=== block 1 ===
### src/rtl/apb_pkg.sv
// ============================================================================
// Module      : apb_pkg
// Description : Shared types and constants for the APB arbiter/master and the
//               counter slave it drives. Holds the master FSM state type, the
//               number of requesters and the default bus widths.
// Revision    : 1.0 - initial release
// ============================================================================
`default_nettype none

package apb_pkg;

    // Requesters sharing the single peripheral bus
    localparam int NUM_REQ = 2;

    // Default bus widths, shared with the counter slave
    localparam int C_APB_ADDR_W = 32;
    localparam int C_APB_DATA_W = 32;

    // Master transfer sequencing
    typedef enum logic [1:0] {
        IDLE   = 2'd0,
        SETUP  = 2'd1,
        ACCESS = 2'd2
    } state_t;

endpackage : apb_pkg

`default_nettype wire

### src/rtl/apb_arbiter_master_if.sv
// ============================================================================
// Module      : apb_arbiter_master_if
// Description : Bundles the requester handshake and the peripheral bus of the
//               APB arbiter/master.
//   Requester side : req_valid/req_write/req_addr/req_wdata in,
//                    req_accept/rsp_valid/rsp_rdata/rsp_err out
//   Peripheral side: PSEL/PENABLE/PWRITE/PRWADDR/PRWDATA out,
//                    PRWDATA1/PREADY in
//   Modports       : master (the arbiter/master), slave (its environment)
// Revision    : 1.0 - initial release
// ============================================================================
`default_nettype none

interface apb_arbiter_master_if #(
    parameter int ADDR_W = apb_pkg::C_APB_ADDR_W,
    parameter int DATA_W = apb_pkg::C_APB_DATA_W
) ();

    // Requester handshake; requester i occupies slice [i*W +: W]
    logic [apb_pkg::NUM_REQ-1:0]        req_valid;
    logic [apb_pkg::NUM_REQ-1:0]        req_write;
    logic [apb_pkg::NUM_REQ*ADDR_W-1:0] req_addr;
    logic [apb_pkg::NUM_REQ*DATA_W-1:0] req_wdata;
    logic [apb_pkg::NUM_REQ-1:0]        req_accept;
    logic [apb_pkg::NUM_REQ-1:0]        rsp_valid;
    logic [DATA_W-1:0]                  rsp_rdata;
    logic                               rsp_err;

    // Peripheral bus
    logic                               PSEL;
    logic                               PENABLE;
    logic                               PWRITE;
    logic [ADDR_W-1:0]                  PRWADDR;
    logic [DATA_W-1:0]                  PRWDATA;
    logic [DATA_W-1:0]                  PRWDATA1;
    logic                               PREADY;

    modport master (
        input  req_valid, req_write, req_addr, req_wdata, PRWDATA1, PREADY,
        output req_accept, rsp_valid, rsp_rdata, rsp_err,
               PSEL, PENABLE, PWRITE, PRWADDR, PRWDATA
    );

    modport slave (
        output req_valid, req_write, req_addr, req_wdata, PRWDATA1, PREADY,
        input  req_accept, rsp_valid, rsp_rdata, rsp_err,
               PSEL, PENABLE, PWRITE, PRWADDR, PRWDATA
    );

endinterface : apb_arbiter_master_if

`default_nettype wire

### src/rtl/rr_arbiter2.sv
// ============================================================================
// Module      : rr_arbiter2
// Description : Two-way round-robin grant selection. Remembers the requester
//               served last and prefers the other one when both are valid.
//   PCLK        in  clock, rising edge
//   PRESETn     in  asynchronous active-low reset
//   i_req_valid in  per-requester request
//   i_adv       in  strobe: a transfer finished, record i_adv_idx as last
//   i_adv_idx   in  index of the requester whose transfer finished
//   o_gnt_any   out at least one requester is valid
//   o_gnt_idx   out index that would be granted this cycle
// Revision    : 1.0 - initial release
// ============================================================================
`default_nettype none

module rr_arbiter2
    import apb_pkg::*;
(
    input  logic               PCLK,
    input  logic               PRESETn,
    input  logic [NUM_REQ-1:0] i_req_valid,
    input  logic               i_adv,
    input  logic               i_adv_idx,
    output logic               o_gnt_any,
    output logic               o_gnt_idx
);

    logic r_last;   // requester served most recently
    logic w_pref;   // requester favoured this cycle

    // Reset value 1 makes requester 0 the favoured one out of reset
    always_ff @(posedge PCLK or negedge PRESETn) begin
        if (!PRESETn) begin
            r_last <= 1'b1;
        end else if (i_adv) begin
            r_last <= i_adv_idx;
        end
    end

    assign w_pref    = ~r_last;
    assign o_gnt_any = |i_req_valid;
    assign o_gnt_idx = i_req_valid[w_pref] ? w_pref : ~w_pref;

endmodule : rr_arbiter2

`default_nettype wire

### src/rtl/apb_arbiter_master.sv
// ============================================================================
// Module      : apb_arbiter_master
// Description : Round-robin arbiter plus APB-style master. Grants one of two
//               requesters, runs the SETUP and ACCESS phases on the shared
//               peripheral bus and returns read data or a timeout error.
//   PCLK     in  clock, rising edge
//   PRESETn  in  asynchronous active-low reset
//   bus      --  apb_arbiter_master_if.master (requester handshake and
//                peripheral bus, all outputs registered)
//   TIMEOUT  parameter: ACCESS cycles without PREADY before the transfer is
//            aborted with rsp_err; must be >= 2
// Revision    : 1.0 - initial release
// ============================================================================
`default_nettype none

module apb_arbiter_master
    import apb_pkg::*;
#(
    parameter int ADDR_W  = C_APB_ADDR_W,
    parameter int DATA_W  = C_APB_DATA_W,
    parameter int TIMEOUT = 16
) (
    input  logic                 PCLK,
    input  logic                 PRESETn,
    apb_arbiter_master_if.master bus
);

    localparam int                 C_CNT_W    = (TIMEOUT > 2) ? $clog2(TIMEOUT) : 1;
    localparam logic [C_CNT_W-1:0] C_CNT_LAST = C_CNT_W'(TIMEOUT - 1);

    // FSM and output registers
    state_t               r_state;
    logic [C_CNT_W-1:0]   r_cnt;
    logic                 r_gnt;
    logic                 r_psel;
    logic                 r_penable;
    logic                 r_pwrite;
    logic [ADDR_W-1:0]    r_paddr;
    logic [DATA_W-1:0]    r_pwdata;
    logic [NUM_REQ-1:0]   r_accept;
    logic [NUM_REQ-1:0]   r_rsp_valid;
    logic [DATA_W-1:0]    r_rsp_rdata;
    logic                 r_rsp_err;

    // Next-state values
    state_t               w_state_nxt;
    logic [C_CNT_W-1:0]   w_cnt_nxt;
    logic                 w_psel_nxt;
    logic                 w_penable_nxt;
    logic [NUM_REQ-1:0]   w_accept_nxt;
    logic [NUM_REQ-1:0]   w_rsp_valid_nxt;
    logic [DATA_W-1:0]    w_rsp_rdata_nxt;
    logic                 w_rsp_err_nxt;
    logic                 w_load;       // capture granted requester's fields
    logic                 w_done;       // transfer finishes at this edge

    // Arbitration
    logic                 w_gnt_any;
    logic                 w_gnt_idx;

    rr_arbiter2 u_arb (
        .PCLK        (PCLK),
        .PRESETn     (PRESETn),
        .i_req_valid (bus.req_valid),
        .i_adv       (w_done),
        .i_adv_idx   (r_gnt),
        .o_gnt_any   (w_gnt_any),
        .o_gnt_idx   (w_gnt_idx)
    );

    // ------------------------------------------------------------------
    // Next state and next registered outputs. Outputs are registered, so
    // each branch describes what the bus shows during the following cycle.
    // ------------------------------------------------------------------
    always_comb begin
        w_state_nxt     = r_state;
        w_cnt_nxt       = r_cnt;
        w_psel_nxt      = 1'b0;
        w_penable_nxt   = 1'b0;
        w_accept_nxt    = '0;
        w_rsp_valid_nxt = '0;
        w_rsp_rdata_nxt = '0;
        w_rsp_err_nxt   = 1'b0;
        w_load          = 1'b0;
        w_done          = 1'b0;

        unique case (r_state)
            IDLE: begin
                if (w_gnt_any) begin
                    w_state_nxt  = SETUP;
                    w_psel_nxt   = 1'b1;
                    w_accept_nxt = w_gnt_idx ? 2'b10 : 2'b01;
                    w_load       = 1'b1;
                end
            end

            SETUP: begin
                w_state_nxt   = ACCESS;
                w_psel_nxt    = 1'b1;
                w_penable_nxt = 1'b1;
                w_cnt_nxt     = '0;
            end

            ACCESS: begin
                // PREADY wins over a timeout hitting in the same cycle
                if (bus.PREADY) begin
                    w_state_nxt     = IDLE;
                    w_done          = 1'b1;
                    w_rsp_valid_nxt = r_gnt ? 2'b10 : 2'b01;
                    w_rsp_rdata_nxt = r_pwrite ? '0 : bus.PRWDATA1;
                end else if (r_cnt == C_CNT_LAST) begin
                    w_state_nxt     = IDLE;
                    w_done          = 1'b1;
                    w_rsp_valid_nxt = r_gnt ? 2'b10 : 2'b01;
                    w_rsp_err_nxt   = 1'b1;
                end else begin
                    w_psel_nxt    = 1'b1;
                    w_penable_nxt = 1'b1;
                    w_cnt_nxt     = r_cnt + 1'b1;
                end
            end

            default: begin
                w_state_nxt = IDLE;
            end
        endcase
    end

    // ------------------------------------------------------------------
    // State and output registers. Asynchronous reset drops PSEL/PENABLE
    // and all pulses at once; an interrupted transfer never responds.
    // ------------------------------------------------------------------
    always_ff @(posedge PCLK or negedge PRESETn) begin
        if (!PRESETn) begin
            r_state     <= IDLE;
            r_cnt       <= '0;
            r_psel      <= 1'b0;
            r_penable   <= 1'b0;
            r_accept    <= '0;
            r_rsp_valid <= '0;
            r_rsp_rdata <= '0;
            r_rsp_err   <= 1'b0;
        end else begin
            r_state     <= w_state_nxt;
            r_cnt       <= w_cnt_nxt;
            r_psel      <= w_psel_nxt;
            r_penable   <= w_penable_nxt;
            r_accept    <= w_accept_nxt;
            r_rsp_valid <= w_rsp_valid_nxt;
            r_rsp_rdata <= w_rsp_rdata_nxt;
            r_rsp_err   <= w_rsp_err_nxt;
        end
    end

    // Transfer fields: only the granted requester is sampled, and the
    // values hold between transfers.
    always_ff @(posedge PCLK or negedge PRESETn) begin
        if (!PRESETn) begin
            r_gnt    <= 1'b0;
            r_pwrite <= 1'b0;
            r_paddr  <= '0;
            r_pwdata <= '0;
        end else if (w_load) begin
            r_gnt    <= w_gnt_idx;
            r_pwrite <= bus.req_write[w_gnt_idx];
            r_paddr  <= w_gnt_idx ? bus.req_addr[2*ADDR_W-1:ADDR_W]
                                  : bus.req_addr[ADDR_W-1:0];
            r_pwdata <= w_gnt_idx ? bus.req_wdata[2*DATA_W-1:DATA_W]
                                  : bus.req_wdata[DATA_W-1:0];
        end
    end

    assign bus.PSEL       = r_psel;
    assign bus.PENABLE    = r_penable;
    assign bus.PWRITE     = r_pwrite;
    assign bus.PRWADDR    = r_paddr;
    assign bus.PRWDATA    = r_pwdata;
    assign bus.req_accept = r_accept;
    assign bus.rsp_valid  = r_rsp_valid;
    assign bus.rsp_rdata  = r_rsp_rdata;
    assign bus.rsp_err    = r_rsp_err;

endmodule : apb_arbiter_master

`default_nettype wire

### src/flat_wrapper.sv
// flat-port wrapper written by rule: the top's interface ports become plain ports
module apb_arbiter_master_flat import apb_pkg::*;
#(
    parameter int ADDR_W  = C_APB_ADDR_W,
    parameter int DATA_W  = C_APB_DATA_W,
    parameter int TIMEOUT = 16
)
  (PCLK, PRESETn, bus_req_valid, bus_req_write, bus_req_addr, bus_req_wdata, bus_PRWDATA1, bus_PREADY, bus_req_accept, bus_rsp_valid, bus_rsp_rdata, bus_rsp_err, bus_PSEL, bus_PENABLE, bus_PWRITE, bus_PRWADDR, bus_PRWDATA);
  apb_arbiter_master_if #(.ADDR_W(ADDR_W), .DATA_W(DATA_W)) bus_i ();
  input  logic PCLK;
  input  logic PRESETn;
  input wire logic [$bits(bus_i.req_valid)-1:0] bus_req_valid;
  input wire logic [$bits(bus_i.req_write)-1:0] bus_req_write;
  input wire logic [$bits(bus_i.req_addr)-1:0] bus_req_addr;
  input wire logic [$bits(bus_i.req_wdata)-1:0] bus_req_wdata;
  input wire logic [$bits(bus_i.PRWDATA1)-1:0] bus_PRWDATA1;
  input wire logic [$bits(bus_i.PREADY)-1:0] bus_PREADY;
  output wire logic [$bits(bus_i.req_accept)-1:0] bus_req_accept;
  output wire logic [$bits(bus_i.rsp_valid)-1:0] bus_rsp_valid;
  output wire logic [$bits(bus_i.rsp_rdata)-1:0] bus_rsp_rdata;
  output wire logic [$bits(bus_i.rsp_err)-1:0] bus_rsp_err;
  output wire logic [$bits(bus_i.PSEL)-1:0] bus_PSEL;
  output wire logic [$bits(bus_i.PENABLE)-1:0] bus_PENABLE;
  output wire logic [$bits(bus_i.PWRITE)-1:0] bus_PWRITE;
  output wire logic [$bits(bus_i.PRWADDR)-1:0] bus_PRWADDR;
  output wire logic [$bits(bus_i.PRWDATA)-1:0] bus_PRWDATA;
  assign bus_i.req_valid = bus_req_valid;
  assign bus_i.req_write = bus_req_write;
  assign bus_i.req_addr = bus_req_addr;
  assign bus_i.req_wdata = bus_req_wdata;
  assign bus_i.PRWDATA1 = bus_PRWDATA1;
  assign bus_i.PREADY = bus_PREADY;
  assign bus_req_accept = bus_i.req_accept;
  assign bus_rsp_valid = bus_i.rsp_valid;
  assign bus_rsp_rdata = bus_i.rsp_rdata;
  assign bus_rsp_err = bus_i.rsp_err;
  assign bus_PSEL = bus_i.PSEL;
  assign bus_PENABLE = bus_i.PENABLE;
  assign bus_PWRITE = bus_i.PWRITE;
  assign bus_PRWADDR = bus_i.PRWADDR;
  assign bus_PRWDATA = bus_i.PRWDATA;
  apb_arbiter_master #(.ADDR_W(ADDR_W), .DATA_W(DATA_W), .TIMEOUT(TIMEOUT)) u_core (.PCLK(PCLK), .PRESETn(PRESETn), .bus(bus_i));
endmodule
### config.mk
export PLATFORM = sky130hd
export DESIGN_NAME = apb_arbiter_master_flat
export DESIGN_NICKNAME = d
export VERILOG_FILES = /design/src/rtl/apb_pkg.sv /design/src/rtl/apb_arbiter_master_if.sv /design/src/rtl/rr_arbiter2.sv /design/src/rtl/apb_arbiter_master.sv /design/src/flat_wrapper.sv
export SDC_FILE = /design/constraint.sdc
export NUM_CORES = 1
export LEC_CHECK = 0
export CAP_MARGIN = 10
export CORE_MARGIN = 3
export CORE_UTILIZATION = 32
export CTS_BUF_LIST = sky130_fd_sc_hd__clkbuf_2
export CTS_CLUSTER_DIAMETER = 30
export DETAILED_ROUTE_END_ITERATION = 7
export GPL_TIMING_DRIVEN = 0
export HOLD_SLACK_MARGIN = 0.12
export PLACE_DENSITY_LB_ADDON = 0.15
export SYNTH_ARGS = -nofsm -noshare
export SYNTH_HDL_FRONTEND = slang
export SYNTH_SLANG_ARGS = --single-unit
### constraint.sdc
create_clock -name PCLK -period 2.1 [get_ports PCLK]
set_input_delay 0.42 -clock PCLK [delete_from_list [all_inputs] [get_ports PCLK]]
set_output_delay 0.42 -clock PCLK [all_outputs]
set_load 0.01 [all_outputs]
Fig. 1: block 1, wiring by layer
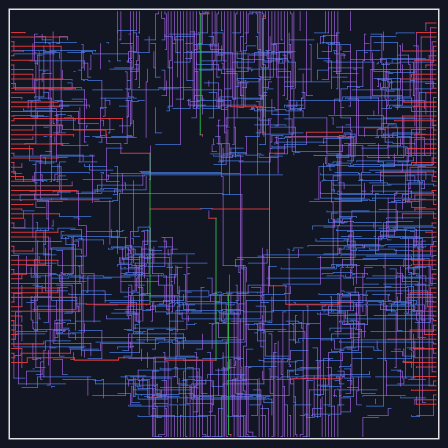
colour	layer	wire length
blue	met1	6240 µm
red	met3	1260 µm
green	met4	235 µm
purple	met2	7210 µm
total wire length: 14.9 mm
total vias in the final route: 3921

==> qor.yml <==
status: "completed"
numPortBuffers: 270
edf_count: 0
clock_path_buffers: 2
ys_ff: 112
comb_area_share: 0.204
ys_sh_mux: 0.00660
async_flop_share: 1.00
inverters: 6
leakagePower_nw: 3.53
cp-start-kind: "flip-flop"
ys_cells: 349
rsz0062_at_grt: "false"
wl_per_cell_um: 18.3
ys_sh_simple: 0.157
setup_viol: 0
gp_congestion: 0.872
vias_per_cell: 4.81
finalHoldWorstSlack_ps: 268
nClkBuffers: 9
path_delay_family: "buffers and inverters"
dpl.hpwl_mm: 11.4
taps: 176
final_layout_top_logic_cells: "clkdlybuf4s50_1, dfrtp_1, a221o_1"
fin_ws_ps: 93.6
yosys_area_um2: 4550
yosysTopAreaCellShare: 0.611
numCtsBuffers: 9
dieArea_um2: 15700
synthTopCellsByArea: "dfrtp_1, a221o_1, and2_0"
ios: 271
crit_arrival_ps: 1590
seq_share: 0.365
min_period_ps: 2010
antenna_found_initial: 0
maxSlewHeadroom: 0.608
-- power by group --
part	switching, W	internal [W]	total, W
registers	0.000352	0.00290	0.00325
logic	0.00183	0.00249	0.00432
clock network	0.000703	0.000143	0.000846
total	0.00289	0.00553	0.00842
-- worst paths after layout --
path | from | to | slack [ps]
worst max-delay path | u_core.bus.PRWDATA[3] | bus_PRWDATA[3] | 90
worst min-delay path | PRESETn | u_core.bus.PRWADDR[27] | 270
worst max register to register | u_core.r_state[0] | u_core.bus.PWRITE | 190
worst min register to register | u_core.r_gnt | u_core.bus.rsp_valid[0] | 450
max in group asynchronous | PRESETn | u_core.bus.PWRITE | 1140
min in group PCLK | bus_PRWDATA1[31] | u_core.bus.rsp_rdata[31] | 340
-- per-layer routing --
metal / up-vias / part of all wire / global-route usage
met5: - / 0 / 0
met4: 0 / 0.016 / 0.0529
met3: 14 / 0.084 / 0.0708
met2: 186 / 0.48 / 0.322
met1: 1884 / 0.42 / 0.233
li1: 1837 / - / -
-- what timing repair did --
item / CTS / global route
hold endpoints to repair: 111 / 0
cloned: 0 / 0
endpoints found under the setup margin: 2 / 25
resized: 1 / 22
hold buffers: 1 / 0
setup buffers: 1 / 3

=== block 2 ===
Fig. 2: block 2, routed metal per tile
The die is cut into 39 by 27 equal tiles; dark blue is low, red is high, scaled to the fullest tile. Values are wire area over tile area, all layers added.
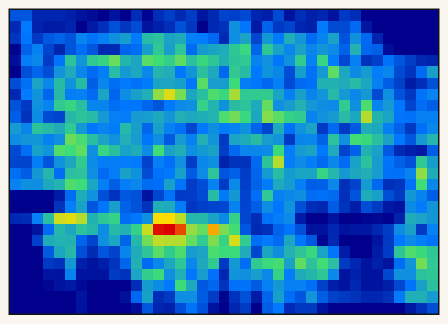
Fig. 3: block 2, ports around the boundary
Pins as bars across the die edge, other pins in grey.
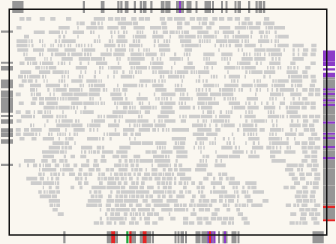
## config.mk

```make
export PLATFORM = sky130hd
export DESIGN_NAME = afe_seq_ctrl
export DESIGN_NICKNAME = d
export VERILOG_FILES = /design/src/rtl/afe_seq_ctrl.sv
export SDC_FILE = /design/constraint.sdc
export NUM_CORES = 1
export LEC_CHECK = 0
export ABC_AREA = 0
export CAP_MARGIN = 20
export CORE_ASPECT_RATIO = 0.7
export CORE_MARGIN = 3
export CORE_UTILIZATION = 35
export DETAILED_ROUTE_END_ITERATION = 7
export PLACE_DENSITY = 0.56
export SLEW_MARGIN = 10
export SYNTH_ARGS = -nofsm -noshare
export SYNTH_HDL_FRONTEND = slang
export SYNTH_SLANG_ARGS = --single-unit
```

## constraint.sdc

```tcl
create_clock -name i_clk -period 2 [get_ports i_clk]
set_input_delay 0.4 -clock i_clk [delete_from_list [all_inputs] [get_ports i_clk]]
set_output_delay 0.4 -clock i_clk [all_outputs]
set_load 0.005 [all_outputs]
```

## src/rtl/afe_seq_ctrl.sv

```systemverilog
// AFE4490 sequencer: writes the config table, then reads one LED/ambient frame per ADC_RDY edge.
// Optional feature macro AMB_SUB_EN adds registered LED-minus-ambient outputs.
module afe_seq_ctrl #(
  parameter int N_CFG       = 8,
  parameter int TIMEOUT_CYC = 4096
) (
  input  logic        i_clk,
  input  logic        i_rst_n,
  input  logic        i_init,
  input  logic        i_adc_rdy,
  output logic [7:0]  o_cfg_idx,
  input  logic [7:0]  i_cfg_addr,
  input  logic [23:0] i_cfg_data,
  output logic [7:0]  o_spi_addr,
  output logic [23:0] o_spi_wr_data,
  output logic        o_spi_rd_wr,
  output logic        o_spi_dv,
  input  logic        i_spi_done,
  input  logic [23:0] i_spi_rd_data,
  output logic [23:0] o_led2,
  output logic [23:0] o_aled2,
  output logic [23:0] o_led1,
  output logic [23:0] o_aled1,
  output logic        o_sample_valid,
  output logic        o_cfg_done,
  output logic        o_busy,
  output logic        o_overrun,
`ifdef AMB_SUB_EN
  output logic [23:0] o_led2_sub,
  output logic [23:0] o_led1_sub,
`endif
  output logic        o_err
);

  localparam logic [2:0] ST_IDLE      = 3'd0;
  localparam logic [2:0] ST_CFG_ISSUE = 3'd1;
  localparam logic [2:0] ST_CFG_WAIT  = 3'd2;
  localparam logic [2:0] ST_RUN       = 3'd3;
  localparam logic [2:0] ST_FR_ISSUE  = 3'd4;
  localparam logic [2:0] ST_FR_WAIT   = 3'd5;
  localparam logic [2:0] ST_PUBLISH   = 3'd6;

  localparam int         CNT_W    = (TIMEOUT_CYC > 2) ? $clog2(TIMEOUT_CYC) : 1;
  localparam logic [7:0] LAST_IDX = 8'(N_CFG - 1);

  logic [2:0]       state_q, state_d;
  logic [7:0]       idx_q, idx_d;
  logic [2:0]       step_q, step_d;
  logic [CNT_W-1:0] cnt_q, cnt_d;
  logic             adc_prev_q;
  logic             cfg_done_q, cfg_done_d;
  logic             err_q, err_d;
  logic             ovr_q, ovr_d;
  logic [23:0]      sh_led2_q, sh_led2_d, sh_aled2_q, sh_aled2_d;
  logic [23:0]      sh_led1_q, sh_led1_d, sh_aled1_q, sh_aled1_d;
  logic [23:0]      led2_q, led2_d, aled2_q, aled2_d, led1_q, led1_d, aled1_q, aled1_d;
`ifdef AMB_SUB_EN
  logic [23:0]      led2_sub_q, led2_sub_d, led1_sub_q, led1_sub_d;
`endif

  logic        adc_edge, timeout, in_cfg, in_fr;
  logic [7:0]  fr_addr;
  logic [23:0] fr_data;
  logic        fr_rd;

  assign adc_edge = i_adc_rdy & ~adc_prev_q;
  assign timeout  = (cnt_q == CNT_W'(TIMEOUT_CYC - 1));
  assign in_cfg   = (state_q == ST_CFG_ISSUE) || (state_q == ST_CFG_WAIT);
  assign in_fr    = (state_q == ST_FR_ISSUE) || (state_q == ST_FR_WAIT);

  // Frame step 0 enables SPI_READ, steps 1..4 read the four result registers, step 5 disables it.
  always_comb begin
    fr_addr = 8'h00;
    fr_data = 24'h000000;
    fr_rd   = 1'b0;
    case (step_q)
      3'd0:    fr_data = 24'h000001;
      3'd1:    begin fr_addr = 8'h2A; fr_rd = 1'b1; end
      3'd2:    begin fr_addr = 8'h2B; fr_rd = 1'b1; end
      3'd3:    begin fr_addr = 8'h2C; fr_rd = 1'b1; end
      3'd4:    begin fr_addr = 8'h2D; fr_rd = 1'b1; end
      default: fr_data = 24'h000000;
    endcase
  end

  // Request fields are held from the ISSUE cycle until done because state, index and step are frozen.
  assign o_spi_addr     = in_cfg ? i_cfg_addr : (in_fr ? fr_addr : 8'h00);
  assign o_spi_wr_data  = in_cfg ? i_cfg_data : (in_fr ? fr_data : 24'h000000);
  assign o_spi_rd_wr    = in_fr & fr_rd;
  assign o_spi_dv       = (state_q == ST_CFG_ISSUE) || (state_q == ST_FR_ISSUE);
  assign o_busy         = in_cfg | in_fr;
  assign o_sample_valid = (state_q == ST_PUBLISH);
  assign o_cfg_idx      = idx_q;
  assign o_cfg_done     = cfg_done_q;
  assign o_err          = err_q;
  assign o_overrun      = ovr_q;
  assign o_led2         = led2_q;
  assign o_aled2        = aled2_q;
  assign o_led1         = led1_q;
  assign o_aled1        = aled1_q;
`ifdef AMB_SUB_EN
  assign o_led2_sub     = led2_sub_q;
  assign o_led1_sub     = led1_sub_q;
`endif

  // NOTE: every _d gets its hold value first so no path through this block infers a latch.
  always_comb begin
    state_d    = state_q;
    idx_d      = idx_q;
    step_d     = step_q;
    cnt_d      = cnt_q;
    cfg_done_d = cfg_done_q;
    err_d      = err_q;
    ovr_d      = ovr_q;
    sh_led2_d  = sh_led2_q;
    sh_aled2_d = sh_aled2_q;
    sh_led1_d  = sh_led1_q;
    sh_aled1_d = sh_aled1_q;
    led2_d     = led2_q;
    aled2_d    = aled2_q;
    led1_d     = led1_q;
    aled1_d    = aled1_q;
`ifdef AMB_SUB_EN
    led2_sub_d = led2_sub_q;
    led1_sub_d = led1_sub_q;
`endif

    case (state_q)
      ST_IDLE, ST_RUN: begin
        if (i_init) begin
          state_d    = ST_CFG_ISSUE;
          idx_d      = 8'd0;
          cfg_done_d = 1'b0;
          err_d      = 1'b0;
          ovr_d      = 1'b0;
        end else if (state_q == ST_RUN && adc_edge) begin
          state_d = ST_FR_ISSUE;
          step_d  = 3'd0;
        end
      end
      // The strobe cycle counts as cycle 0 of the wait, so the timeout lands TIMEOUT_CYC cycles after dv.
      ST_CFG_ISSUE: begin
        cnt_d   = CNT_W'(1);
        state_d = ST_CFG_WAIT;
      end
      ST_FR_ISSUE: begin
        cnt_d   = CNT_W'(1);
        state_d = ST_FR_WAIT;
      end
      ST_CFG_WAIT: begin
        cnt_d = cnt_q + CNT_W'(1);
        if (i_spi_done) begin
          if (idx_q == LAST_IDX) begin
            state_d    = ST_RUN;
            cfg_done_d = 1'b1;
          end else begin
            idx_d   = idx_q + 8'd1;
            state_d = ST_CFG_ISSUE;
          end
        end else if (timeout) begin
          state_d    = ST_IDLE;
          err_d      = 1'b1;
          cfg_done_d = 1'b0;
        end
      end
      ST_FR_WAIT: begin
        cnt_d = cnt_q + CNT_W'(1);
        if (i_spi_done) begin
          case (step_q)
            3'd1:    sh_led2_d  = i_spi_rd_data;
            3'd2:    sh_aled2_d = i_spi_rd_data;
            3'd3:    sh_led1_d  = i_spi_rd_data;
            3'd4:    sh_aled1_d = i_spi_rd_data;
            default: ;
          endcase
          if (step_q == 3'd5) begin
            state_d = ST_PUBLISH;
            led2_d  = sh_led2_q;
            aled2_d = sh_aled2_q;
            led1_d  = sh_led1_q;
            aled1_d = sh_aled1_q;
`ifdef AMB_SUB_EN
            led2_sub_d = sh_led2_q - sh_aled2_q;
            led1_sub_d = sh_led1_q - sh_aled1_q;
`endif
          end else begin
            step_d  = step_q + 3'd1;
            state_d = ST_FR_ISSUE;
          end
        end else if (timeout) begin
          state_d    = ST_IDLE;
          err_d      = 1'b1;
          cfg_done_d = 1'b0;
        end
      end
      ST_PUBLISH: state_d = ST_RUN;
      default:    state_d = ST_IDLE;
    endcase

    if (adc_edge && (in_fr || state_q == ST_PUBLISH)) ovr_d = 1'b1;
  end

  // NOTE: reset is synchronous, and state uses non-blocking assignments so all registers update together.
  always_ff @(posedge i_clk) begin
    if (!i_rst_n) begin
      state_q    <= ST_IDLE;
      idx_q      <= 8'd0;
      step_q     <= 3'd0;
      cnt_q      <= '0;
      adc_prev_q <= 1'b0;
      cfg_done_q <= 1'b0;
      err_q      <= 1'b0;
      ovr_q      <= 1'b0;
      sh_led2_q  <= 24'd0;
      sh_aled2_q <= 24'd0;
      sh_led1_q  <= 24'd0;
      sh_aled1_q <= 24'd0;
      led2_q     <= 24'd0;
      aled2_q    <= 24'd0;
      led1_q     <= 24'd0;
      aled1_q    <= 24'd0;
`ifdef AMB_SUB_EN
      led2_sub_q <= 24'd0;
      led1_sub_q <= 24'd0;
`endif
    end else begin
      state_q    <= state_d;
      idx_q      <= idx_d;
      step_q     <= step_d;
      cnt_q      <= cnt_d;
      adc_prev_q <= i_adc_rdy;
      cfg_done_q <= cfg_done_d;
      err_q      <= err_d;
      ovr_q      <= ovr_d;
      sh_led2_q  <= sh_led2_d;
      sh_aled2_q <= sh_aled2_d;
      sh_led1_q  <= sh_led1_d;
      sh_aled1_q <= sh_aled1_d;
      led2_q     <= led2_d;
      aled2_q    <= aled2_d;
      led1_q     <= led1_d;
      aled1_q    <= aled1_d;
`ifdef AMB_SUB_EN
      led2_sub_q <= led2_sub_d;
      led1_sub_q <= led1_sub_d;
`endif
    end
  end

endmodule

```

==> qor.yml <==
antenna_cells: 0
buffers: 295
top_power_group: "registers"
clock_sinks: 222
rows: 47
min-delay-path-class: "flip-flop to flip-flop"
fillers: 2289
seq_share: 0.348
dr_total_vias: 8462
dpl.hpwl_mm: 19.1
ys_ff: 222
numCtsBuffers: 23
r2r_cells: 5
ys_cells: 1108
fin_ws_ps: -152
failed_checks: "setup timing"
logic_family: "simple AND/OR/NAND/NOR gates"
p_int_w: 0.00791
yosys_warnings: 0
flops: 222
slew_viol_final: 0
final_layout_top_logic_cells: "nand2_1, dfxtp_1, a21oi_1"
flop_cell: "dfxtp_1"
nonClkBufAreaFrac: 0.229
r2r-start: "state_q[0]"
clk_pin_slew_ps: 60
r2r_setup_slack_ps: 70
first_global_vias: 7832
ff_latch_area_um2: 4460
end_kind: "output pin"
grt_max_degree: 121
min_period_ps: 2150
power.density_nw_per_um2: 809
min_path_cells: 2
synthTopCellsByArea: "dfxtp_1, nand2_1, a21oi_1"
cap_violations: 0
antenna_found_initial: 0
tool_warnings: 33
clock_area_frac: 0.0613
numPortBuffers: 203
mappedNetlistNets: 1176
setup_viol: 33
rsz0062_at_grt: "true"
ctsHtreeMaxLevel: 1
ctsHoldBuffers: 0
gp_congestion: 0.886
leakagePower_nw: 4.45
wl_per_cell_um: 17.3
status: "finished with violations"
overflow: 0
critPathKind: "flip-flop to output pin"
crit_path_end: "o_spi_wr_data[5]"
maxSlewHeadroom: 0.618
cp-start-kind: "flip-flop"
p_switching_w: 0.00247
yosysTopAreaCellShare: 0.515
fin_nets: 1417
ios: 204
drtIter0Drc: 633
Notes on Fig. 2 above:
densest ninth of the die	bottom centre
nearly empty tiles	9.5%
mean over tiles	0.17
fullest tile	0.69
tiles over half the peak	5.7%

Notes on Fig. 3 above:
colour	port	pins	direction	edge
red	i_cfg_addr	8	input	6 bottom, 2 right
purple	o_led1	24	output	19 right, 4 bottom, 1 top
green	i_adc_rdy	1	input	bottom
all pins by edge	75 right, 53 bottom, 48 top, 28 left

## critical path, stage by stage (launching register included)
cell     delay [ps]
dfxtp_4         370
xor2_4          190
buf_12          140
buf_8           120
buf_8           130
and3_4          170
buf_6           110
## state kept, by name, summed over array words and instances (netlist names)
register and cells:
cnt_q 12, adc_prev_q 1, o_cfg_idx 8, o_cfg_done 1, sh_led1_q 24, sh_led2_q 24
o_aled2 24, sh_aled1_q 24, o_err 1, sh_aled2_q 24, o_led1 24, state_q 3
o_aled1 24, o_led2 24, o_overrun 1, step_q 3
## layer usage
metal	track usage	vias to the layer above
li1	-	4180
met1	0.321	4022
met2	0.301	236
met3	0.0420	24
met4	0.0349	0
met5	0	-
## synth_stat cells, types with 3 or more instances
master and n:
o221ai_1 3, a2111o_1 3, nand3_1 14, o21a_1 3, or2_2 5, nor3b_1 7
a21boi_0 4, inv_1 11, a21o_1 6, xnor2_1 3, dfxtp_1 222, ha_1 7
nor2_1 14, nor3_1 4, nand2_1 405, and3_1 29, nor2b_1 7, a21oi_1 215
clkbuf_1 65, o2111ai_1 3, o31ai_1 3, or3_1 5, nand4_1 4, o21ai_0 11
buf_2 10

=== block 3 ===
Fig. 4: block 3, where the registers sit
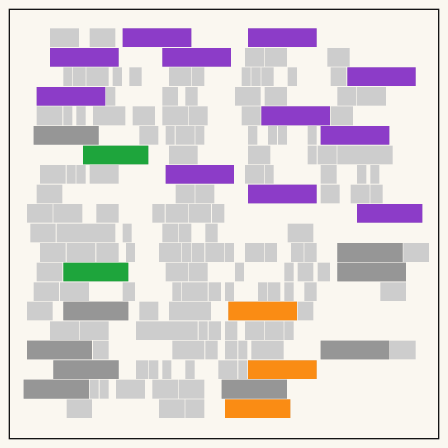
Fig. 5: block 3, ports around the boundary
Pins as bars across the die edge, other pins in grey.
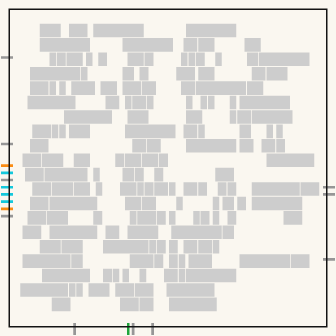
--- src/rtl/crg_switch_ctrl_pkg.sv ---
// Shared types and sizing helpers for the clock/reset switch sequencer.
// Holds the FSM state encoding, default dwell lengths and width functions.
package crg_pkg;

    typedef enum logic [2:0] {
        IDLE,
        RST_ASSERT,
        GATE_OFF,
        WAIT_LOCK,
        SWITCH,
        GATE_ON,
        RST_RELEASE
    } crg_state_t;

    localparam int DEF_NUM_PLL       = 4;
    localparam int DEF_RST_CYCLES    = 4;
    localparam int DEF_GATE_CYCLES   = 4;
    localparam int DEF_SETTLE_CYCLES = 4;
    localparam int DEF_LOCK_TIMEOUT  = 1024;

    // Width that holds the largest dwell value without wrapping.
    function automatic int crg_cnt_w(input int a, input int b, input int c, input int d);
        int m;
        m = a;
        if (b > m) m = b;
        if (c > m) m = c;
        if (d > m) m = d;
        return (m < 1) ? 1 : $clog2(m + 1);
    endfunction

    function automatic int crg_sel_w(input int n);
        return (n > 1) ? $clog2(n) : 1;
    endfunction

endpackage

--- src/rtl/crg_switch_ctrl_if.sv ---
// Request handshake, PLL lock inputs and downstream clock/reset controls.
// master = requester/environment side, slave = the sequencer.
interface crg_switch_ctrl_if
    import crg_pkg::*;
#(
    parameter int NUM_PLL = DEF_NUM_PLL
);
    localparam int SEL_W = crg_sel_w(NUM_PLL);

    logic               req_valid_i;
    logic [SEL_W-1:0]   req_sel_i;
    logic               req_ready_o;
    logic [NUM_PLL-1:0] pll_locked_i;
    logic [SEL_W-1:0]   sel_o;
    logic               en_o;
    logic               arst_req_o;
    logic               busy_o;
    logic               done_o;
    logic               err_o;

    modport master (
        output req_valid_i, req_sel_i, pll_locked_i,
        input  req_ready_o, sel_o, en_o, arst_req_o, busy_o, done_o, err_o
    );

    modport slave (
        input  req_valid_i, req_sel_i, pll_locked_i,
        output req_ready_o, sel_o, en_o, arst_req_o, busy_o, done_o, err_o
    );

endinterface

--- src/rtl/crg_switch_ctrl_wait_counter.sv ---
// Loadable down-counter with zero flag; load wins over decrement, holds at zero.
// Zero flag is combinational from the count register, no backpressure.
module crg_wait_counter #(
    parameter int           W       = 4,
    parameter logic [W-1:0] RST_VAL = '0
) (
    input  logic         clk,
    input  logic         rst,
    input  logic         load,
    input  logic [W-1:0] load_val,
    output logic         zero
);

    logic [W-1:0] cnt_q;

    always_ff @(posedge clk or posedge rst) begin
        if (rst) begin
            cnt_q <= RST_VAL;
        end else if (load) begin
            cnt_q <= load_val;
        end else if (cnt_q != '0) begin
            cnt_q <= cnt_q - W'(1);
        end
    end

    assign zero = (cnt_q == '0);

endmodule

--- src/rtl/crg_switch_ctrl.sv ---
// Glitch-safe PLL source sequencer: reset, gate, lock, switch, ungate, release; bring-up after reset.
// Registered outputs; a request is acted on one cycle after accept, req_valid_i is ignored while busy.
module crg_switch_ctrl
    import crg_pkg::*;
#(
    parameter int NUM_PLL       = DEF_NUM_PLL,
    parameter int DEFAULT_SEL   = 0,
    parameter int RST_CYCLES    = DEF_RST_CYCLES,
    parameter int GATE_CYCLES   = DEF_GATE_CYCLES,
    parameter int SETTLE_CYCLES = DEF_SETTLE_CYCLES,
    parameter int LOCK_TIMEOUT  = DEF_LOCK_TIMEOUT
) (
    input  logic               ref_clk_i,
    input  logic               arst_i,
    crg_switch_ctrl_if.slave   bus
);

    localparam int SEL_W = crg_sel_w(NUM_PLL);
    localparam int CNT_W = crg_cnt_w(RST_CYCLES, GATE_CYCLES, SETTLE_CYCLES, LOCK_TIMEOUT);

    localparam logic [SEL_W-1:0] DEF_SEL   = SEL_W'(DEFAULT_SEL);
    localparam logic [CNT_W-1:0] RST_LD    = CNT_W'(RST_CYCLES - 1);
    localparam logic [CNT_W-1:0] GATE_LD   = CNT_W'(GATE_CYCLES - 1);
    localparam logic [CNT_W-1:0] SETTLE_LD = CNT_W'(SETTLE_CYCLES - 1);
    localparam logic [CNT_W-1:0] LOCK_LD   = CNT_W'(LOCK_TIMEOUT - 1);

    crg_state_t       state_q, nxt_state;
    logic [SEL_W-1:0] target_q, nxt_target;
    logic [SEL_W-1:0] sel_q, nxt_sel;
    logic             pend_q, nxt_pend;
    logic             en_q, nxt_en;
    logic             arst_req_q, nxt_arst_req;
    logic             ready_q, nxt_ready;
    logic             busy_q, nxt_busy;
    logic             done_q, nxt_done;
    logic             err_q, nxt_err;

    logic             cnt_load;
    logic [CNT_W-1:0] cnt_val;
    logic             cnt_zero;
    logic             tgt_locked;
    logic             tgt_illegal;

    // Counter resets already loaded for the bring-up WAIT_LOCK.
    crg_wait_counter #(
        .W       (CNT_W),
        .RST_VAL (LOCK_LD)
    ) u_wait_counter (
        .clk      (ref_clk_i),
        .rst      (arst_i),
        .load     (cnt_load),
        .load_val (cnt_val),
        .zero     (cnt_zero)
    );

    always_comb begin
        tgt_locked = 1'b0;
        for (int i = 0; i < NUM_PLL; i++) begin
            if (target_q == SEL_W'(i)) tgt_locked = bus.pll_locked_i[i];
        end
    end

    assign tgt_illegal = (int'(target_q) >= NUM_PLL);

    always_ff @(posedge ref_clk_i or posedge arst_i) begin
        if (arst_i) begin
            state_q    <= WAIT_LOCK;
            target_q   <= DEF_SEL;
            sel_q      <= DEF_SEL;
            pend_q     <= 1'b0;
            en_q       <= 1'b0;
            arst_req_q <= 1'b1;
            ready_q    <= 1'b0;
            busy_q     <= 1'b1;
            done_q     <= 1'b0;
            err_q      <= 1'b0;
        end else begin
            state_q    <= nxt_state;
            target_q   <= nxt_target;
            sel_q      <= nxt_sel;
            pend_q     <= nxt_pend;
            en_q       <= nxt_en;
            arst_req_q <= nxt_arst_req;
            ready_q    <= nxt_ready;
            busy_q     <= nxt_busy;
            done_q     <= nxt_done;
            err_q      <= nxt_err;
        end
    end

    always_comb begin
        nxt_state    = state_q;
        nxt_target   = target_q;
        nxt_sel      = sel_q;
        nxt_pend     = 1'b0;
        nxt_en       = en_q;
        nxt_arst_req = arst_req_q;
        nxt_ready    = ready_q;
        nxt_done     = 1'b0;
        nxt_err      = err_q;
        cnt_load     = 1'b0;
        cnt_val      = LOCK_LD;

        unique case (state_q)
            IDLE: begin
                // pend_q marks the cycle after accept, when the latched target is judged.
                if (pend_q) begin
                    if (tgt_illegal) begin
                        nxt_err   = 1'b1;
                        nxt_done  = 1'b1;
                        nxt_ready = 1'b1;
                    end else if (target_q == sel_q) begin
                        nxt_done  = 1'b1;
                        nxt_ready = 1'b1;
                    end else begin
                        nxt_state    = RST_ASSERT;
                        nxt_arst_req = 1'b1;
                        cnt_load     = 1'b1;
                        cnt_val      = RST_LD;
                    end
                end else if (bus.req_valid_i && ready_q) begin
                    nxt_target = bus.req_sel_i;
                    nxt_err    = 1'b0;
                    nxt_ready  = 1'b0;
                    nxt_pend   = 1'b1;
                end
            end
            RST_ASSERT: begin
                if (cnt_zero) begin
                    nxt_state = GATE_OFF;
                    nxt_en    = 1'b0;
                    cnt_load  = 1'b1;
                    cnt_val   = GATE_LD;
                end
            end
            GATE_OFF: begin
                if (cnt_zero) begin
                    nxt_state = WAIT_LOCK;
                    cnt_load  = 1'b1;
                    cnt_val   = LOCK_LD;
                end
            end
            WAIT_LOCK: begin
                if (tgt_locked) begin
                    nxt_state = SWITCH;
                    nxt_sel   = target_q;
                    cnt_load  = 1'b1;
                    cnt_val   = SETTLE_LD;
                end else if (cnt_zero) begin
                    // Lock never came: keep the running source and bring the clock back.
                    nxt_state  = GATE_ON;
                    nxt_err    = 1'b1;
                    nxt_target = sel_q;
                    nxt_en     = 1'b1;
                    cnt_load   = 1'b1;
                    cnt_val    = GATE_LD;
                end
            end
            SWITCH: begin
                if (cnt_zero) begin
                    nxt_state = GATE_ON;
                    nxt_en    = 1'b1;
                    cnt_load  = 1'b1;
                    cnt_val   = GATE_LD;
                end
            end
            GATE_ON: begin
                if (cnt_zero) begin
                    nxt_state    = RST_RELEASE;
                    nxt_arst_req = 1'b0;
                    nxt_done     = 1'b1;
                end
            end
            RST_RELEASE: begin
                nxt_state = IDLE;
                nxt_ready = 1'b1;
            end
            default: begin
                nxt_state = IDLE;
                nxt_ready = 1'b1;
            end
        endcase

        nxt_busy = (nxt_state != IDLE);
    end

    assign bus.req_ready_o = ready_q;
    assign bus.sel_o       = sel_q;
    assign bus.en_o        = en_q;
    assign bus.arst_req_o  = arst_req_q;
    assign bus.busy_o      = busy_q;
    assign bus.done_o      = done_q;
    assign bus.err_o       = err_q;

endmodule
--- src/flat_wrapper.sv ---
// flat-port wrapper written by rule: the top's interface ports become plain ports
module crg_switch_ctrl_flat import crg_pkg::*;
#(
    parameter int NUM_PLL       = DEF_NUM_PLL,
    parameter int DEFAULT_SEL   = 0,
    parameter int RST_CYCLES    = DEF_RST_CYCLES,
    parameter int GATE_CYCLES   = DEF_GATE_CYCLES,
    parameter int SETTLE_CYCLES = DEF_SETTLE_CYCLES,
    parameter int LOCK_TIMEOUT  = DEF_LOCK_TIMEOUT
)
  (ref_clk_i, arst_i, bus_req_valid_i, bus_req_sel_i, bus_pll_locked_i, bus_req_ready_o, bus_sel_o, bus_en_o, bus_arst_req_o, bus_busy_o, bus_done_o, bus_err_o);
  crg_switch_ctrl_if #(.NUM_PLL(NUM_PLL)) bus_i ();
  input  logic ref_clk_i;
  input  logic arst_i;
  input wire logic [$bits(bus_i.req_valid_i)-1:0] bus_req_valid_i;
  input wire logic [$bits(bus_i.req_sel_i)-1:0] bus_req_sel_i;
  input wire logic [$bits(bus_i.pll_locked_i)-1:0] bus_pll_locked_i;
  output wire logic [$bits(bus_i.req_ready_o)-1:0] bus_req_ready_o;
  output wire logic [$bits(bus_i.sel_o)-1:0] bus_sel_o;
  output wire logic [$bits(bus_i.en_o)-1:0] bus_en_o;
  output wire logic [$bits(bus_i.arst_req_o)-1:0] bus_arst_req_o;
  output wire logic [$bits(bus_i.busy_o)-1:0] bus_busy_o;
  output wire logic [$bits(bus_i.done_o)-1:0] bus_done_o;
  output wire logic [$bits(bus_i.err_o)-1:0] bus_err_o;
  assign bus_i.req_valid_i = bus_req_valid_i;
  assign bus_i.req_sel_i = bus_req_sel_i;
  assign bus_i.pll_locked_i = bus_pll_locked_i;
  assign bus_req_ready_o = bus_i.req_ready_o;
  assign bus_sel_o = bus_i.sel_o;
  assign bus_en_o = bus_i.en_o;
  assign bus_arst_req_o = bus_i.arst_req_o;
  assign bus_busy_o = bus_i.busy_o;
  assign bus_done_o = bus_i.done_o;
  assign bus_err_o = bus_i.err_o;
  crg_switch_ctrl #(.NUM_PLL(NUM_PLL), .DEFAULT_SEL(DEFAULT_SEL), .RST_CYCLES(RST_CYCLES), .GATE_CYCLES(GATE_CYCLES), .SETTLE_CYCLES(SETTLE_CYCLES), .LOCK_TIMEOUT(LOCK_TIMEOUT)) u_core (.ref_clk_i(ref_clk_i), .arst_i(arst_i), .bus(bus_i));
endmodule
--- config.mk ---
export PLATFORM = sky130hd
export DESIGN_NAME = crg_switch_ctrl_flat
export DESIGN_NICKNAME = d
export VERILOG_FILES = /design/src/rtl/crg_switch_ctrl_pkg.sv /design/src/rtl/crg_switch_ctrl_if.sv /design/src/rtl/crg_switch_ctrl_wait_counter.sv /design/src/rtl/crg_switch_ctrl.sv /design/src/flat_wrapper.sv
export SDC_FILE = /design/constraint.sdc
export NUM_CORES = 1
export LEC_CHECK = 0
export ABC_CLOCK_PERIOD_IN_PS = 3950
export CAP_MARGIN = 40
export CORE_UTILIZATION = 45
export DETAILED_ROUTE_END_ITERATION = 10
export PLACE_DENSITY_LB_ADDON = 0.1
export RECOVER_POWER = 25
export SLEW_MARGIN = 5
export SYNTH_ARGS = -nofsm -noshare
export SYNTH_HDL_FRONTEND = slang
export SYNTH_HIERARCHICAL = 1
export SYNTH_SLANG_ARGS = --single-unit
--- constraint.sdc ---
create_clock -name ref_clk_i -period 3.95 [get_ports ref_clk_i]
set_input_delay 0.79 -clock ref_clk_i [delete_from_list [all_inputs] [get_ports ref_clk_i]]
set_output_delay 0.79 -clock ref_clk_i [all_outputs]
set_load 0.02 [all_outputs]
==> qor.yml <==
crit_path_end: "u_core/u_wait_counter/cnt_q[4]"
ys_cells: 151
drtAntennaViolNets: 0
root_buffer: "clkbuf_4"
p_clk_w: 0.000119
cp-start-kind: "flip-flop"
dr_wl_met2_mm: 1.36
comb_area_share: 0.463
fin_cells: 211
yosys_area_um2: 1490
fin_nets: 180
required_ps: 4220
nMultiInputCombCells: 113
path_buffers: 3
fillers: 301
cp_max_fo: 20
comb_power_w: 0.000118
place_ws_ps: 1170
grt_use_total: 0.192
logic_family: "simple AND/OR/NAND/NOR gates"
inverters: 7
min_period_ps: 2660
path_delay_family: "simple AND/OR/NAND/NOR gates"
clk_pin_slew_ps: 140
syn-cell-area_um2: 1490
fin_ws_ps: 1290
cts_tree: "done"
setup_tns_ps: 0
post_cts_buffers: 0
status: "completed"
critPathKind: "flip-flop to flip-flop"
timing_worst_slew_pin_value_ps: 662
post_cts_resized: 0
p_switching_w: 0.000172
final-comb-area_um2: 800
Notes on Fig. 4 above:
colour	name in the netlist	sequential cells
green	u_core/bus.sel_o	2
purple	u_core/u_wait_counter/cnt_q	11
orange	u_core/state_q	3
not coloured	9
total sequential power: 0.000359 W
register share of the cell area: 0.373
fin util: 0.556
Register Area: 643 µm²

Notes on Fig. 5 above:
colour	port	pins	direction	edge
green	bus_req_valid_i	1	input	bottom
orange	bus_sel_o	2	output	left
cyan	bus_pll_locked_i	4	input	left
Die X: 59.6 µm
Die Y-Extent: 59.6 µm
port buffer count: 16

## cells in the mapped netlist, types with 2 or more instances
library cell | number | area, µm²
dfstp_2 | 14 | 368
xnor2_1 | 7 | 61.3
a21oi_1 | 9 | 45.0
o31ai_1 | 8 | 60.1
or4b_1 | 2 | 20.0
mux2_1 | 2 | 22.5
nand3_1 | 4 | 20.0
dfrtp_1 | 11 | 275
nor3_1 | 3 | 15.0
nand3b_1 | 2 | 15.0
nor4_1 | 2 | 12.5
nor2_1 | 12 | 45.0
inv_1 | 7 | 26.3
buf_2 | 2 | 10.0
o21ai_0 | 8 | 40.0
ha_1 | 3 | 37.5
xor2_1 | 3 | 26.3
clkbuf_1 | 5 | 18.8
o211ai_1 | 2 | 15.0
nand2_1 | 16 | 60.1
conb_1 | 2 | 7.51
mux2_2 | 6 | 67.6
## flip-flops by register name, indices dropped and copies added, names as in the netlist
register and count:
u_core/bus.arst_req_o 1, u_core/bus.busy_o 1, u_core/bus.done_o 1, u_core/bus.en_o 1
u_core/bus.err_o 1, u_core/bus.req_ready_o 1, u_core/bus.sel_o 2, u_core/pend_q 1
u_core/state_q 3, u_core/target_q 2, u_core/u_wait_counter/cnt_q 11

=== block 4 ===
Fig. 6: block 4, selected gate families
Scale bar: 50 µm.
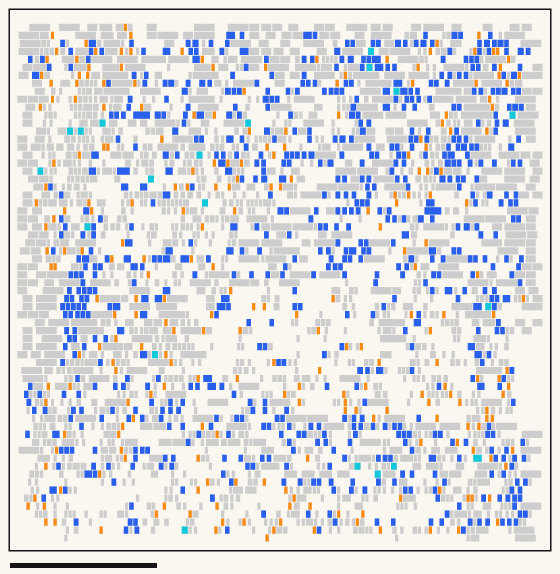
Fig. 7: block 4, ports around the boundary
Pins as bars across the die edge, other pins in grey.
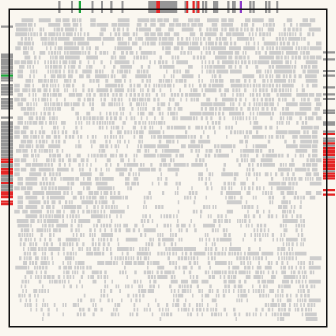
Fig. 8: block 4, clock wiring as the flow saved it
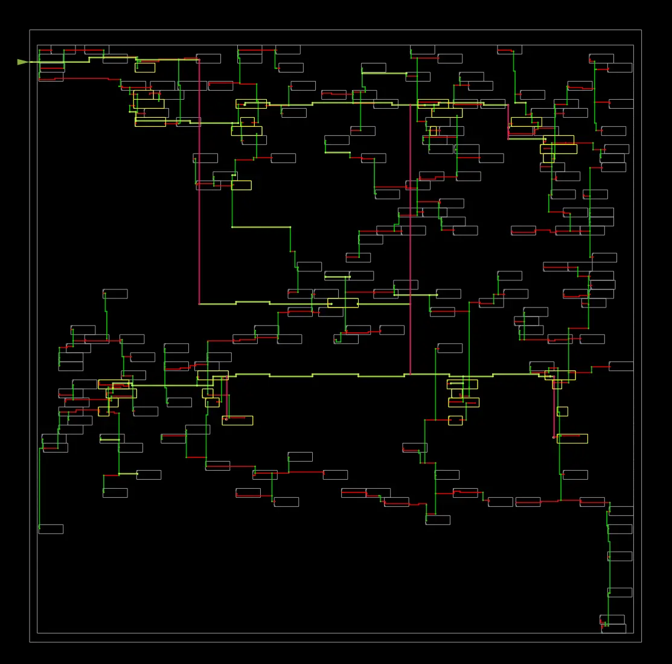
`config.mk`:
```
export PLATFORM = sky130hd
export DESIGN_NAME = mdu
export DESIGN_NICKNAME = d
export VERILOG_FILES = /design/src/rtl/mdu_pkg.sv /design/src/rtl/mdu_addsub.sv /design/src/rtl/mdu.sv
export SDC_FILE = /design/constraint.sdc
export NUM_CORES = 1
export LEC_CHECK = 0
export ABC_AREA = 1
export CAP_MARGIN = 20
export CORE_MARGIN = 2
export CORE_UTILIZATION = 48
export DETAILED_ROUTE_END_ITERATION = 12
export GPL_ROUTABILITY_DRIVEN = 1
export HOLD_SLACK_MARGIN = 0.15
export PLACE_DENSITY = 0.66
export RECOVER_POWER = 25
export SLEW_MARGIN = 20
export SYNTH_ARGS = -nofsm -noshare
export SYNTH_HDL_FRONTEND = slang
export SYNTH_SLANG_ARGS = --single-unit
```
`constraint.sdc`:
```
create_clock -name clock -period 6.1 [get_ports clock]
set_input_delay 1.22 -clock clock [delete_from_list [all_inputs] [get_ports clock]]
set_output_delay 1.22 -clock clock [all_outputs]
set_load 0.03 [all_outputs]
```
`src/rtl/mdu_pkg.sv`:
```
// Shared constants for the multiply/divide unit: op encodings and op decode helpers.
package mdu_pkg;

  localparam logic [1:0] MDU_MULT  = 2'd0;
  localparam logic [1:0] MDU_MULTU = 2'd1;
  localparam logic [1:0] MDU_DIV   = 2'd2;
  localparam logic [1:0] MDU_DIVU  = 2'd3;

  // Signed ops are MULT/DIV (even encodings).
  function automatic logic op_signed(input logic [1:0] o);
    return ~o[0];
  endfunction

  // Divide ops are DIV/DIVU (upper encoding bit set).
  function automatic logic op_is_div(input logic [1:0] o);
    return o[1];
  endfunction

endpackage

```
`src/rtl/mdu_addsub.sv`:
```
// (W)-bit adder/subtractor with carry-out; cout=1 on subtract means no borrow.
module mdu_addsub #(
  parameter int unsigned W = 33
) (
  input  logic [W-1:0] x,
  input  logic [W-1:0] y,
  input  logic         sub,
  output logic [W-1:0] sum,
  output logic         cout
);

  logic [W:0] full;

  // Subtraction as x + ~y + 1.
  always_comb begin
    full = {1'b0, x} + {1'b0, (sub ? ~y : y)} + {{W{1'b0}}, sub};
    sum  = full[W-1:0];
    cout = full[W];
  end

endmodule

```
`src/rtl/mdu.sv`:
```
// Iterative multiply/divide unit: radix-2 shift-add multiply, restoring divide, HI/LO results.
module mdu
  import mdu_pkg::*;
#(
  parameter int unsigned N = 32
) (
  input  logic         clock,
  input  logic         reset,
  input  logic         start,
  input  logic [1:0]   op,
  input  logic [N-1:0] inA,
  input  logic [N-1:0] inB,
  output logic         busy,
  output logic         done,
  output logic [N-1:0] hi,
  output logic [N-1:0] lo,
  output logic         div_zero
);

  localparam logic [1:0] IDLE = 2'd0;
  localparam logic [1:0] CALC = 2'd1;
  localparam logic [1:0] FIX  = 2'd2;
  localparam logic [1:0] DONE = 2'd3;

  localparam int unsigned CW = $clog2(N);

  logic [1:0]     state_q;
  logic [1:0]     op_q;
  logic           sign_a_q, sign_b_q;
  logic [CW-1:0]  cnt_q;
  // Multiply: m_q = multiplicand, acc = {partial product, remaining multiplier bits}.
  // Divide:   m_q = divisor,      acc = {partial remainder, dividend -> quotient}.
  logic [N-1:0]   m_q;
  logic [2*N-1:0] acc_q;
  logic [N-1:0]   hi_q, lo_q;
  logic           div_zero_q;

  logic           neg_a, neg_b;
  logic [N-1:0]   mag_a, mag_b;
  logic [N:0]     as_x, as_y, as_sum;
  logic           as_sub, as_cout;
  logic [N:0]     mul_hi;
  logic [N-1:0]   rem_next;
  logic [2*N-1:0] acc_step;
  logic [2*N-1:0] prod_fix;
  logic [N-1:0]   quo_fix, rem_fix;
  logic [N-1:0]   res_hi, res_lo;

  mdu_addsub #(
    .W(N + 1)
  ) u_addsub (
    .x   (as_x),
    .y   (as_y),
    .sub (as_sub),
    .sum (as_sum),
    .cout(as_cout)
  );

  // Operand magnitudes at acceptance; raw values for unsigned ops.
  always_comb begin
    neg_a = op_signed(op) & inA[N-1];
    neg_b = op_signed(op) & inB[N-1];
    mag_a = neg_a ? -inA : inA;
    mag_b = neg_b ? -inB : inB;
  end

  // One iteration: shared adder does the accumulate add or the trial subtraction.
  always_comb begin
    as_y     = {1'b0, m_q};
    as_x     = {1'b0, acc_q[2*N-1:N]};
    as_sub   = 1'b0;
    if (op_is_div(op_q)) begin
      as_x   = {acc_q[2*N-1:N], acc_q[N-1]};
      as_sub = 1'b1;
    end
    mul_hi   = acc_q[0] ? as_sum : {1'b0, acc_q[2*N-1:N]};
    // Remainder always fits in N bits: either below the divisor or the restored value.
    rem_next = as_cout ? as_sum[N-1:0] : as_x[N-1:0];
    if (op_is_div(op_q)) begin
      acc_step = {rem_next, acc_q[N-2:0], as_cout};
    end else begin
      acc_step = {mul_hi, acc_q[N-1:1]};
    end
  end

  // Sign correction applied in FIX; unsigned ops pass through.
  always_comb begin
    prod_fix = acc_q;
    quo_fix  = acc_q[N-1:0];
    rem_fix  = acc_q[2*N-1:N];
    if (op_signed(op_q)) begin
      if (sign_a_q ^ sign_b_q) begin
        prod_fix = -acc_q;
        quo_fix  = -acc_q[N-1:0];
      end
      if (sign_a_q) begin
        rem_fix = -acc_q[2*N-1:N];
      end
    end
    if (op_is_div(op_q)) begin
      res_hi = rem_fix;
      res_lo = quo_fix;
    end else begin
      res_hi = prod_fix[2*N-1:N];
      res_lo = prod_fix[N-1:0];
    end
  end

  // FSM, iteration counter, shift registers and HI/LO result registers.
  always_ff @(posedge clock) begin
    if (reset) begin
      state_q    <= IDLE;
      op_q       <= 2'd0;
      sign_a_q   <= 1'b0;
      sign_b_q   <= 1'b0;
      cnt_q      <= '0;
      m_q        <= '0;
      acc_q      <= '0;
      hi_q       <= '0;
      lo_q       <= '0;
      div_zero_q <= 1'b0;
    end else begin
      unique case (state_q)
        IDLE: begin
          if (start) begin
            op_q       <= op;
            sign_a_q   <= neg_a;
            sign_b_q   <= neg_b;
            cnt_q      <= '0;
            div_zero_q <= 1'b0;
            if (op_is_div(op) && (inB == '0)) begin
              hi_q       <= inA;
              lo_q       <= '1;
              div_zero_q <= 1'b1;
              state_q    <= DONE;
            end else if (op_is_div(op)) begin
              m_q     <= mag_b;
              acc_q   <= {{N{1'b0}}, mag_a};
              state_q <= CALC;
            end else begin
              m_q     <= mag_a;
              acc_q   <= {{N{1'b0}}, mag_b};
              state_q <= CALC;
            end
          end
        end
        CALC: begin
          acc_q <= acc_step;
          cnt_q <= cnt_q + CW'(1);
          if (cnt_q == CW'(N - 1)) begin
            state_q <= FIX;
          end
        end
        FIX: begin
          hi_q    <= res_hi;
          lo_q    <= res_lo;
          state_q <= DONE;
        end
        DONE: begin
          state_q <= IDLE;
        end
        default: state_q <= IDLE;
      endcase
    end
  end

  assign busy     = (state_q != IDLE);
  assign done     = (state_q == DONE);
  assign hi       = hi_q;
  assign lo       = lo_q;
  assign div_zero = div_zero_q;

endmodule

```
==> qor.yml <==
dominant_cells: "multi-input combinational cells"
failed_checks: "capacitance limit, slew limit"
post_cts_buffers: 0
ys_sh_mux: 0
ys_sh_simple: 0.347
power.density_nw_per_um2: 458
avgSynthCellArea_um2: 5.89
finalHoldWorstSlack_ps: 473
min-delay-path-class: "flip-flop to flip-flop"
grt_use_total: 0.394
maxSlewHeadroom: -0.511
dr.pass1.iters: 7
numCtsBuffers: 17
use_met2: 0.559
buffers: 156
ff_latch_area_um2: 3450
crit_start: "state_q[1]"
clkPwrFrac: 0.143
status: "finished with violations"
flop_cell: "dfxtp_1"
inverters: 243
fp_util: 0.491
drtIter0Drc: 2890
slew_viol_final: 39
path_buffers: 3
root_buffer: "clkbuf_16"
worstPathCellList: "inv_1, ha_1, clkbuf_1, o211ai_2, inv_1, nand3_1, nor2_1, nor2_1, nor2_1"
cap_violations: 1
synth_seq_share: 0.221
Notes on Fig. 6 above:
colour	family	cells	most used	where
cyan	AND and OR gates	20	or2_2	widely spread
blue	inverting AOI/OAI gates	708	a21oi_1	widely spread
orange	inverters	243	inv_1	widely spread

Notes on Fig. 7 above:
colour	port	pins	direction	edge
purple	reset	1	input	top
green	op	2	input	1 left, 1 top
red	hi	32	output	16 right, 11 left, 5 top
all pins by edge	59 left, 44 top, 33 right
Die Y-Extent: 184 µm
port buffer count: 135
Die X: 184 µm

Notes on Fig. 8 above:
clock sinks: 172
Clock group: 0.00115 W
Layout Skew: 13.5 ps

==> registers in the layout (all words and copies together), names as in the netlist <==
register,flops
acc_q,64
hi,32
lo,32
m_q,32
cnt_q,5
op_q,2
state_q,2
div_zero,1
sign_a_q,1
sign_b_q,1
==> metrics by stage <==
| stage | instances | setup WS (ps) | area, µm² | util | power, W |
|---|---|---|---|---|---|
| CTS | 3096 | 1920 | 17600 | 0.554 | 0.00788 |
| detailed placement | 3064 | 1590 | 17000 | 0.535 | 0.00672 |
| floorplan | 2642 | 2820 | 15600 | - | 0.00510 |
| global route | 3096 | 1490 | 17600 | 0.554 | 0.00856 |
| global placement | 3064 | 1720 | 17000 | 0.535 | 0.00668 |
| finish | 3096 | 1540 | 17600 | 0.554 | 0.00804 |
==> logic make-up (layout without fill, tap and decap cells) <==
family | count (synthesis) | count (layout)
adder cells (fa/ha/maj) | 42 | 42
XOR/XNOR | 89 | 89
AND/OR/NAND/NOR | 1242 | 1242
AND-OR/OR-AND | 718 | 718
flip-flops | 172 | 172
buffers and inverters | 379 | 431
==> final timing paths <==
check	to	cells after the start	slack [ps]
max	acc_q[57]	9	1540
min	cnt_q[4]	2	470
max reg2reg	acc_q[57]	9	1540
min reg2reg	cnt_q[4]	2	470

=== block 5 ===
### src/rtl/alu_operand_sequencer.sv
// alu_operand_sequencer
//   Host-side driver for the 8-bit ALU pin interface. Takes an (op, A, B)
//   request, serialises a 3-byte frame (header, A, B) onto alu_in, waits
//   RESULT_LATENCY cycles, samples alu_out and offers it as a response.
//
// Ports:
//   clk, rst, ena         clock, synchronous active-high reset, block enable
//   req_valid/req_ready   request handshake; req_op/req_a/req_b payload
//   alu_in                registered drive of ALU IN7..IN0
//   alu_out               ALU OUT7..OUT0, sampled at the end of the latency
//   rsp_valid/rsp_ready   response handshake; rsp_data captured result
//   busy                  high whenever a frame or response is in progress
module alu_operand_sequencer #(
   parameter int unsigned RESULT_LATENCY = 2,
   parameter logic [7:0]  IDLE_BYTE      = 8'h00
) (
   input  logic       clk,
   input  logic       rst,
   input  logic       ena,
   input  logic       req_valid,
   output logic       req_ready,
   input  logic [3:0] req_op,
   input  logic [7:0] req_a,
   input  logic [7:0] req_b,
   output logic [7:0] alu_in,
   input  logic [7:0] alu_out,
   output logic       rsp_valid,
   input  logic       rsp_ready,
   output logic [7:0] rsp_data,
   output logic       busy
);

   typedef enum logic [2:0] {
      S_IDLE,
      S_HDR,
      S_OPA,
      S_OPB,
      S_WAIT,
      S_RESP
   } state_t;

   // Counter is loaded with LATENCY-1 so that the capture happens on the
   // edge closing the RESULT_LATENCY-th cycle after the B byte.
   localparam logic [3:0] CNT_LOAD = 4'(RESULT_LATENCY - 1);

   state_t     state;
   logic [3:0] cnt;
   logic [7:0] a_q;
   logic [7:0] b_q;

   assign req_ready = ena & (state == S_IDLE);

   // alu_in is assigned together with the state transition, so the byte on
   // the pins always belongs to the state being entered.
   always_ff @(posedge clk) begin
      if (rst) begin
         state     <= S_IDLE;
         alu_in    <= IDLE_BYTE;
         rsp_valid <= 1'b0;
         rsp_data  <= '0;
         busy      <= 1'b0;
         cnt       <= '0;
         a_q       <= '0;
         b_q       <= '0;
      end else if (ena) begin
         case (state)
            S_IDLE: begin
               if (req_valid) begin
                  a_q    <= req_a;
                  b_q    <= req_b;
                  alu_in <= {1'b1, 3'b000, req_op};
                  busy   <= 1'b1;
                  state  <= S_HDR;
               end
            end
            S_HDR: begin
               alu_in <= a_q;
               state  <= S_OPA;
            end
            S_OPA: begin
               alu_in <= b_q;
               state  <= S_OPB;
            end
            S_OPB: begin
               alu_in <= IDLE_BYTE;
               cnt    <= CNT_LOAD;
               state  <= S_WAIT;
            end
            S_WAIT: begin
               if (cnt == '0) begin
                  rsp_data  <= alu_out;
                  rsp_valid <= 1'b1;
                  state     <= S_RESP;
               end else begin
                  cnt <= cnt - 4'd1;
               end
            end
            S_RESP: begin
               if (rsp_ready) begin
                  rsp_valid <= 1'b0;
                  busy      <= 1'b0;
                  state     <= S_IDLE;
               end
            end
            default: begin
               alu_in    <= IDLE_BYTE;
               rsp_valid <= 1'b0;
               busy      <= 1'b0;
               state     <= S_IDLE;
            end
         endcase
      end
   end

endmodule

### config.mk
export PLATFORM = sky130hd
export DESIGN_NAME = alu_operand_sequencer
export DESIGN_NICKNAME = d
export VERILOG_FILES = /design/src/rtl/alu_operand_sequencer.sv
export SDC_FILE = /design/constraint.sdc
export NUM_CORES = 1
export LEC_CHECK = 0
export CORE_AREA = 5 5 66 68
export DETAILED_ROUTE_END_ITERATION = 10
export DIE_AREA = 0 0 71 73
export GPL_ROUTABILITY_DRIVEN = 0
export PLACE_DENSITY = 0.87
export SLEW_MARGIN = 10
export SYNTH_ARGS = -nofsm -noshare
export SYNTH_HDL_FRONTEND = slang
export SYNTH_SLANG_ARGS = --single-unit
export TNS_END_PERCENT = 100
### constraint.sdc
create_clock -name clk -period 3.73 [get_ports clk]
set_input_delay 0.9325 -clock clk [delete_from_list [all_inputs] [get_ports clk]]
set_output_delay 0.9325 -clock clk [all_outputs]
set_load 0.03 [all_outputs]
Fig. 9: block 5, selected gate families
Scale bar: 20 µm.
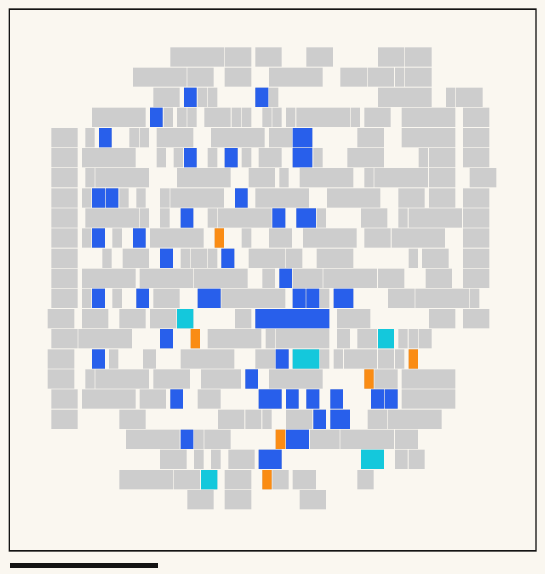
colour	family	cells	most used
cyan	AND and OR gates	5	and2_1
blue	inverting AOI/OAI gates	42	a21oi_1
orange	inverters	6	inv_1
Commonest Layout Cell: clkdlybuf4s50_1
Layout Cells excl Fill: 305
fraction of area in multi-input gates: 0.376

Fig. 10: block 5, clock wiring as the flow saved it
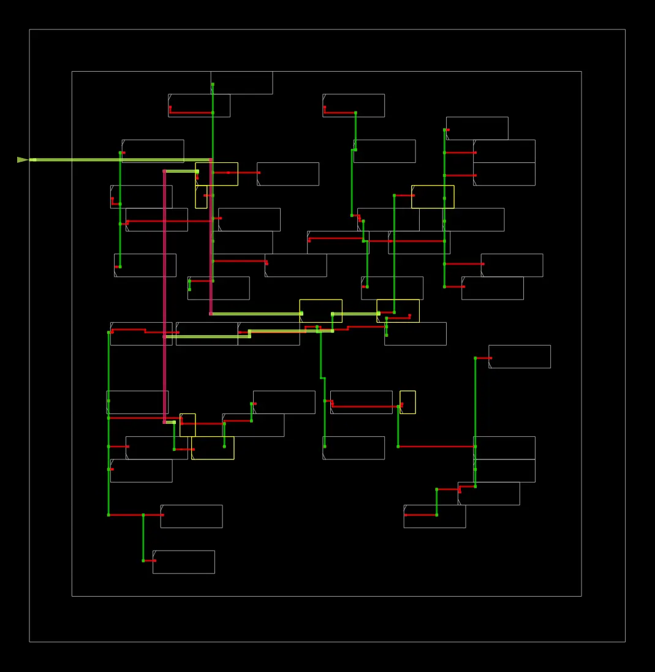
Layout Skew: 6.71 ps
clock sinks: 41

Fig. 11: block 5, wiring by layer
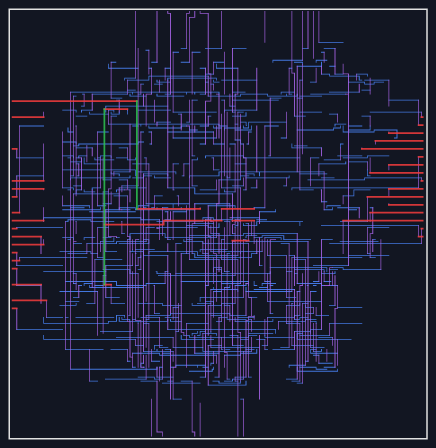
colour	layer	wire length
purple	met2	2080 µm
red	met3	203 µm
green	met4	48.3 µm
blue	met1	1890 µm
average wire per standard cell: 13.8 µm
GR Util All Layers: 0.169
total vias in the final route: 1602
total wire length: 4.22 mm

==> qor.yml <==
status: "completed"
ctsHoldBuffers: 0
aoi_share: 0.210
drtIter0Drc: 73
mappedNetlistNets: 243
die_x_um: 71
pg_seq_w: 0.000477
min_path_cells: 2
fin_ws_ps: 230
worstPathCellList: "clkdlybuf4s50_1, nor4b_4, clkdlybuf4s50_1"
min-delay-path-class: "flip-flop to flip-flop"
leakagePower_nw: 0.907
synthAdderAreaFrac: 0.0137
path_buffers: 2
antenna_found_initial: 0
path_delay_family: "buffers and inverters"
share_comb_of_total_power: 0.183
avgSynthCellArea_um2: 8.81
cap_violations: 0
grt_max_degree: 33
post-route-period-util: 0.938
cts_tree: "done"
hp-start: "b_q[7]"
setup_tns_ps: 0
p_int_w: 0.000669
power.density_nw_per_um2: 379
top_cell: "dfxtp_1"
yosysTopAreaCellShare: 0.448
antenna_cells: 0
slowest_delay_ps: 720
numCtsBuffers: 5
synth_area_leader_cell: "dfxtp_1"
timing.rr.end: "alu_in[1]"
clkPwrFrac: 0.299
fp_util: 0.482
async_flop_share: 0
final_layout_top_logic_cells: "clkdlybuf4s50_1, dfxtp_1, nand2_1"
critPathKind: "primary input to output pin"
tool_warnings: 27
r2r_setup_slack_ps: 1750
cp-start-kind: "primary input"
crit_arrival_ps: 2570
synthTopCellsByArea: "dfxtp_1, nand2_1, mux2i_1"
top_power_group: "registers"
dieArea_um2: 5180
timing_worst_slew_pin_value_ps: 803
post_cts_resized: 0
drtAntennaViolNets: 0
clock_path_buffers: 2
min_to: "b_q[7]"
overflow: 0
p_clk_w: 0.000275
slew_viol_final: 0
dpl.hpwl_mm: 3.04
[cell type report]
cell class                      instances  area, µm²
Timing Repair Buffer                   53        526
Tap cell                               50       62.6
Fill cell                             361       1370
Clock inverter                          2       10.0
Inverter                                6       22.5
Clock buffer                            6       72.6
Sequential cell                        41        821
Multi-Input combinational cell        147        912
[state kept, by name, indices dropped and copies added, names as in the netlist]
| register | flops |
|---|---|
| a_q | 8 |
| alu_in | 8 |
| b_q | 8 |
| busy | 1 |
| cnt | 4 |
| rsp_data | 8 |
| rsp_valid | 1 |
| state | 3 |
[per-layer routing]
layer | track usage | vias up | share of wire
li1 | - | 821 | -
met1 | 0.198 | 734 | 0.45
met2 | 0.300 | 42 | 0.49
met3 | 0.0399 | 5 | 0.048
met4 | 0.0626 | 0 | 0.011
met5 | 0 | - | 0
[worst max path at each step]
stage,depth (start not counted),from,slack (ps),to
3_5_place_dp,3,ena,220,req_ready
6_report,3,ena,230,req_ready
2_1_floorplan,1,ena,1430,req_ready
5_1_grt,3,ena,160,req_ready
3_3_place_gp,3,ena,310,req_ready
4_1_cts,3,ena,220,req_ready

=== block 6 ===
<file path="src/rtl/hdlc_chk_satcnt.sv">
// Saturating event counter: adds 0..3 per cycle, sticks at all-ones, clear wins.
module hdlc_chk_satcnt #(
    parameter int W = 8
) (
    input  logic         clk,
    input  logic         rst,
    input  logic         clr,
    input  logic [1:0]   inc,
    output logic [W-1:0] cnt
);

    logic [W+1:0] sum;

    assign sum = {2'b00, cnt} + {{W{1'b0}}, inc};

    always_ff @(posedge clk) begin
        if (!rst)
            cnt <= '0;
        else if (clr)
            cnt <= '0;
        else if (sum > {2'b00, {W{1'b1}}})
            cnt <= '1;
        else
            cnt <= sum[W-1:0];
    end

endmodule

</file>
<file path="config.mk">
export PLATFORM = sky130hd
export DESIGN_NAME = hdlc_chk_satcnt
export DESIGN_NICKNAME = d
export VERILOG_FILES = /design/src/rtl/hdlc_chk_satcnt.sv
export SDC_FILE = /design/constraint.sdc
export NUM_CORES = 1
export LEC_CHECK = 0
export ABC_AREA = 1
export CORE_AREA = 2 2 39 41
export CTS_BUF_LIST = sky130_fd_sc_hd__clkbuf_8
export CTS_CLUSTER_SIZE = 40
export DETAILED_ROUTE_END_ITERATION = 16
export DIE_AREA = 0 0 41 43
export SETUP_SLACK_MARGIN = 0.02
export SLEW_MARGIN = 20
export SYNTH_ARGS = -nofsm -noshare
export SYNTH_HDL_FRONTEND = slang
export SYNTH_SLANG_ARGS = --single-unit
</file>
<file path="constraint.sdc">
create_clock -name clk -period 1.9 [get_ports clk]
set_input_delay 0.19 -clock clk [delete_from_list [all_inputs] [get_ports clk]]
set_output_delay 0.19 -clock clk [all_outputs]
set_load 0.02 [all_outputs]
</file>
Fig. 12: block 6, routed metal per tile
The die is cut into 8 by 9 equal tiles; dark blue is low, red is high, scaled to the fullest tile. Values are wire area over tile area, all layers added.
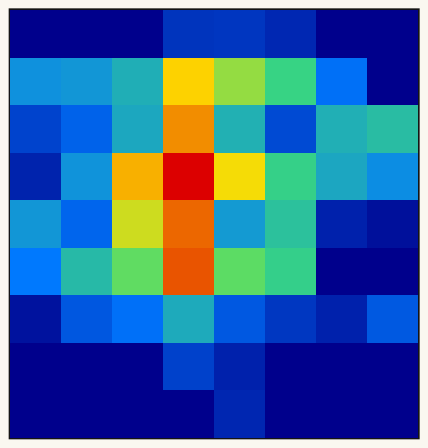
tiles over half the peak	15%
mean over tiles	0.081
nearly empty tiles	29%
densest ninth of the die	centre
emptiest ninth of the die	lower right
fullest tile	0.32
average wire per standard cell: 9.56 µm
total vias in the final route: 412
total wire length: 870 µm

==> qor.yml <==
leakagePower_nw: 0.278
xor_share: 0.0194
top_power_group: "clock"
final_layout_top_logic_cells: "nand2_1, clkdlybuf4s50_1, inv_1"
biggestRegsByFlops: "cnt x8"
cap_violations: 0
fin_cells: 91
tool_warnings: 26
grt-busiest-layer: "met2"
path_delay_family: "adder cells"
die_h_um: 43
mappedNetlistNets: 68
pwr-share-seq: 0.410
status: "completed"
hold_viol: 0
grt_pass1_wl_mm: 1.44
ctsHoldBuffers: 0
rsz0062_at_grt: "false"
post-route-period-util: 0.852
ys_cells: 60
dieArea_um2: 1760
dpl.hpwl_um: 670
synth_seq_share: 0.356
grt_max_degree: 7
final_util: 0.457
grt.met3_usage: 0.0314
power_w: 0.000427
syn_inst: 60
Fig. 13: block 6, wiring by layer
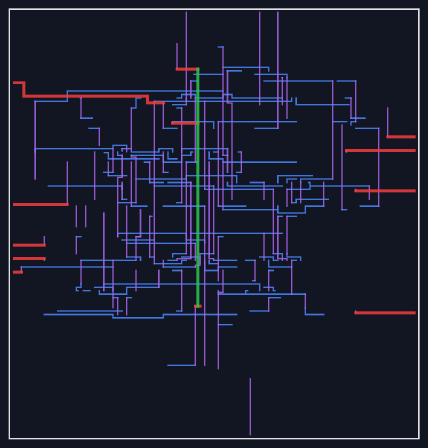
colour	layer	wire length
blue	met1	405 µm
purple	met2	386 µm
red	met3	55.0 µm
green	met4	23.8 µm
GR Util All Layers: 0.125

## layer usage
metal  up-vias  wire (µm)
li1        217          -
met3         3         54
met4         0         23
met5         -          0
met1       180        405
met2        12        385
## synth_stat cells
master	instances	area, µm²
xnor2_1	1	8.76
nor2_1	2	7.51
dfxtp_1	8	160
nand2_1	13	48.8
a21oi_1	5	25.0
nor2_4	1	11.3
fa_1	1	20.0
inv_2	2	7.51
nand2_2	2	12.5
ha_1	2	25.0
nand3_2	1	10.0
clkinv_1	1	3.75
nor3_1	2	10.0
nand3_1	7	35.0
o21bai_1	1	7.51
inv_1	10	37.5
nor2_8	1	20.0
## worst paths after layout
check         start     end  slack [ps]  depth (start not counted)
max          inc[0]  cnt[5]         280                          9
min          cnt[6]  cnt[6]         530                          2
max reg2reg  cnt[0]  cnt[5]         360                          8
min reg2reg  cnt[6]  cnt[6]         530                          2
## cell type report
type | instances | area [µm²] | share of cell area
multi-input combinational | 39 | 241 | 0.382
clock buffer | 3 | 41.3 | 0.0653
tap | 16 | 20.0 | 0.0317
timing repair buffer | 12 | 120 | 0.190
sequential | 8 | 160 | 0.253
inverter | 13 | 48.8 | 0.0772

=== block 7 ===
--- config.mk ---
export PLATFORM = sky130hd
export DESIGN_NAME = nabp_filtered_ram_ring_control
export DESIGN_NICKNAME = d
export VERILOG_FILES = /design/src/rtl/nabp_fram_pkg.sv /design/src/rtl/nabp_fram_slot_tracker.sv /design/src/rtl/nabp_filtered_ram_ring_control.sv
export SDC_FILE = /design/constraint.sdc
export NUM_CORES = 1
export LEC_CHECK = 0
export CAP_MARGIN = 20
export CELL_PAD_IN_SITES_DETAIL_PLACEMENT = 0
export CELL_PAD_IN_SITES_GLOBAL_PLACEMENT = 1
export CORE_MARGIN = 5
export CORE_UTILIZATION = 25
export DETAILED_ROUTE_END_ITERATION = 8
export PLACE_DENSITY_LB_ADDON = 0.1
export SETUP_SLACK_MARGIN = 0.02
export SYNTH_ARGS = -nofsm -noshare
export SYNTH_HDL_FRONTEND = slang
export SYNTH_HIERARCHICAL = 1
export SYNTH_SLANG_ARGS = --single-unit
--- constraint.sdc ---
create_clock -name clk -period 3.1 [get_ports clk]
set_clock_uncertainty 0.1 [all_clocks]
set_input_delay 0.465 -clock clk [delete_from_list [all_inputs] [get_ports clk]]
set_output_delay 0.465 -clock clk [all_outputs]
set_load 0.02 [all_outputs]
--- src/rtl/nabp_fram_pkg.sv ---
`default_nettype none
// ============================================================================
// Module   : nabp_fram_pkg
// Purpose  : Shared types and helpers for the filtered-RAM ring controller.
//            Holds the slot status and controller state encodings, the
//            slot-index / counter width helpers and the ring-increment helper.
// Ports    : none (package)
// Revision : 1.0 - initial ring version
// ============================================================================
package nabp_fram_pkg;

  // Life cycle of one filtered RAM slot.
  typedef enum logic [1:0] {
    SLOT_FREE    = 2'd0,
    SLOT_FILLING = 2'd1,
    SLOT_FULL    = 2'd2,
    SLOT_WORK    = 2'd3
  } slot_status_t;

  // Host-side fill sequencer states.
  typedef enum logic [1:0] {
    ST_REQ   = 2'd0,
    ST_FILL  = 2'd1,
    ST_STALL = 2'd2,
    ST_DRAIN = 2'd3
  } fsm_state_t;

  // Width of a slot index (at least one bit).
  function automatic int idx_w(input int n);
    return (n > 1) ? $clog2(n) : 1;
  endfunction

  // Width of a counter that must be able to hold the value n.
  function automatic int cnt_w(input int n);
    return $clog2(n + 1);
  endfunction

  // Next slot index in ring order.
  function automatic int ring_inc(input int idx, input int n);
    return (idx + 1 >= n) ? 0 : idx + 1;
  endfunction

endpackage : nabp_fram_pkg
`default_nettype wire

--- src/rtl/nabp_fram_slot_tracker.sv ---
`default_nettype none
// ============================================================================
// Module   : nabp_fram_slot_tracker
// Purpose  : Per-slot status and angle tag registers plus the free/full/work
//            occupancy counters of the filtered RAM ring.
// Ports    : clk, reset_n      - clock, synchronous active-low reset
//            fill_start [N]    - one-hot: slot starts filling, tag captured
//            fill_tag          - angle tag stored on fill_start
//            fill_done [N]     - one-hot: slot has finished filling
//            grant [N]         - one-hot: full slot handed to processing
//            rel [N]           - one-hot: working slot released
//            status[N], tag[N] - per-slot status and tag
//            free_cnt, full_cnt, work_cnt - occupancy counters
// Revision : 1.0 - initial ring version
// ============================================================================
module nabp_fram_slot_tracker
  import nabp_fram_pkg::*;
#(
  parameter  int NUM_BUFS = 3,
  parameter  int ANGLE_W  = 8,
  localparam int CNT_W    = cnt_w(NUM_BUFS)
) (
  input  logic                clk,
  input  logic                reset_n,
  input  logic [NUM_BUFS-1:0] fill_start,
  input  logic [ANGLE_W-1:0]  fill_tag,
  input  logic [NUM_BUFS-1:0] fill_done,
  input  logic [NUM_BUFS-1:0] grant,
  input  logic [NUM_BUFS-1:0] rel,
  output slot_status_t        status [NUM_BUFS],
  output logic [ANGLE_W-1:0]  tag    [NUM_BUFS],
  output logic [CNT_W-1:0]    free_cnt,
  output logic [CNT_W-1:0]    full_cnt,
  output logic [CNT_W-1:0]    work_cnt
);

  logic [CNT_W-1:0] r_free_cnt;
  logic [CNT_W-1:0] r_full_cnt;
  logic [CNT_W-1:0] r_work_cnt;
  logic             w_any_done;
  logic             w_any_grant;
  logic             w_any_rel;

  for (genvar i = 0; i < NUM_BUFS; i++) begin : g_slot
    slot_status_t       r_status;
    logic [ANGLE_W-1:0] r_tag;

    // A slot only ever receives one strobe per cycle: the controller aims
    // fill, grant and release at slots in distinct states.
    always_ff @(posedge clk) begin
      if (!reset_n) begin
        r_status <= SLOT_FREE;
        r_tag    <= '0;
      end else if (fill_start[i]) begin
        r_status <= SLOT_FILLING;
        r_tag    <= fill_tag;
      end else if (fill_done[i]) begin
        r_status <= SLOT_FULL;
      end else if (grant[i]) begin
        r_status <= SLOT_WORK;
      end else if (rel[i]) begin
        r_status <= SLOT_FREE;
      end
    end

    assign status[i] = r_status;
    assign tag[i]    = r_tag;
  end

  assign w_any_done  = |fill_done;
  assign w_any_grant = |grant;
  assign w_any_rel   = |rel;

  // A FILLING slot still counts as free: it holds no usable data until its
  // done pulse, so the three counters always sum to NUM_BUFS.
  always_ff @(posedge clk) begin
    if (!reset_n) begin
      r_free_cnt <= CNT_W'(NUM_BUFS);
      r_full_cnt <= '0;
      r_work_cnt <= '0;
    end else begin
      r_free_cnt <= r_free_cnt + CNT_W'(w_any_rel)   - CNT_W'(w_any_done);
      r_full_cnt <= r_full_cnt + CNT_W'(w_any_done)  - CNT_W'(w_any_grant);
      r_work_cnt <= r_work_cnt + CNT_W'(w_any_grant) - CNT_W'(w_any_rel);
    end
  end

  assign free_cnt = r_free_cnt;
  assign full_cnt = r_full_cnt;
  assign work_cnt = r_work_cnt;

endmodule : nabp_fram_slot_tracker
`default_nettype wire

--- src/rtl/nabp_filtered_ram_ring_control.sv ---
`default_nettype none
// ============================================================================
// Module   : nabp_filtered_ram_ring_control
// Purpose  : Ring controller for NUM_BUFS filtered RAM slots. Requests angles
//            from the host, kicks slot fills in ring order, hands full slots
//            to up to two processing channels (old/new) and routes slot data.
// Ports    : clk, reset_n                    - clock, sync active-low reset
//            hs_angle, hs_has_next_angle,
//            hs_next_angle_ack, hs_next_angle - host angle handshake
//            hs_s_val, buf_hs_s_val          - fill address mux
//            buf_fill_kick, buf_fill_done    - per-slot fill control
//            buf_pr0_val, buf_pr1_val,
//            pr0_val, pr1_val                - processing data mux
//            pr_next_angle(_ack),
//            pr_prev_angle_release(_ack),
//            pr_angle, pr_has_next_angle     - processing handshake
//            stat_stall_cycles,
//            stat_underrun_cycles            - statistics counters
// Options  : NABP_FRAM_RING_STATS_EN - builds the saturating statistics
//            counters; otherwise the stat ports read 0.
// Revision : 1.0 - initial ring version
// ============================================================================
module nabp_filtered_ram_ring_control
  import nabp_fram_pkg::*;
#(
  parameter int NUM_BUFS = 3,
  parameter int ANGLE_W  = 8,
  parameter int S_W      = 9,
  parameter int DATA_W   = 16
) (
  input  logic                       clk,
  input  logic                       reset_n,
  input  logic [ANGLE_W-1:0]         hs_angle,
  input  logic                       hs_has_next_angle,
  input  logic                       hs_next_angle_ack,
  output logic                       hs_next_angle,
  output logic [S_W-1:0]             hs_s_val,
  input  logic [NUM_BUFS*S_W-1:0]    buf_hs_s_val,
  output logic [NUM_BUFS-1:0]        buf_fill_kick,
  input  logic [NUM_BUFS-1:0]        buf_fill_done,
  input  logic [NUM_BUFS*DATA_W-1:0] buf_pr0_val,
  input  logic [NUM_BUFS*DATA_W-1:0] buf_pr1_val,
  input  logic                       pr_next_angle,
  output logic                       pr_next_angle_ack,
  input  logic                       pr_prev_angle_release,
  output logic                       pr_prev_angle_release_ack,
  output logic [ANGLE_W-1:0]         pr_angle,
  output logic                       pr_has_next_angle,
  output logic [DATA_W-1:0]          pr0_val,
  output logic [DATA_W-1:0]          pr1_val,
  output logic [15:0]                stat_stall_cycles,
  output logic [15:0]                stat_underrun_cycles
);

  localparam int IDX_W = idx_w(NUM_BUFS);
  localparam int CNT_W = cnt_w(NUM_BUFS);
  localparam logic [CNT_W-1:0] C_TWO = CNT_W'(2);
  localparam logic [CNT_W-1:0] C_ALL = CNT_W'(NUM_BUFS);

  fsm_state_t          r_state;
  fsm_state_t          w_state_nxt;
  logic [IDX_W-1:0]    r_wr_ptr;
  logic [IDX_W-1:0]    r_full_head;
  logic [IDX_W-1:0]    r_old_ptr;
  logic [IDX_W-1:0]    r_new_ptr;
  logic [NUM_BUFS-1:0] r_fill_kick;

  logic [NUM_BUFS-1:0] w_fill_start;
  logic [NUM_BUFS-1:0] w_fill_done;
  logic [NUM_BUFS-1:0] w_grant;
  logic [NUM_BUFS-1:0] w_rel;
  logic [NUM_BUFS-1:0] w_wr_onehot;
  logic [NUM_BUFS-1:0] w_head_onehot;
  logic [NUM_BUFS-1:0] w_old_onehot;
  logic [IDX_W-1:0]    w_wr_ptr_inc;
  logic [IDX_W-1:0]    w_head_inc;
  logic                w_grant_ack;
  logic                w_rel_ack;
  logic                w_any_filling;
  logic [CNT_W-1:0]    w_free_after;

  slot_status_t        w_status [NUM_BUFS];
  logic [ANGLE_W-1:0]  w_tag    [NUM_BUFS];
  logic [CNT_W-1:0]    w_free_cnt;
  logic [CNT_W-1:0]    w_full_cnt;
  logic [CNT_W-1:0]    w_work_cnt;

  logic [S_W-1:0]      w_hs_s [NUM_BUFS];
  logic [DATA_W-1:0]   w_pr0  [NUM_BUFS];
  logic [DATA_W-1:0]   w_pr1  [NUM_BUFS];

  for (genvar i = 0; i < NUM_BUFS; i++) begin : g_unpack
    assign w_hs_s[i] = buf_hs_s_val[i*S_W +: S_W];
    assign w_pr0[i]  = buf_pr0_val[i*DATA_W +: DATA_W];
    assign w_pr1[i]  = buf_pr1_val[i*DATA_W +: DATA_W];
  end

  nabp_fram_slot_tracker #(
    .NUM_BUFS (NUM_BUFS),
    .ANGLE_W  (ANGLE_W)
  ) u_tracker (
    .clk        (clk),
    .reset_n    (reset_n),
    .fill_start (w_fill_start),
    .fill_tag   (hs_angle),
    .fill_done  (w_fill_done),
    .grant      (w_grant),
    .rel        (w_rel),
    .status     (w_status),
    .tag        (w_tag),
    .free_cnt   (w_free_cnt),
    .full_cnt   (w_full_cnt),
    .work_cnt   (w_work_cnt)
  );

  assign w_wr_onehot   = NUM_BUFS'(1) << r_wr_ptr;
  assign w_head_onehot = NUM_BUFS'(1) << r_full_head;
  assign w_old_onehot  = NUM_BUFS'(1) << r_old_ptr;
  assign w_wr_ptr_inc  = IDX_W'(ring_inc(int'(r_wr_ptr), NUM_BUFS));
  assign w_head_inc    = IDX_W'(ring_inc(int'(r_full_head), NUM_BUFS));

  // Processing handshake: at most two slots may be in WORK at once.
  assign w_grant_ack = reset_n && pr_next_angle && (w_full_cnt != '0) && (w_work_cnt < C_TWO);
  assign w_rel_ack   = reset_n && pr_prev_angle_release && (w_work_cnt != '0);
  assign w_grant     = w_grant_ack ? w_head_onehot : '0;
  assign w_rel       = w_rel_ack ? w_old_onehot : '0;

  // Free slots after the current fill completes, including a same-cycle release.
  assign w_free_after = w_free_cnt - CNT_W'(1) + CNT_W'(w_rel_ack);

  always_comb begin
    w_any_filling = 1'b0;
    for (int i = 0; i < NUM_BUFS; i++) begin
      if (w_status[i] == SLOT_FILLING) w_any_filling = 1'b1;
    end
  end

  // ---------------------------------------------------------------- FSM ----
  always_ff @(posedge clk) begin
    if (!reset_n) r_state <= ST_REQ;
    else          r_state <= w_state_nxt;
  end

  always_comb begin
    w_state_nxt  = r_state;
    w_fill_start = '0;
    w_fill_done  = '0;
    case (r_state)
      ST_REQ: begin
        if (hs_next_angle_ack) begin
          if (hs_has_next_angle) begin
            w_fill_start = w_wr_onehot;
            w_state_nxt  = ST_FILL;
          end else begin
            w_state_nxt  = ST_DRAIN;
          end
        end
      end
      ST_FILL: begin
        // Only the slot being filled may complete; other done bits are noise.
        if (buf_fill_done[r_wr_ptr]) begin
          w_fill_done = w_wr_onehot;
          w_state_nxt = (w_free_after != '0) ? ST_REQ : ST_STALL;
        end
      end
      ST_STALL: begin
        if (w_rel_ack) w_state_nxt = ST_REQ;
      end
      ST_DRAIN: begin
        // Whole ring empty: the next projection set may start.
        if (w_free_cnt == C_ALL) w_state_nxt = ST_REQ;
      end
      default: w_state_nxt = ST_REQ;
    endcase
  end

  // ----------------------------------------------------------- pointers ----
  always_ff @(posedge clk) begin
    if (!reset_n) begin
      r_wr_ptr    <= '0;
      r_full_head <= '0;
      r_old_ptr   <= '0;
      r_new_ptr   <= '0;
      r_fill_kick <= '0;
    end else begin
      r_fill_kick <= w_fill_start;
      if (|w_fill_done) r_wr_ptr <= w_wr_ptr_inc;
      if (w_grant_ack) begin
        r_new_ptr   <= r_full_head;
        r_full_head <= w_head_inc;
      end
      // WORK slots are contiguous in ring order behind full_head, so after a
      // release the next-oldest one is new_ptr (two working) or the slot at
      // full_head, which is exactly the one being granted if a grant coincides.
      if (w_rel_ack) begin
        r_old_ptr <= (w_work_cnt == C_TWO) ? r_new_ptr : r_full_head;
      end else if (w_grant_ack && (w_work_cnt == '0)) begin
        r_old_ptr <= r_full_head;
      end
    end
  end

  // ------------------------------------------------------------ outputs ----
  assign hs_next_angle             = reset_n && (r_state == ST_REQ);
  assign hs_s_val                  = w_hs_s[r_wr_ptr];
  assign buf_fill_kick             = r_fill_kick;
  assign pr_next_angle_ack         = w_grant_ack;
  assign pr_prev_angle_release_ack = w_rel_ack;
  assign pr_angle                  = (reset_n && (w_full_cnt != '0)) ? w_tag[r_full_head] : '0;
  assign pr_has_next_angle         = !((r_state == ST_DRAIN) && (w_full_cnt == '0) && !w_any_filling);
  assign pr0_val                   = w_pr0[r_old_ptr];
  assign pr1_val                   = w_pr1[r_new_ptr];

  // --------------------------------------------------------- statistics ----
`ifdef NABP_FRAM_RING_STATS_EN
  logic [15:0] r_stat_stall;
  logic [15:0] r_stat_underrun;

  always_ff @(posedge clk) begin
    if (!reset_n) begin
      r_stat_stall    <= '0;
      r_stat_underrun <= '0;
    end else begin
      if ((r_state == ST_STALL) && (r_stat_stall != 16'hFFFF)) begin
        r_stat_stall <= r_stat_stall + 16'd1;
      end
      if (pr_next_angle && (w_full_cnt == '0) && (r_state != ST_DRAIN) &&
          (r_stat_underrun != 16'hFFFF)) begin
        r_stat_underrun <= r_stat_underrun + 16'd1;
      end
    end
  end

  assign stat_stall_cycles    = r_stat_stall;
  assign stat_underrun_cycles = r_stat_underrun;
`else
  assign stat_stall_cycles    = '0;
  assign stat_underrun_cycles = '0;
`endif

endmodule : nabp_filtered_ram_ring_control
`default_nettype wire

Fig. 14: block 7, ports around the boundary
Pins as bars across the die edge, other pins in grey.
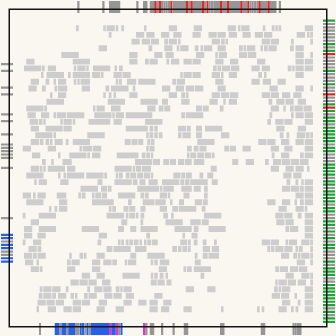
colour	port	pins	direction	edge
red	pr1_val	16	output	13 top, 3 right
magenta	buf_fill_kick	3	output	bottom
green	buf_pr0_val	48	input	right
blue	buf_hs_s_val	27	input	21 bottom, 6 left
Die Y-Extent: 128 µm
port buffer count: 195
Die X: 128 µm

Fig. 15: block 7, wiring by layer
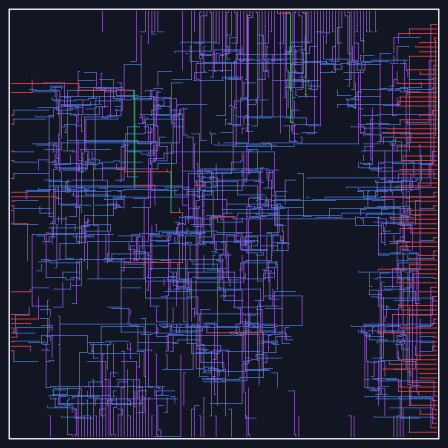
colour	layer	wire length
purple	met2	6180 µm
red	met3	829 µm
green	met4	133 µm
blue	met1	5180 µm
total wire length: 12.3 mm
average wire per standard cell: 14.9 µm
GR Util All Layers: 0.138
total vias in the final route: 3657

Fig. 16: block 7, where the registers sit
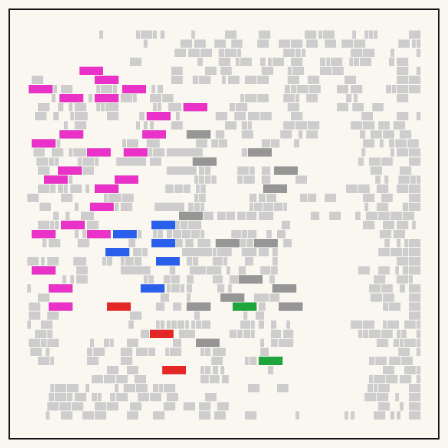
colour	name in the netlist	sequential cells
magenta	u_tracker/g_slot.r_tag	24
red	buf_fill_kick	3
green	r_state	2
blue	u_tracker/g_slot.r_status	6

==> qor.yml <==
post_cts_buffers: 0
flop_cell: "dfxtp_1"
post_cts_resized: 0
final_util: 0.417
share_comb_of_total_power: 0.364
p_switching_w: 0.000636
async_flop_share: 0
dieArea_um2: 16500
p_int_w: 0.00148
cp_max_fo: 11
regMostFlops: "u_tracker/g_slot.r_tag"
path_buffers: 2
post_dp_cell_area_um2: 5590
clock_sinks: 49
yosys_warnings: 6
root_buffer: "clkbuf_16"
ff_latch_area_um2: 981
place_ws_ps: 36.5
largest_reg_flops: 24
synthTopCellsByArea: "dfxtp_1, mux2i_1, buf_4"
route.detailed.drc: 0
status: "completed"
aoi_share: 0.144
dr_wl_met2_mm: 6.18
clkPwrFrac: 0.300
grt-busiest-layer: "met2"
numCtsBuffers: 5
buffers: 218
==> worst paths after layout <==
kind                                startpoint                            to  slack [ps]  cells past startpoint
setup / recovery                   r_wr_ptr[0]                   hs_s_val[6]         300                      5
hold / removal    u_tracker/g_slot[0].r_tag[3]  u_tracker/g_slot[0].r_tag[3]         390                      2
setup reg to reg                r_full_head[0]         u_tracker/work_cnt[1]         540                      8
hold reg to reg   u_tracker/g_slot[0].r_tag[3]  u_tracker/g_slot[0].r_tag[3]         390                      2
==> cell usage after synthesis, types with 4 or more instances <==
| library cell | n |
|---|---|
| a211oi_1 | 5 |
| a21oi_1 | 21 |
| buf_2 | 14 |
| buf_4 | 35 |
| clkbuf_1 | 10 |
| dfxtp_1 | 49 |
| ha_1 | 5 |
| inv_1 | 17 |
| mux2_1 | 5 |
| mux2i_1 | 68 |
| nand2_1 | 60 |
| nand2b_1 | 4 |
| nand3_1 | 6 |
| nor2_1 | 35 |
| nor2b_1 | 10 |
| nor3_1 | 10 |
| o21ai_0 | 45 |
| o21ai_1 | 4 |
| xnor2_1 | 4 |

=== block 8 ===
Fig. 17: block 8, ports around the boundary
Pins as bars across the die edge, other pins in grey.
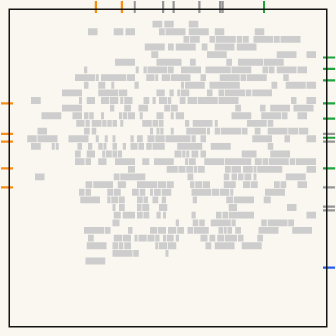
[config.mk]
export PLATFORM = sky130hd
export DESIGN_NAME = address_generator2
export DESIGN_NICKNAME = d
export VERILOG_FILES = /design/src/rtl/address_generator2.sv
export SDC_FILE = /design/constraint.sdc
export NUM_CORES = 1
export LEC_CHECK = 0
export CORE_MARGIN = 3
export CORE_UTILIZATION = 25
export DETAILED_ROUTE_END_ITERATION = 10
export PLACE_DENSITY = 0.51
export SYNTH_ARGS = -nofsm -noshare
export SYNTH_HDL_FRONTEND = slang
export SYNTH_SLANG_ARGS = --single-unit
[constraint.sdc]
create_clock -name clk -period 3.8 [get_ports clk]
set_clock_uncertainty 0.15 [all_clocks]
set_input_delay 0.95 -clock clk [delete_from_list [all_inputs] [get_ports clk]]
set_output_delay 0.95 -clock clk [all_outputs]
set_load 0.01 [all_outputs]
[src/rtl/address_generator2.sv]
// address_generator2
//   Address sequencer for an in-place radix-2 NTT over one read port and one
//   write port of the coefficient RAM. A rising edge of `done` while idle runs
//   LOG_N butterfly stages. Each stage reads top/bottom operands of N/2
//   butterflies on alternate cycles, then drains for LATENCY cycles so the
//   next stage never reads a coefficient before it has been written back.
//
// Ports
//   clk            rising-edge clock
//   rst            synchronous active-low reset
//   done           start request (rising edge while idle starts a transform)
//   rdAddress      coefficient read address (registered)
//   wrAddress      write-back address = rdAddress delayed by LATENCY cycles
//   wrValid        write strobe = "was reading" delayed by LATENCY cycles
//   twiddleAddress twiddle ROM index for the current butterfly (registered)
module address_generator2 #(
  parameter int N       = 256,
  parameter int LOG_N   = 8,
  parameter int LATENCY = 4
) (
  input  logic             clk,
  input  logic             rst,
  input  logic             done,
  output logic [LOG_N-1:0] rdAddress,
  output logic [LOG_N-1:0] wrAddress,
  output logic             wrValid,
  output logic [LOG_N-2:0] twiddleAddress
);

  localparam int SW = (LOG_N > 1) ? $clog2(LOG_N) : 1;
  localparam int DW = (LATENCY > 1) ? $clog2(LATENCY) : 1;
  localparam logic [LOG_N-1:0] CNT_LAST   = LOG_N'(N - 1);
  localparam logic [SW-1:0]    STAGE_LAST = SW'(LOG_N - 1);
  localparam logic [DW-1:0]    DCNT_LAST  = DW'(LATENCY - 1);

  typedef enum logic [1:0] {S_IDLE, S_READ, S_DRAIN} state_t;

  state_t           r_state, w_state_nxt;
  logic [SW-1:0]    r_stage, w_stage_nxt;
  logic [LOG_N-1:0] r_cnt, w_cnt_nxt;     // {butterfly index, operand select}
  logic [DW-1:0]    r_dcnt, w_dcnt_nxt;
  logic             r_done_d;
  logic             w_start;

  // Write-side delay line; index LATENCY-1 is the oldest entry.
  logic [LOG_N-1:0] r_dly_addr [LATENCY];
  logic [LATENCY-1:0] r_dly_vld;

  // Operand address: top = g*2*half + o, which is j with the group bits
  // shifted up one position; bottom adds half.
  function automatic logic [LOG_N-1:0] f_rd_addr(input logic [SW-1:0]    s,
                                                 input logic [LOG_N-2:0] j,
                                                 input logic             bot);
    logic [LOG_N-1:0] jj, half, lo_mask, top;
    jj      = {1'b0, j};
    half    = LOG_N'(1) << s;
    lo_mask = half - LOG_N'(1);
    top     = ((jj & ~lo_mask) << 1) | (jj & lo_mask);
    return bot ? (top | half) : top;
  endfunction

  function automatic logic [LOG_N-2:0] f_tw_addr(input logic [SW-1:0]    s,
                                                 input logic [LOG_N-2:0] j);
    logic [LOG_N-1:0] jj, o, tw;
    jj = {1'b0, j};
    o  = jj & ((LOG_N'(1) << s) - LOG_N'(1));
    tw = o << (STAGE_LAST - s);
    return tw[LOG_N-2:0];
  endfunction

  assign w_start = (r_state == S_IDLE) && done && !r_done_d;

  always_comb begin
    w_state_nxt = r_state;
    w_stage_nxt = r_stage;
    w_cnt_nxt   = r_cnt;
    w_dcnt_nxt  = r_dcnt;
    case (r_state)
      S_IDLE: begin
        if (w_start) begin
          w_state_nxt = S_READ;
          w_stage_nxt = '0;
          w_cnt_nxt   = '0;
        end
      end
      S_READ: begin
        if (r_cnt == CNT_LAST) begin
          w_state_nxt = S_DRAIN;
          w_dcnt_nxt  = '0;
        end else begin
          w_cnt_nxt = r_cnt + LOG_N'(1);
        end
      end
      S_DRAIN: begin
        if (r_dcnt == DCNT_LAST) begin
          if (r_stage == STAGE_LAST) begin
            w_state_nxt = S_IDLE;
          end else begin
            w_state_nxt = S_READ;
            w_stage_nxt = r_stage + SW'(1);
            w_cnt_nxt   = '0;
          end
        end else begin
          w_dcnt_nxt = r_dcnt + DW'(1);
        end
      end
      default: w_state_nxt = S_IDLE;
    endcase
  end

  always_ff @(posedge clk) begin
    if (!rst) begin
      r_state        <= S_IDLE;
      r_stage        <= '0;
      r_cnt          <= '0;
      r_dcnt         <= '0;
      r_done_d       <= 1'b0;
      rdAddress      <= '0;
      twiddleAddress <= '0;
      r_dly_vld      <= '0;
      for (int i = 0; i < LATENCY; i++) r_dly_addr[i] <= '0;
    end else begin
      r_state  <= w_state_nxt;
      r_stage  <= w_stage_nxt;
      r_cnt    <= w_cnt_nxt;
      r_dcnt   <= w_dcnt_nxt;
      r_done_d <= done;

      // Addresses are computed for the cycle being entered; DRAIN holds.
      case (w_state_nxt)
        S_READ: begin
          rdAddress      <= f_rd_addr(w_stage_nxt, w_cnt_nxt[LOG_N-1:1], w_cnt_nxt[0]);
          twiddleAddress <= f_tw_addr(w_stage_nxt, w_cnt_nxt[LOG_N-1:1]);
        end
        S_IDLE: begin
          rdAddress      <= '0;
          twiddleAddress <= '0;
        end
        default: ;
      endcase

      // Butterfly pipeline mirror
      r_dly_vld[0]  <= (r_state == S_READ);
      r_dly_addr[0] <= rdAddress;
      for (int i = 1; i < LATENCY; i++) begin
        r_dly_vld[i]  <= r_dly_vld[i-1];
        r_dly_addr[i] <= r_dly_addr[i-1];
      end
    end
  end

  assign wrValid   = r_dly_vld[LATENCY-1];
  assign wrAddress = r_dly_addr[LATENCY-1];

endmodule

==> qor.yml <==
crit_path_end: "twiddleAddress[6]"
overflow: 0
grt.met3_usage: 0.0431
leakagePower_nw: 1.38
edf_count: 0
synth_cell_types: 49
fin_nets: 354
timing_worst_slew_pin_value_ps: 794
p_clk_w: 0.000851
yosysTopAreaCellShare: 0.473
dr_wl_met2_mm: 2.76
wl_per_cell_um: 13.5
syn_inst: 308
numPortBuffers: 26
final_util: 0.334
required_ps: 3880
post-route-period-util: 0.876
r2r-start: "r_dcnt[0]"
antenna_cells: 0
min_path_cells: 1
grt-busiest-layer: "met2"
clock_latency_ps: 330
dp_cells: 476
yosys_warnings: 0
drive_above_1_share: 0.125
flop_cell: "dfxtp_1"
cp-start-kind: "primary input"
dieArea_um2: 12600
grt_pass1_wl_mm: 10.9
power_w: 0.00162
status: "completed"
place_ws_ps: 163
About Fig. 17:
colour	port	pins	direction	edge
blue	clk	1	input	right
orange	twiddleAddress	7	output	5 left, 2 top
green	wrAddress	8	output	7 right, 1 top
all pins by edge	13 right, 9 top, 5 left
Die Y-Extent: 112 µm
Die X: 112 µm

area by class of cell:
| class | instances | area (µm²) |
|---|---|---|
| Tap cell | 140 | 175 |
| Timing Repair Buffer | 45 | 403 |
| Inverter | 8 | 30.0 |
| Multi-Input combinational cell | 216 | 1390 |
| Fill cell | 1137 | 7290 |
| Clock buffer | 9 | 225 |
| Sequential cell | 67 | 1340 |
| Clock inverter | 7 | 83.8 |
sequential cells by signal, indices dropped and copies added, names as in the netlist:
register        count
r_cnt               8
r_dcnt              2
r_dly_addr         32
r_dly_vld           4
r_done_d            1
r_stage             3
r_state             2
rdAddress           8
twiddleAddress      7
logic make-up after synthesis:
| group | Yosys count |
|---|---|
| AND-OR/OR-AND | 76 |
| flip-flops | 67 |
| XOR/XNOR | 2 |
| buffers and inverters | 25 |
| multiplexers | 4 |
| AND/OR/NAND/NOR | 130 |
| adder cells (fa/ha/maj) | 4 |
worst max-delay path, cell delays in order:
cell             delay (ps)
clkdlybuf4s50_1         470
nand2b_1                 80
a21o_1                  190
a221o_1                 360
nor2_1                  150
nand2_1                 110
ha_1                    320
nand2b_1                220
o21ai_0                 170
o21ai_0                 120
o311ai_1                260

=== block 9 ===
$ cat src/rtl/pc_reg_unit.sv
// Program-counter register stage: holds the fetch address, picks the next PC
// (step / redirect / exception vector) and offers it to fetch via pc_valid/if_ready.
module pc_reg_unit #(
    parameter int                 WIDTH    = 32,
    parameter logic [WIDTH-1:0]   RESET_PC = 32'h0040_0000,
    parameter logic [WIDTH-1:0]   EXC_VEC  = 32'h0040_0004,
    parameter int                 STEP     = 4,
    parameter int                 CNT_W    = 16
) (
    input  logic             CLK,
    input  logic             RST_n,
    input  logic             if_ready,
    input  logic             redirect,
    input  logic [WIDTH-1:0] redir_target,
    input  logic             exc,
    input  logic             halt,
    input  logic             resume,
    output logic [WIDTH-1:0] pc,
    output logic [WIDTH-1:0] pc_next_seq,
    output logic             pc_valid,
    output logic             misalign_err,
    output logic [CNT_W-1:0] fetch_cnt
);

    typedef enum logic [1:0] {
        BOOT = 2'd0,
        RUN  = 2'd1,
        HALT = 2'd2
    } state_t;

    state_t state;

    logic fire;
    logic target_misaligned;

    // Sequential step wraps naturally at 2^WIDTH through the truncated add.
    function automatic logic [WIDTH-1:0] step_pc(input logic [WIDTH-1:0] cur);
        return cur + WIDTH'(STEP);
    endfunction

    assign pc_next_seq       = step_pc(pc);
    assign fire              = pc_valid & if_ready;
    assign target_misaligned = |redir_target[1:0];

    always_ff @(posedge CLK) begin
        if (!RST_n) begin
            state        <= BOOT;
            pc           <= RESET_PC;
            pc_valid     <= 1'b0;
            misalign_err <= 1'b0;
            fetch_cnt    <= '0;
        end else begin
            misalign_err <= 1'b0;

            // The counter tracks accepted fetches even when a flush wins the pc mux.
            if (fire) begin
                fetch_cnt <= fetch_cnt + 1'b1;
            end

            unique case (state)
                BOOT: begin
                    state    <= RUN;
                    pc_valid <= 1'b1;
                end

                RUN, HALT: begin
                    if (exc) begin
                        pc <= EXC_VEC;
                    end else if (redirect) begin
                        if (target_misaligned) begin
                            pc           <= EXC_VEC;
                            misalign_err <= 1'b1;
                        end else begin
                            pc <= redir_target;
                        end
                    end else if (fire) begin
                        pc <= pc_next_seq;
                    end

                    if (state == RUN) begin
                        if (halt && !exc) begin
                            state    <= HALT;
                            pc_valid <= 1'b0;
                        end
                    end else if (resume || exc) begin
                        state    <= RUN;
                        pc_valid <= 1'b1;
                    end
                end

                default: begin
                    state    <= BOOT;
                    pc_valid <= 1'b0;
                end
            endcase
        end
    end

endmodule

$ cat config.mk
export PLATFORM = sky130hd
export DESIGN_NAME = pc_reg_unit
export DESIGN_NICKNAME = d
export VERILOG_FILES = /design/src/rtl/pc_reg_unit.sv
export SDC_FILE = /design/constraint.sdc
export NUM_CORES = 1
export LEC_CHECK = 0
export CORE_ASPECT_RATIO = 0.75
export CORE_MARGIN = 2
export CORE_UTILIZATION = 44
export CTS_CLUSTER_SIZE = 16
export DETAILED_ROUTE_END_ITERATION = 10
export PLACE_DENSITY = 0.9
export SYNTH_ARGS = -nofsm -noshare
export SYNTH_HDL_FRONTEND = slang
export SYNTH_SLANG_ARGS = --single-unit
$ cat constraint.sdc
create_clock -name CLK -period 2.5 [get_ports CLK]
set_input_delay 0.5 -clock CLK [delete_from_list [all_inputs] [get_ports CLK]]
set_output_delay 0.5 -clock CLK [all_outputs]
set_load 0.01 [all_outputs]
==> qor.yml <==
biggestRegsByFlops: "pc x32, fetch_cnt x16, state x2"
synthAdderAreaFrac: 0.0244
antenna_cells: 0
seq_share: 0.207
setup_viol: 8
fillers: 445
dr.pass1.iters: 6
synth_seq_share: 0.331
ys_ff: 51
yosys_warnings: 0
avgSynthCellArea_um2: 7.72
first_global_vias: 3908
syn-cell-area_um2: 3080
fp_util: 0.453
dp_cells: 633
rsz0062_at_grt: "true"
buffers: 190
ff_latch_area_um2: 1040
synth_area_leader_cell: "dfxtp_1"
fin_ws_ps: -172
xor_share: 0.108
status: "finished with violations"
fin_nets: 619
final-comb-area_um2: 2000
top_cell: "dfxtp_1"
final_util: 0.737
gp_congestion: 0.955
irDropWorstVdd_mv: 0.290
power_w: 0.00229
taps: 84
wl_per_cell_um: 19.1
overflow: 0
power.density_nw_per_um2: 456
clock_latency_ps: 310
inverters: 18
fmax_mhz: 374
tool_warnings: 31
ys_cells: 399
share_comb_of_total_power: 0.383
crit_arrival_ps: 2170
end_kind: "output pin"
synth_cell_types: 53
root_buffer: "clkbuf_8"
failed_checks: "setup timing"
nMultiInputCombCells: 308
worst paths after layout:
kind	start	endpoint	slack [ps]	cells after the start
hold reg to reg	pc[0]	pc[0]	510	1
setup / recovery	pc[15]	pc_next_seq[31]	-170	8
hold / removal	pc[0]	pc[0]	510	1
setup reg to reg	state[0]	pc[11]	340	5
metal layers:
layer	share of wire	wire, µm	global-route usage	vias to the layer above
met5	0	0	0	-
met4	0.046	580	0.148	0
met3	0.11	1380	0.0817	73
met2	0.47	5880	0.508	295
met1	0.38	4730	0.362	1901
li1	-	-	-	1767
timing repair:
action / in CTS / in global routing
setup endpoints to repair: 22 / 18
gates resized: 50 / 44
pin swaps: 11 / 17
setup buffers: 11 / 7
layout by cell type, fill, tap and decap left out, types with 16 or more instances in the layout:
cell type,netlist,final
a21oi_1,28,28
buf_4,2,65
clkdlybuf4s50_1,0,96
dfxtp_1,51,40
inv_1,17,17
nand2_1,41,39
nand3_1,19,16
nor2_1,38,36
o21ai_0,21,21
xnor2_1,29,26
worst max-delay path: stages, from the launching register on:
cell and delay, ps:
dfxtp_2 350, nand4_1 140, buf_4 170, nor4_4 330, buf_4 170, nand4_1 130, or3_4 390, nand2_2 90
buf_6 100
Fig. 18: block 9, clock wiring as the flow saved it
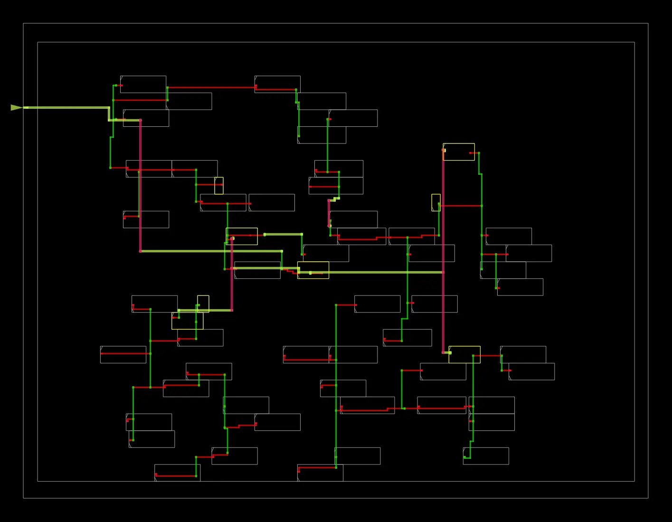
clock sinks: 51
flip-flops: 51
CTS buffer count: 5

Fig. 19: block 9, ports around the boundary
Pins as bars across the die edge, other pins in grey.
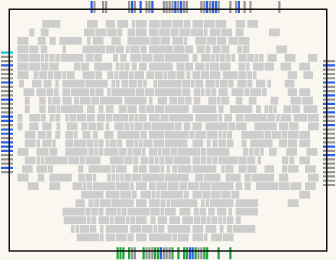
colour	port	pins	direction	edge
blue	redir_target	32	input	11 left, 10 top, 8 right, 3 bottom
green	fetch_cnt	16	output	bottom
cyan	CLK	1	input	left
all pins by edge	33 top, 30 right, 29 left, 29 bottom
Die X: 101 µm
Die Y-Extent: 76.5 µm
port buffer count: 120



==> notes/layouts.md <==
Pictures saved along the way, in no particular order.

Wiring by layer.
panel A
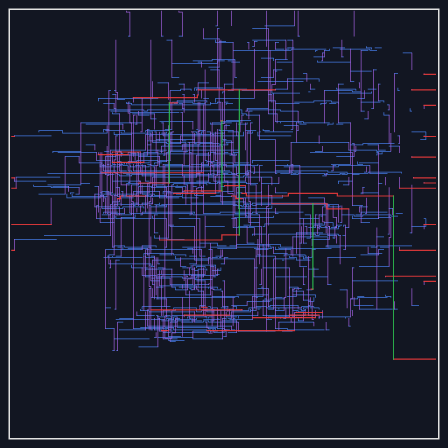
panel B
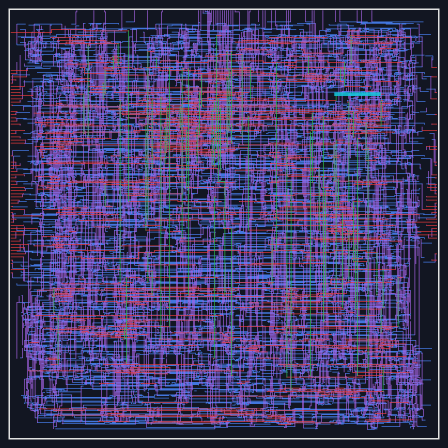
panel C
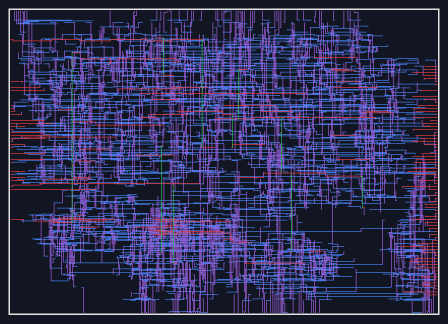
panel D
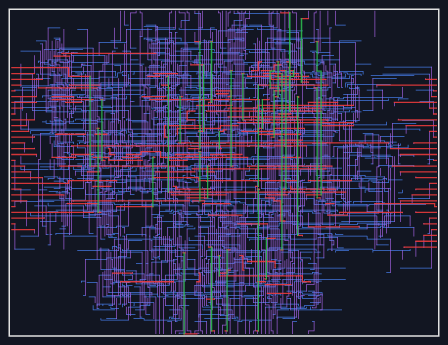
panel E
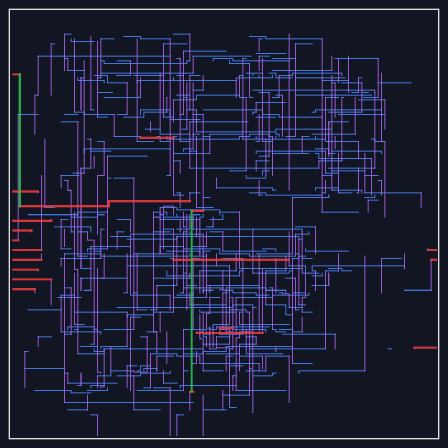
The one with the most wire is panel B.
The one with the least wire is panel E.
| from | picture |
|---|---|
| block 4 | panel B |
| block 3 | panel E |
| block 9 | panel D |
| block 2 | panel C |
| block 8 | panel A |


==> gallery <==
Where the registers sit.
image #1
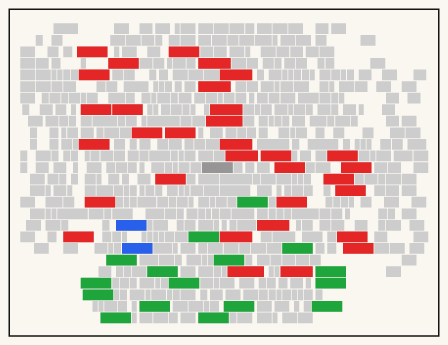
image #2
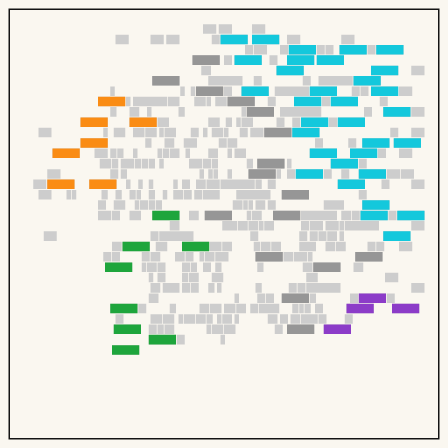
image #3
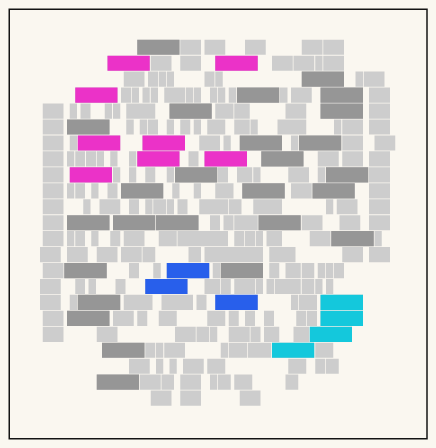
image #4
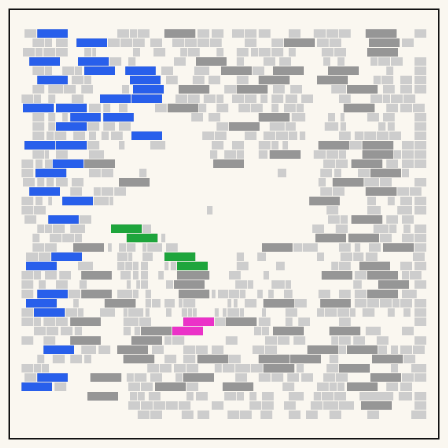
image #5
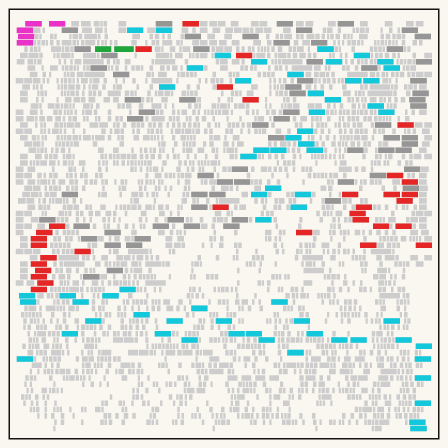
Of these, fewest cells: image #3
Of these, most cells: image #5
block 5: image #3
block 4: image #5
block 9: image #1
block 1: image #4
block 8: image #2

Key to image #3:
colour	name in the netlist	sequential cells
magenta	a_q	8
blue	state	3
cyan	cnt	4

Power figures rest on the tool's default switching activity, not on a simulated workload.
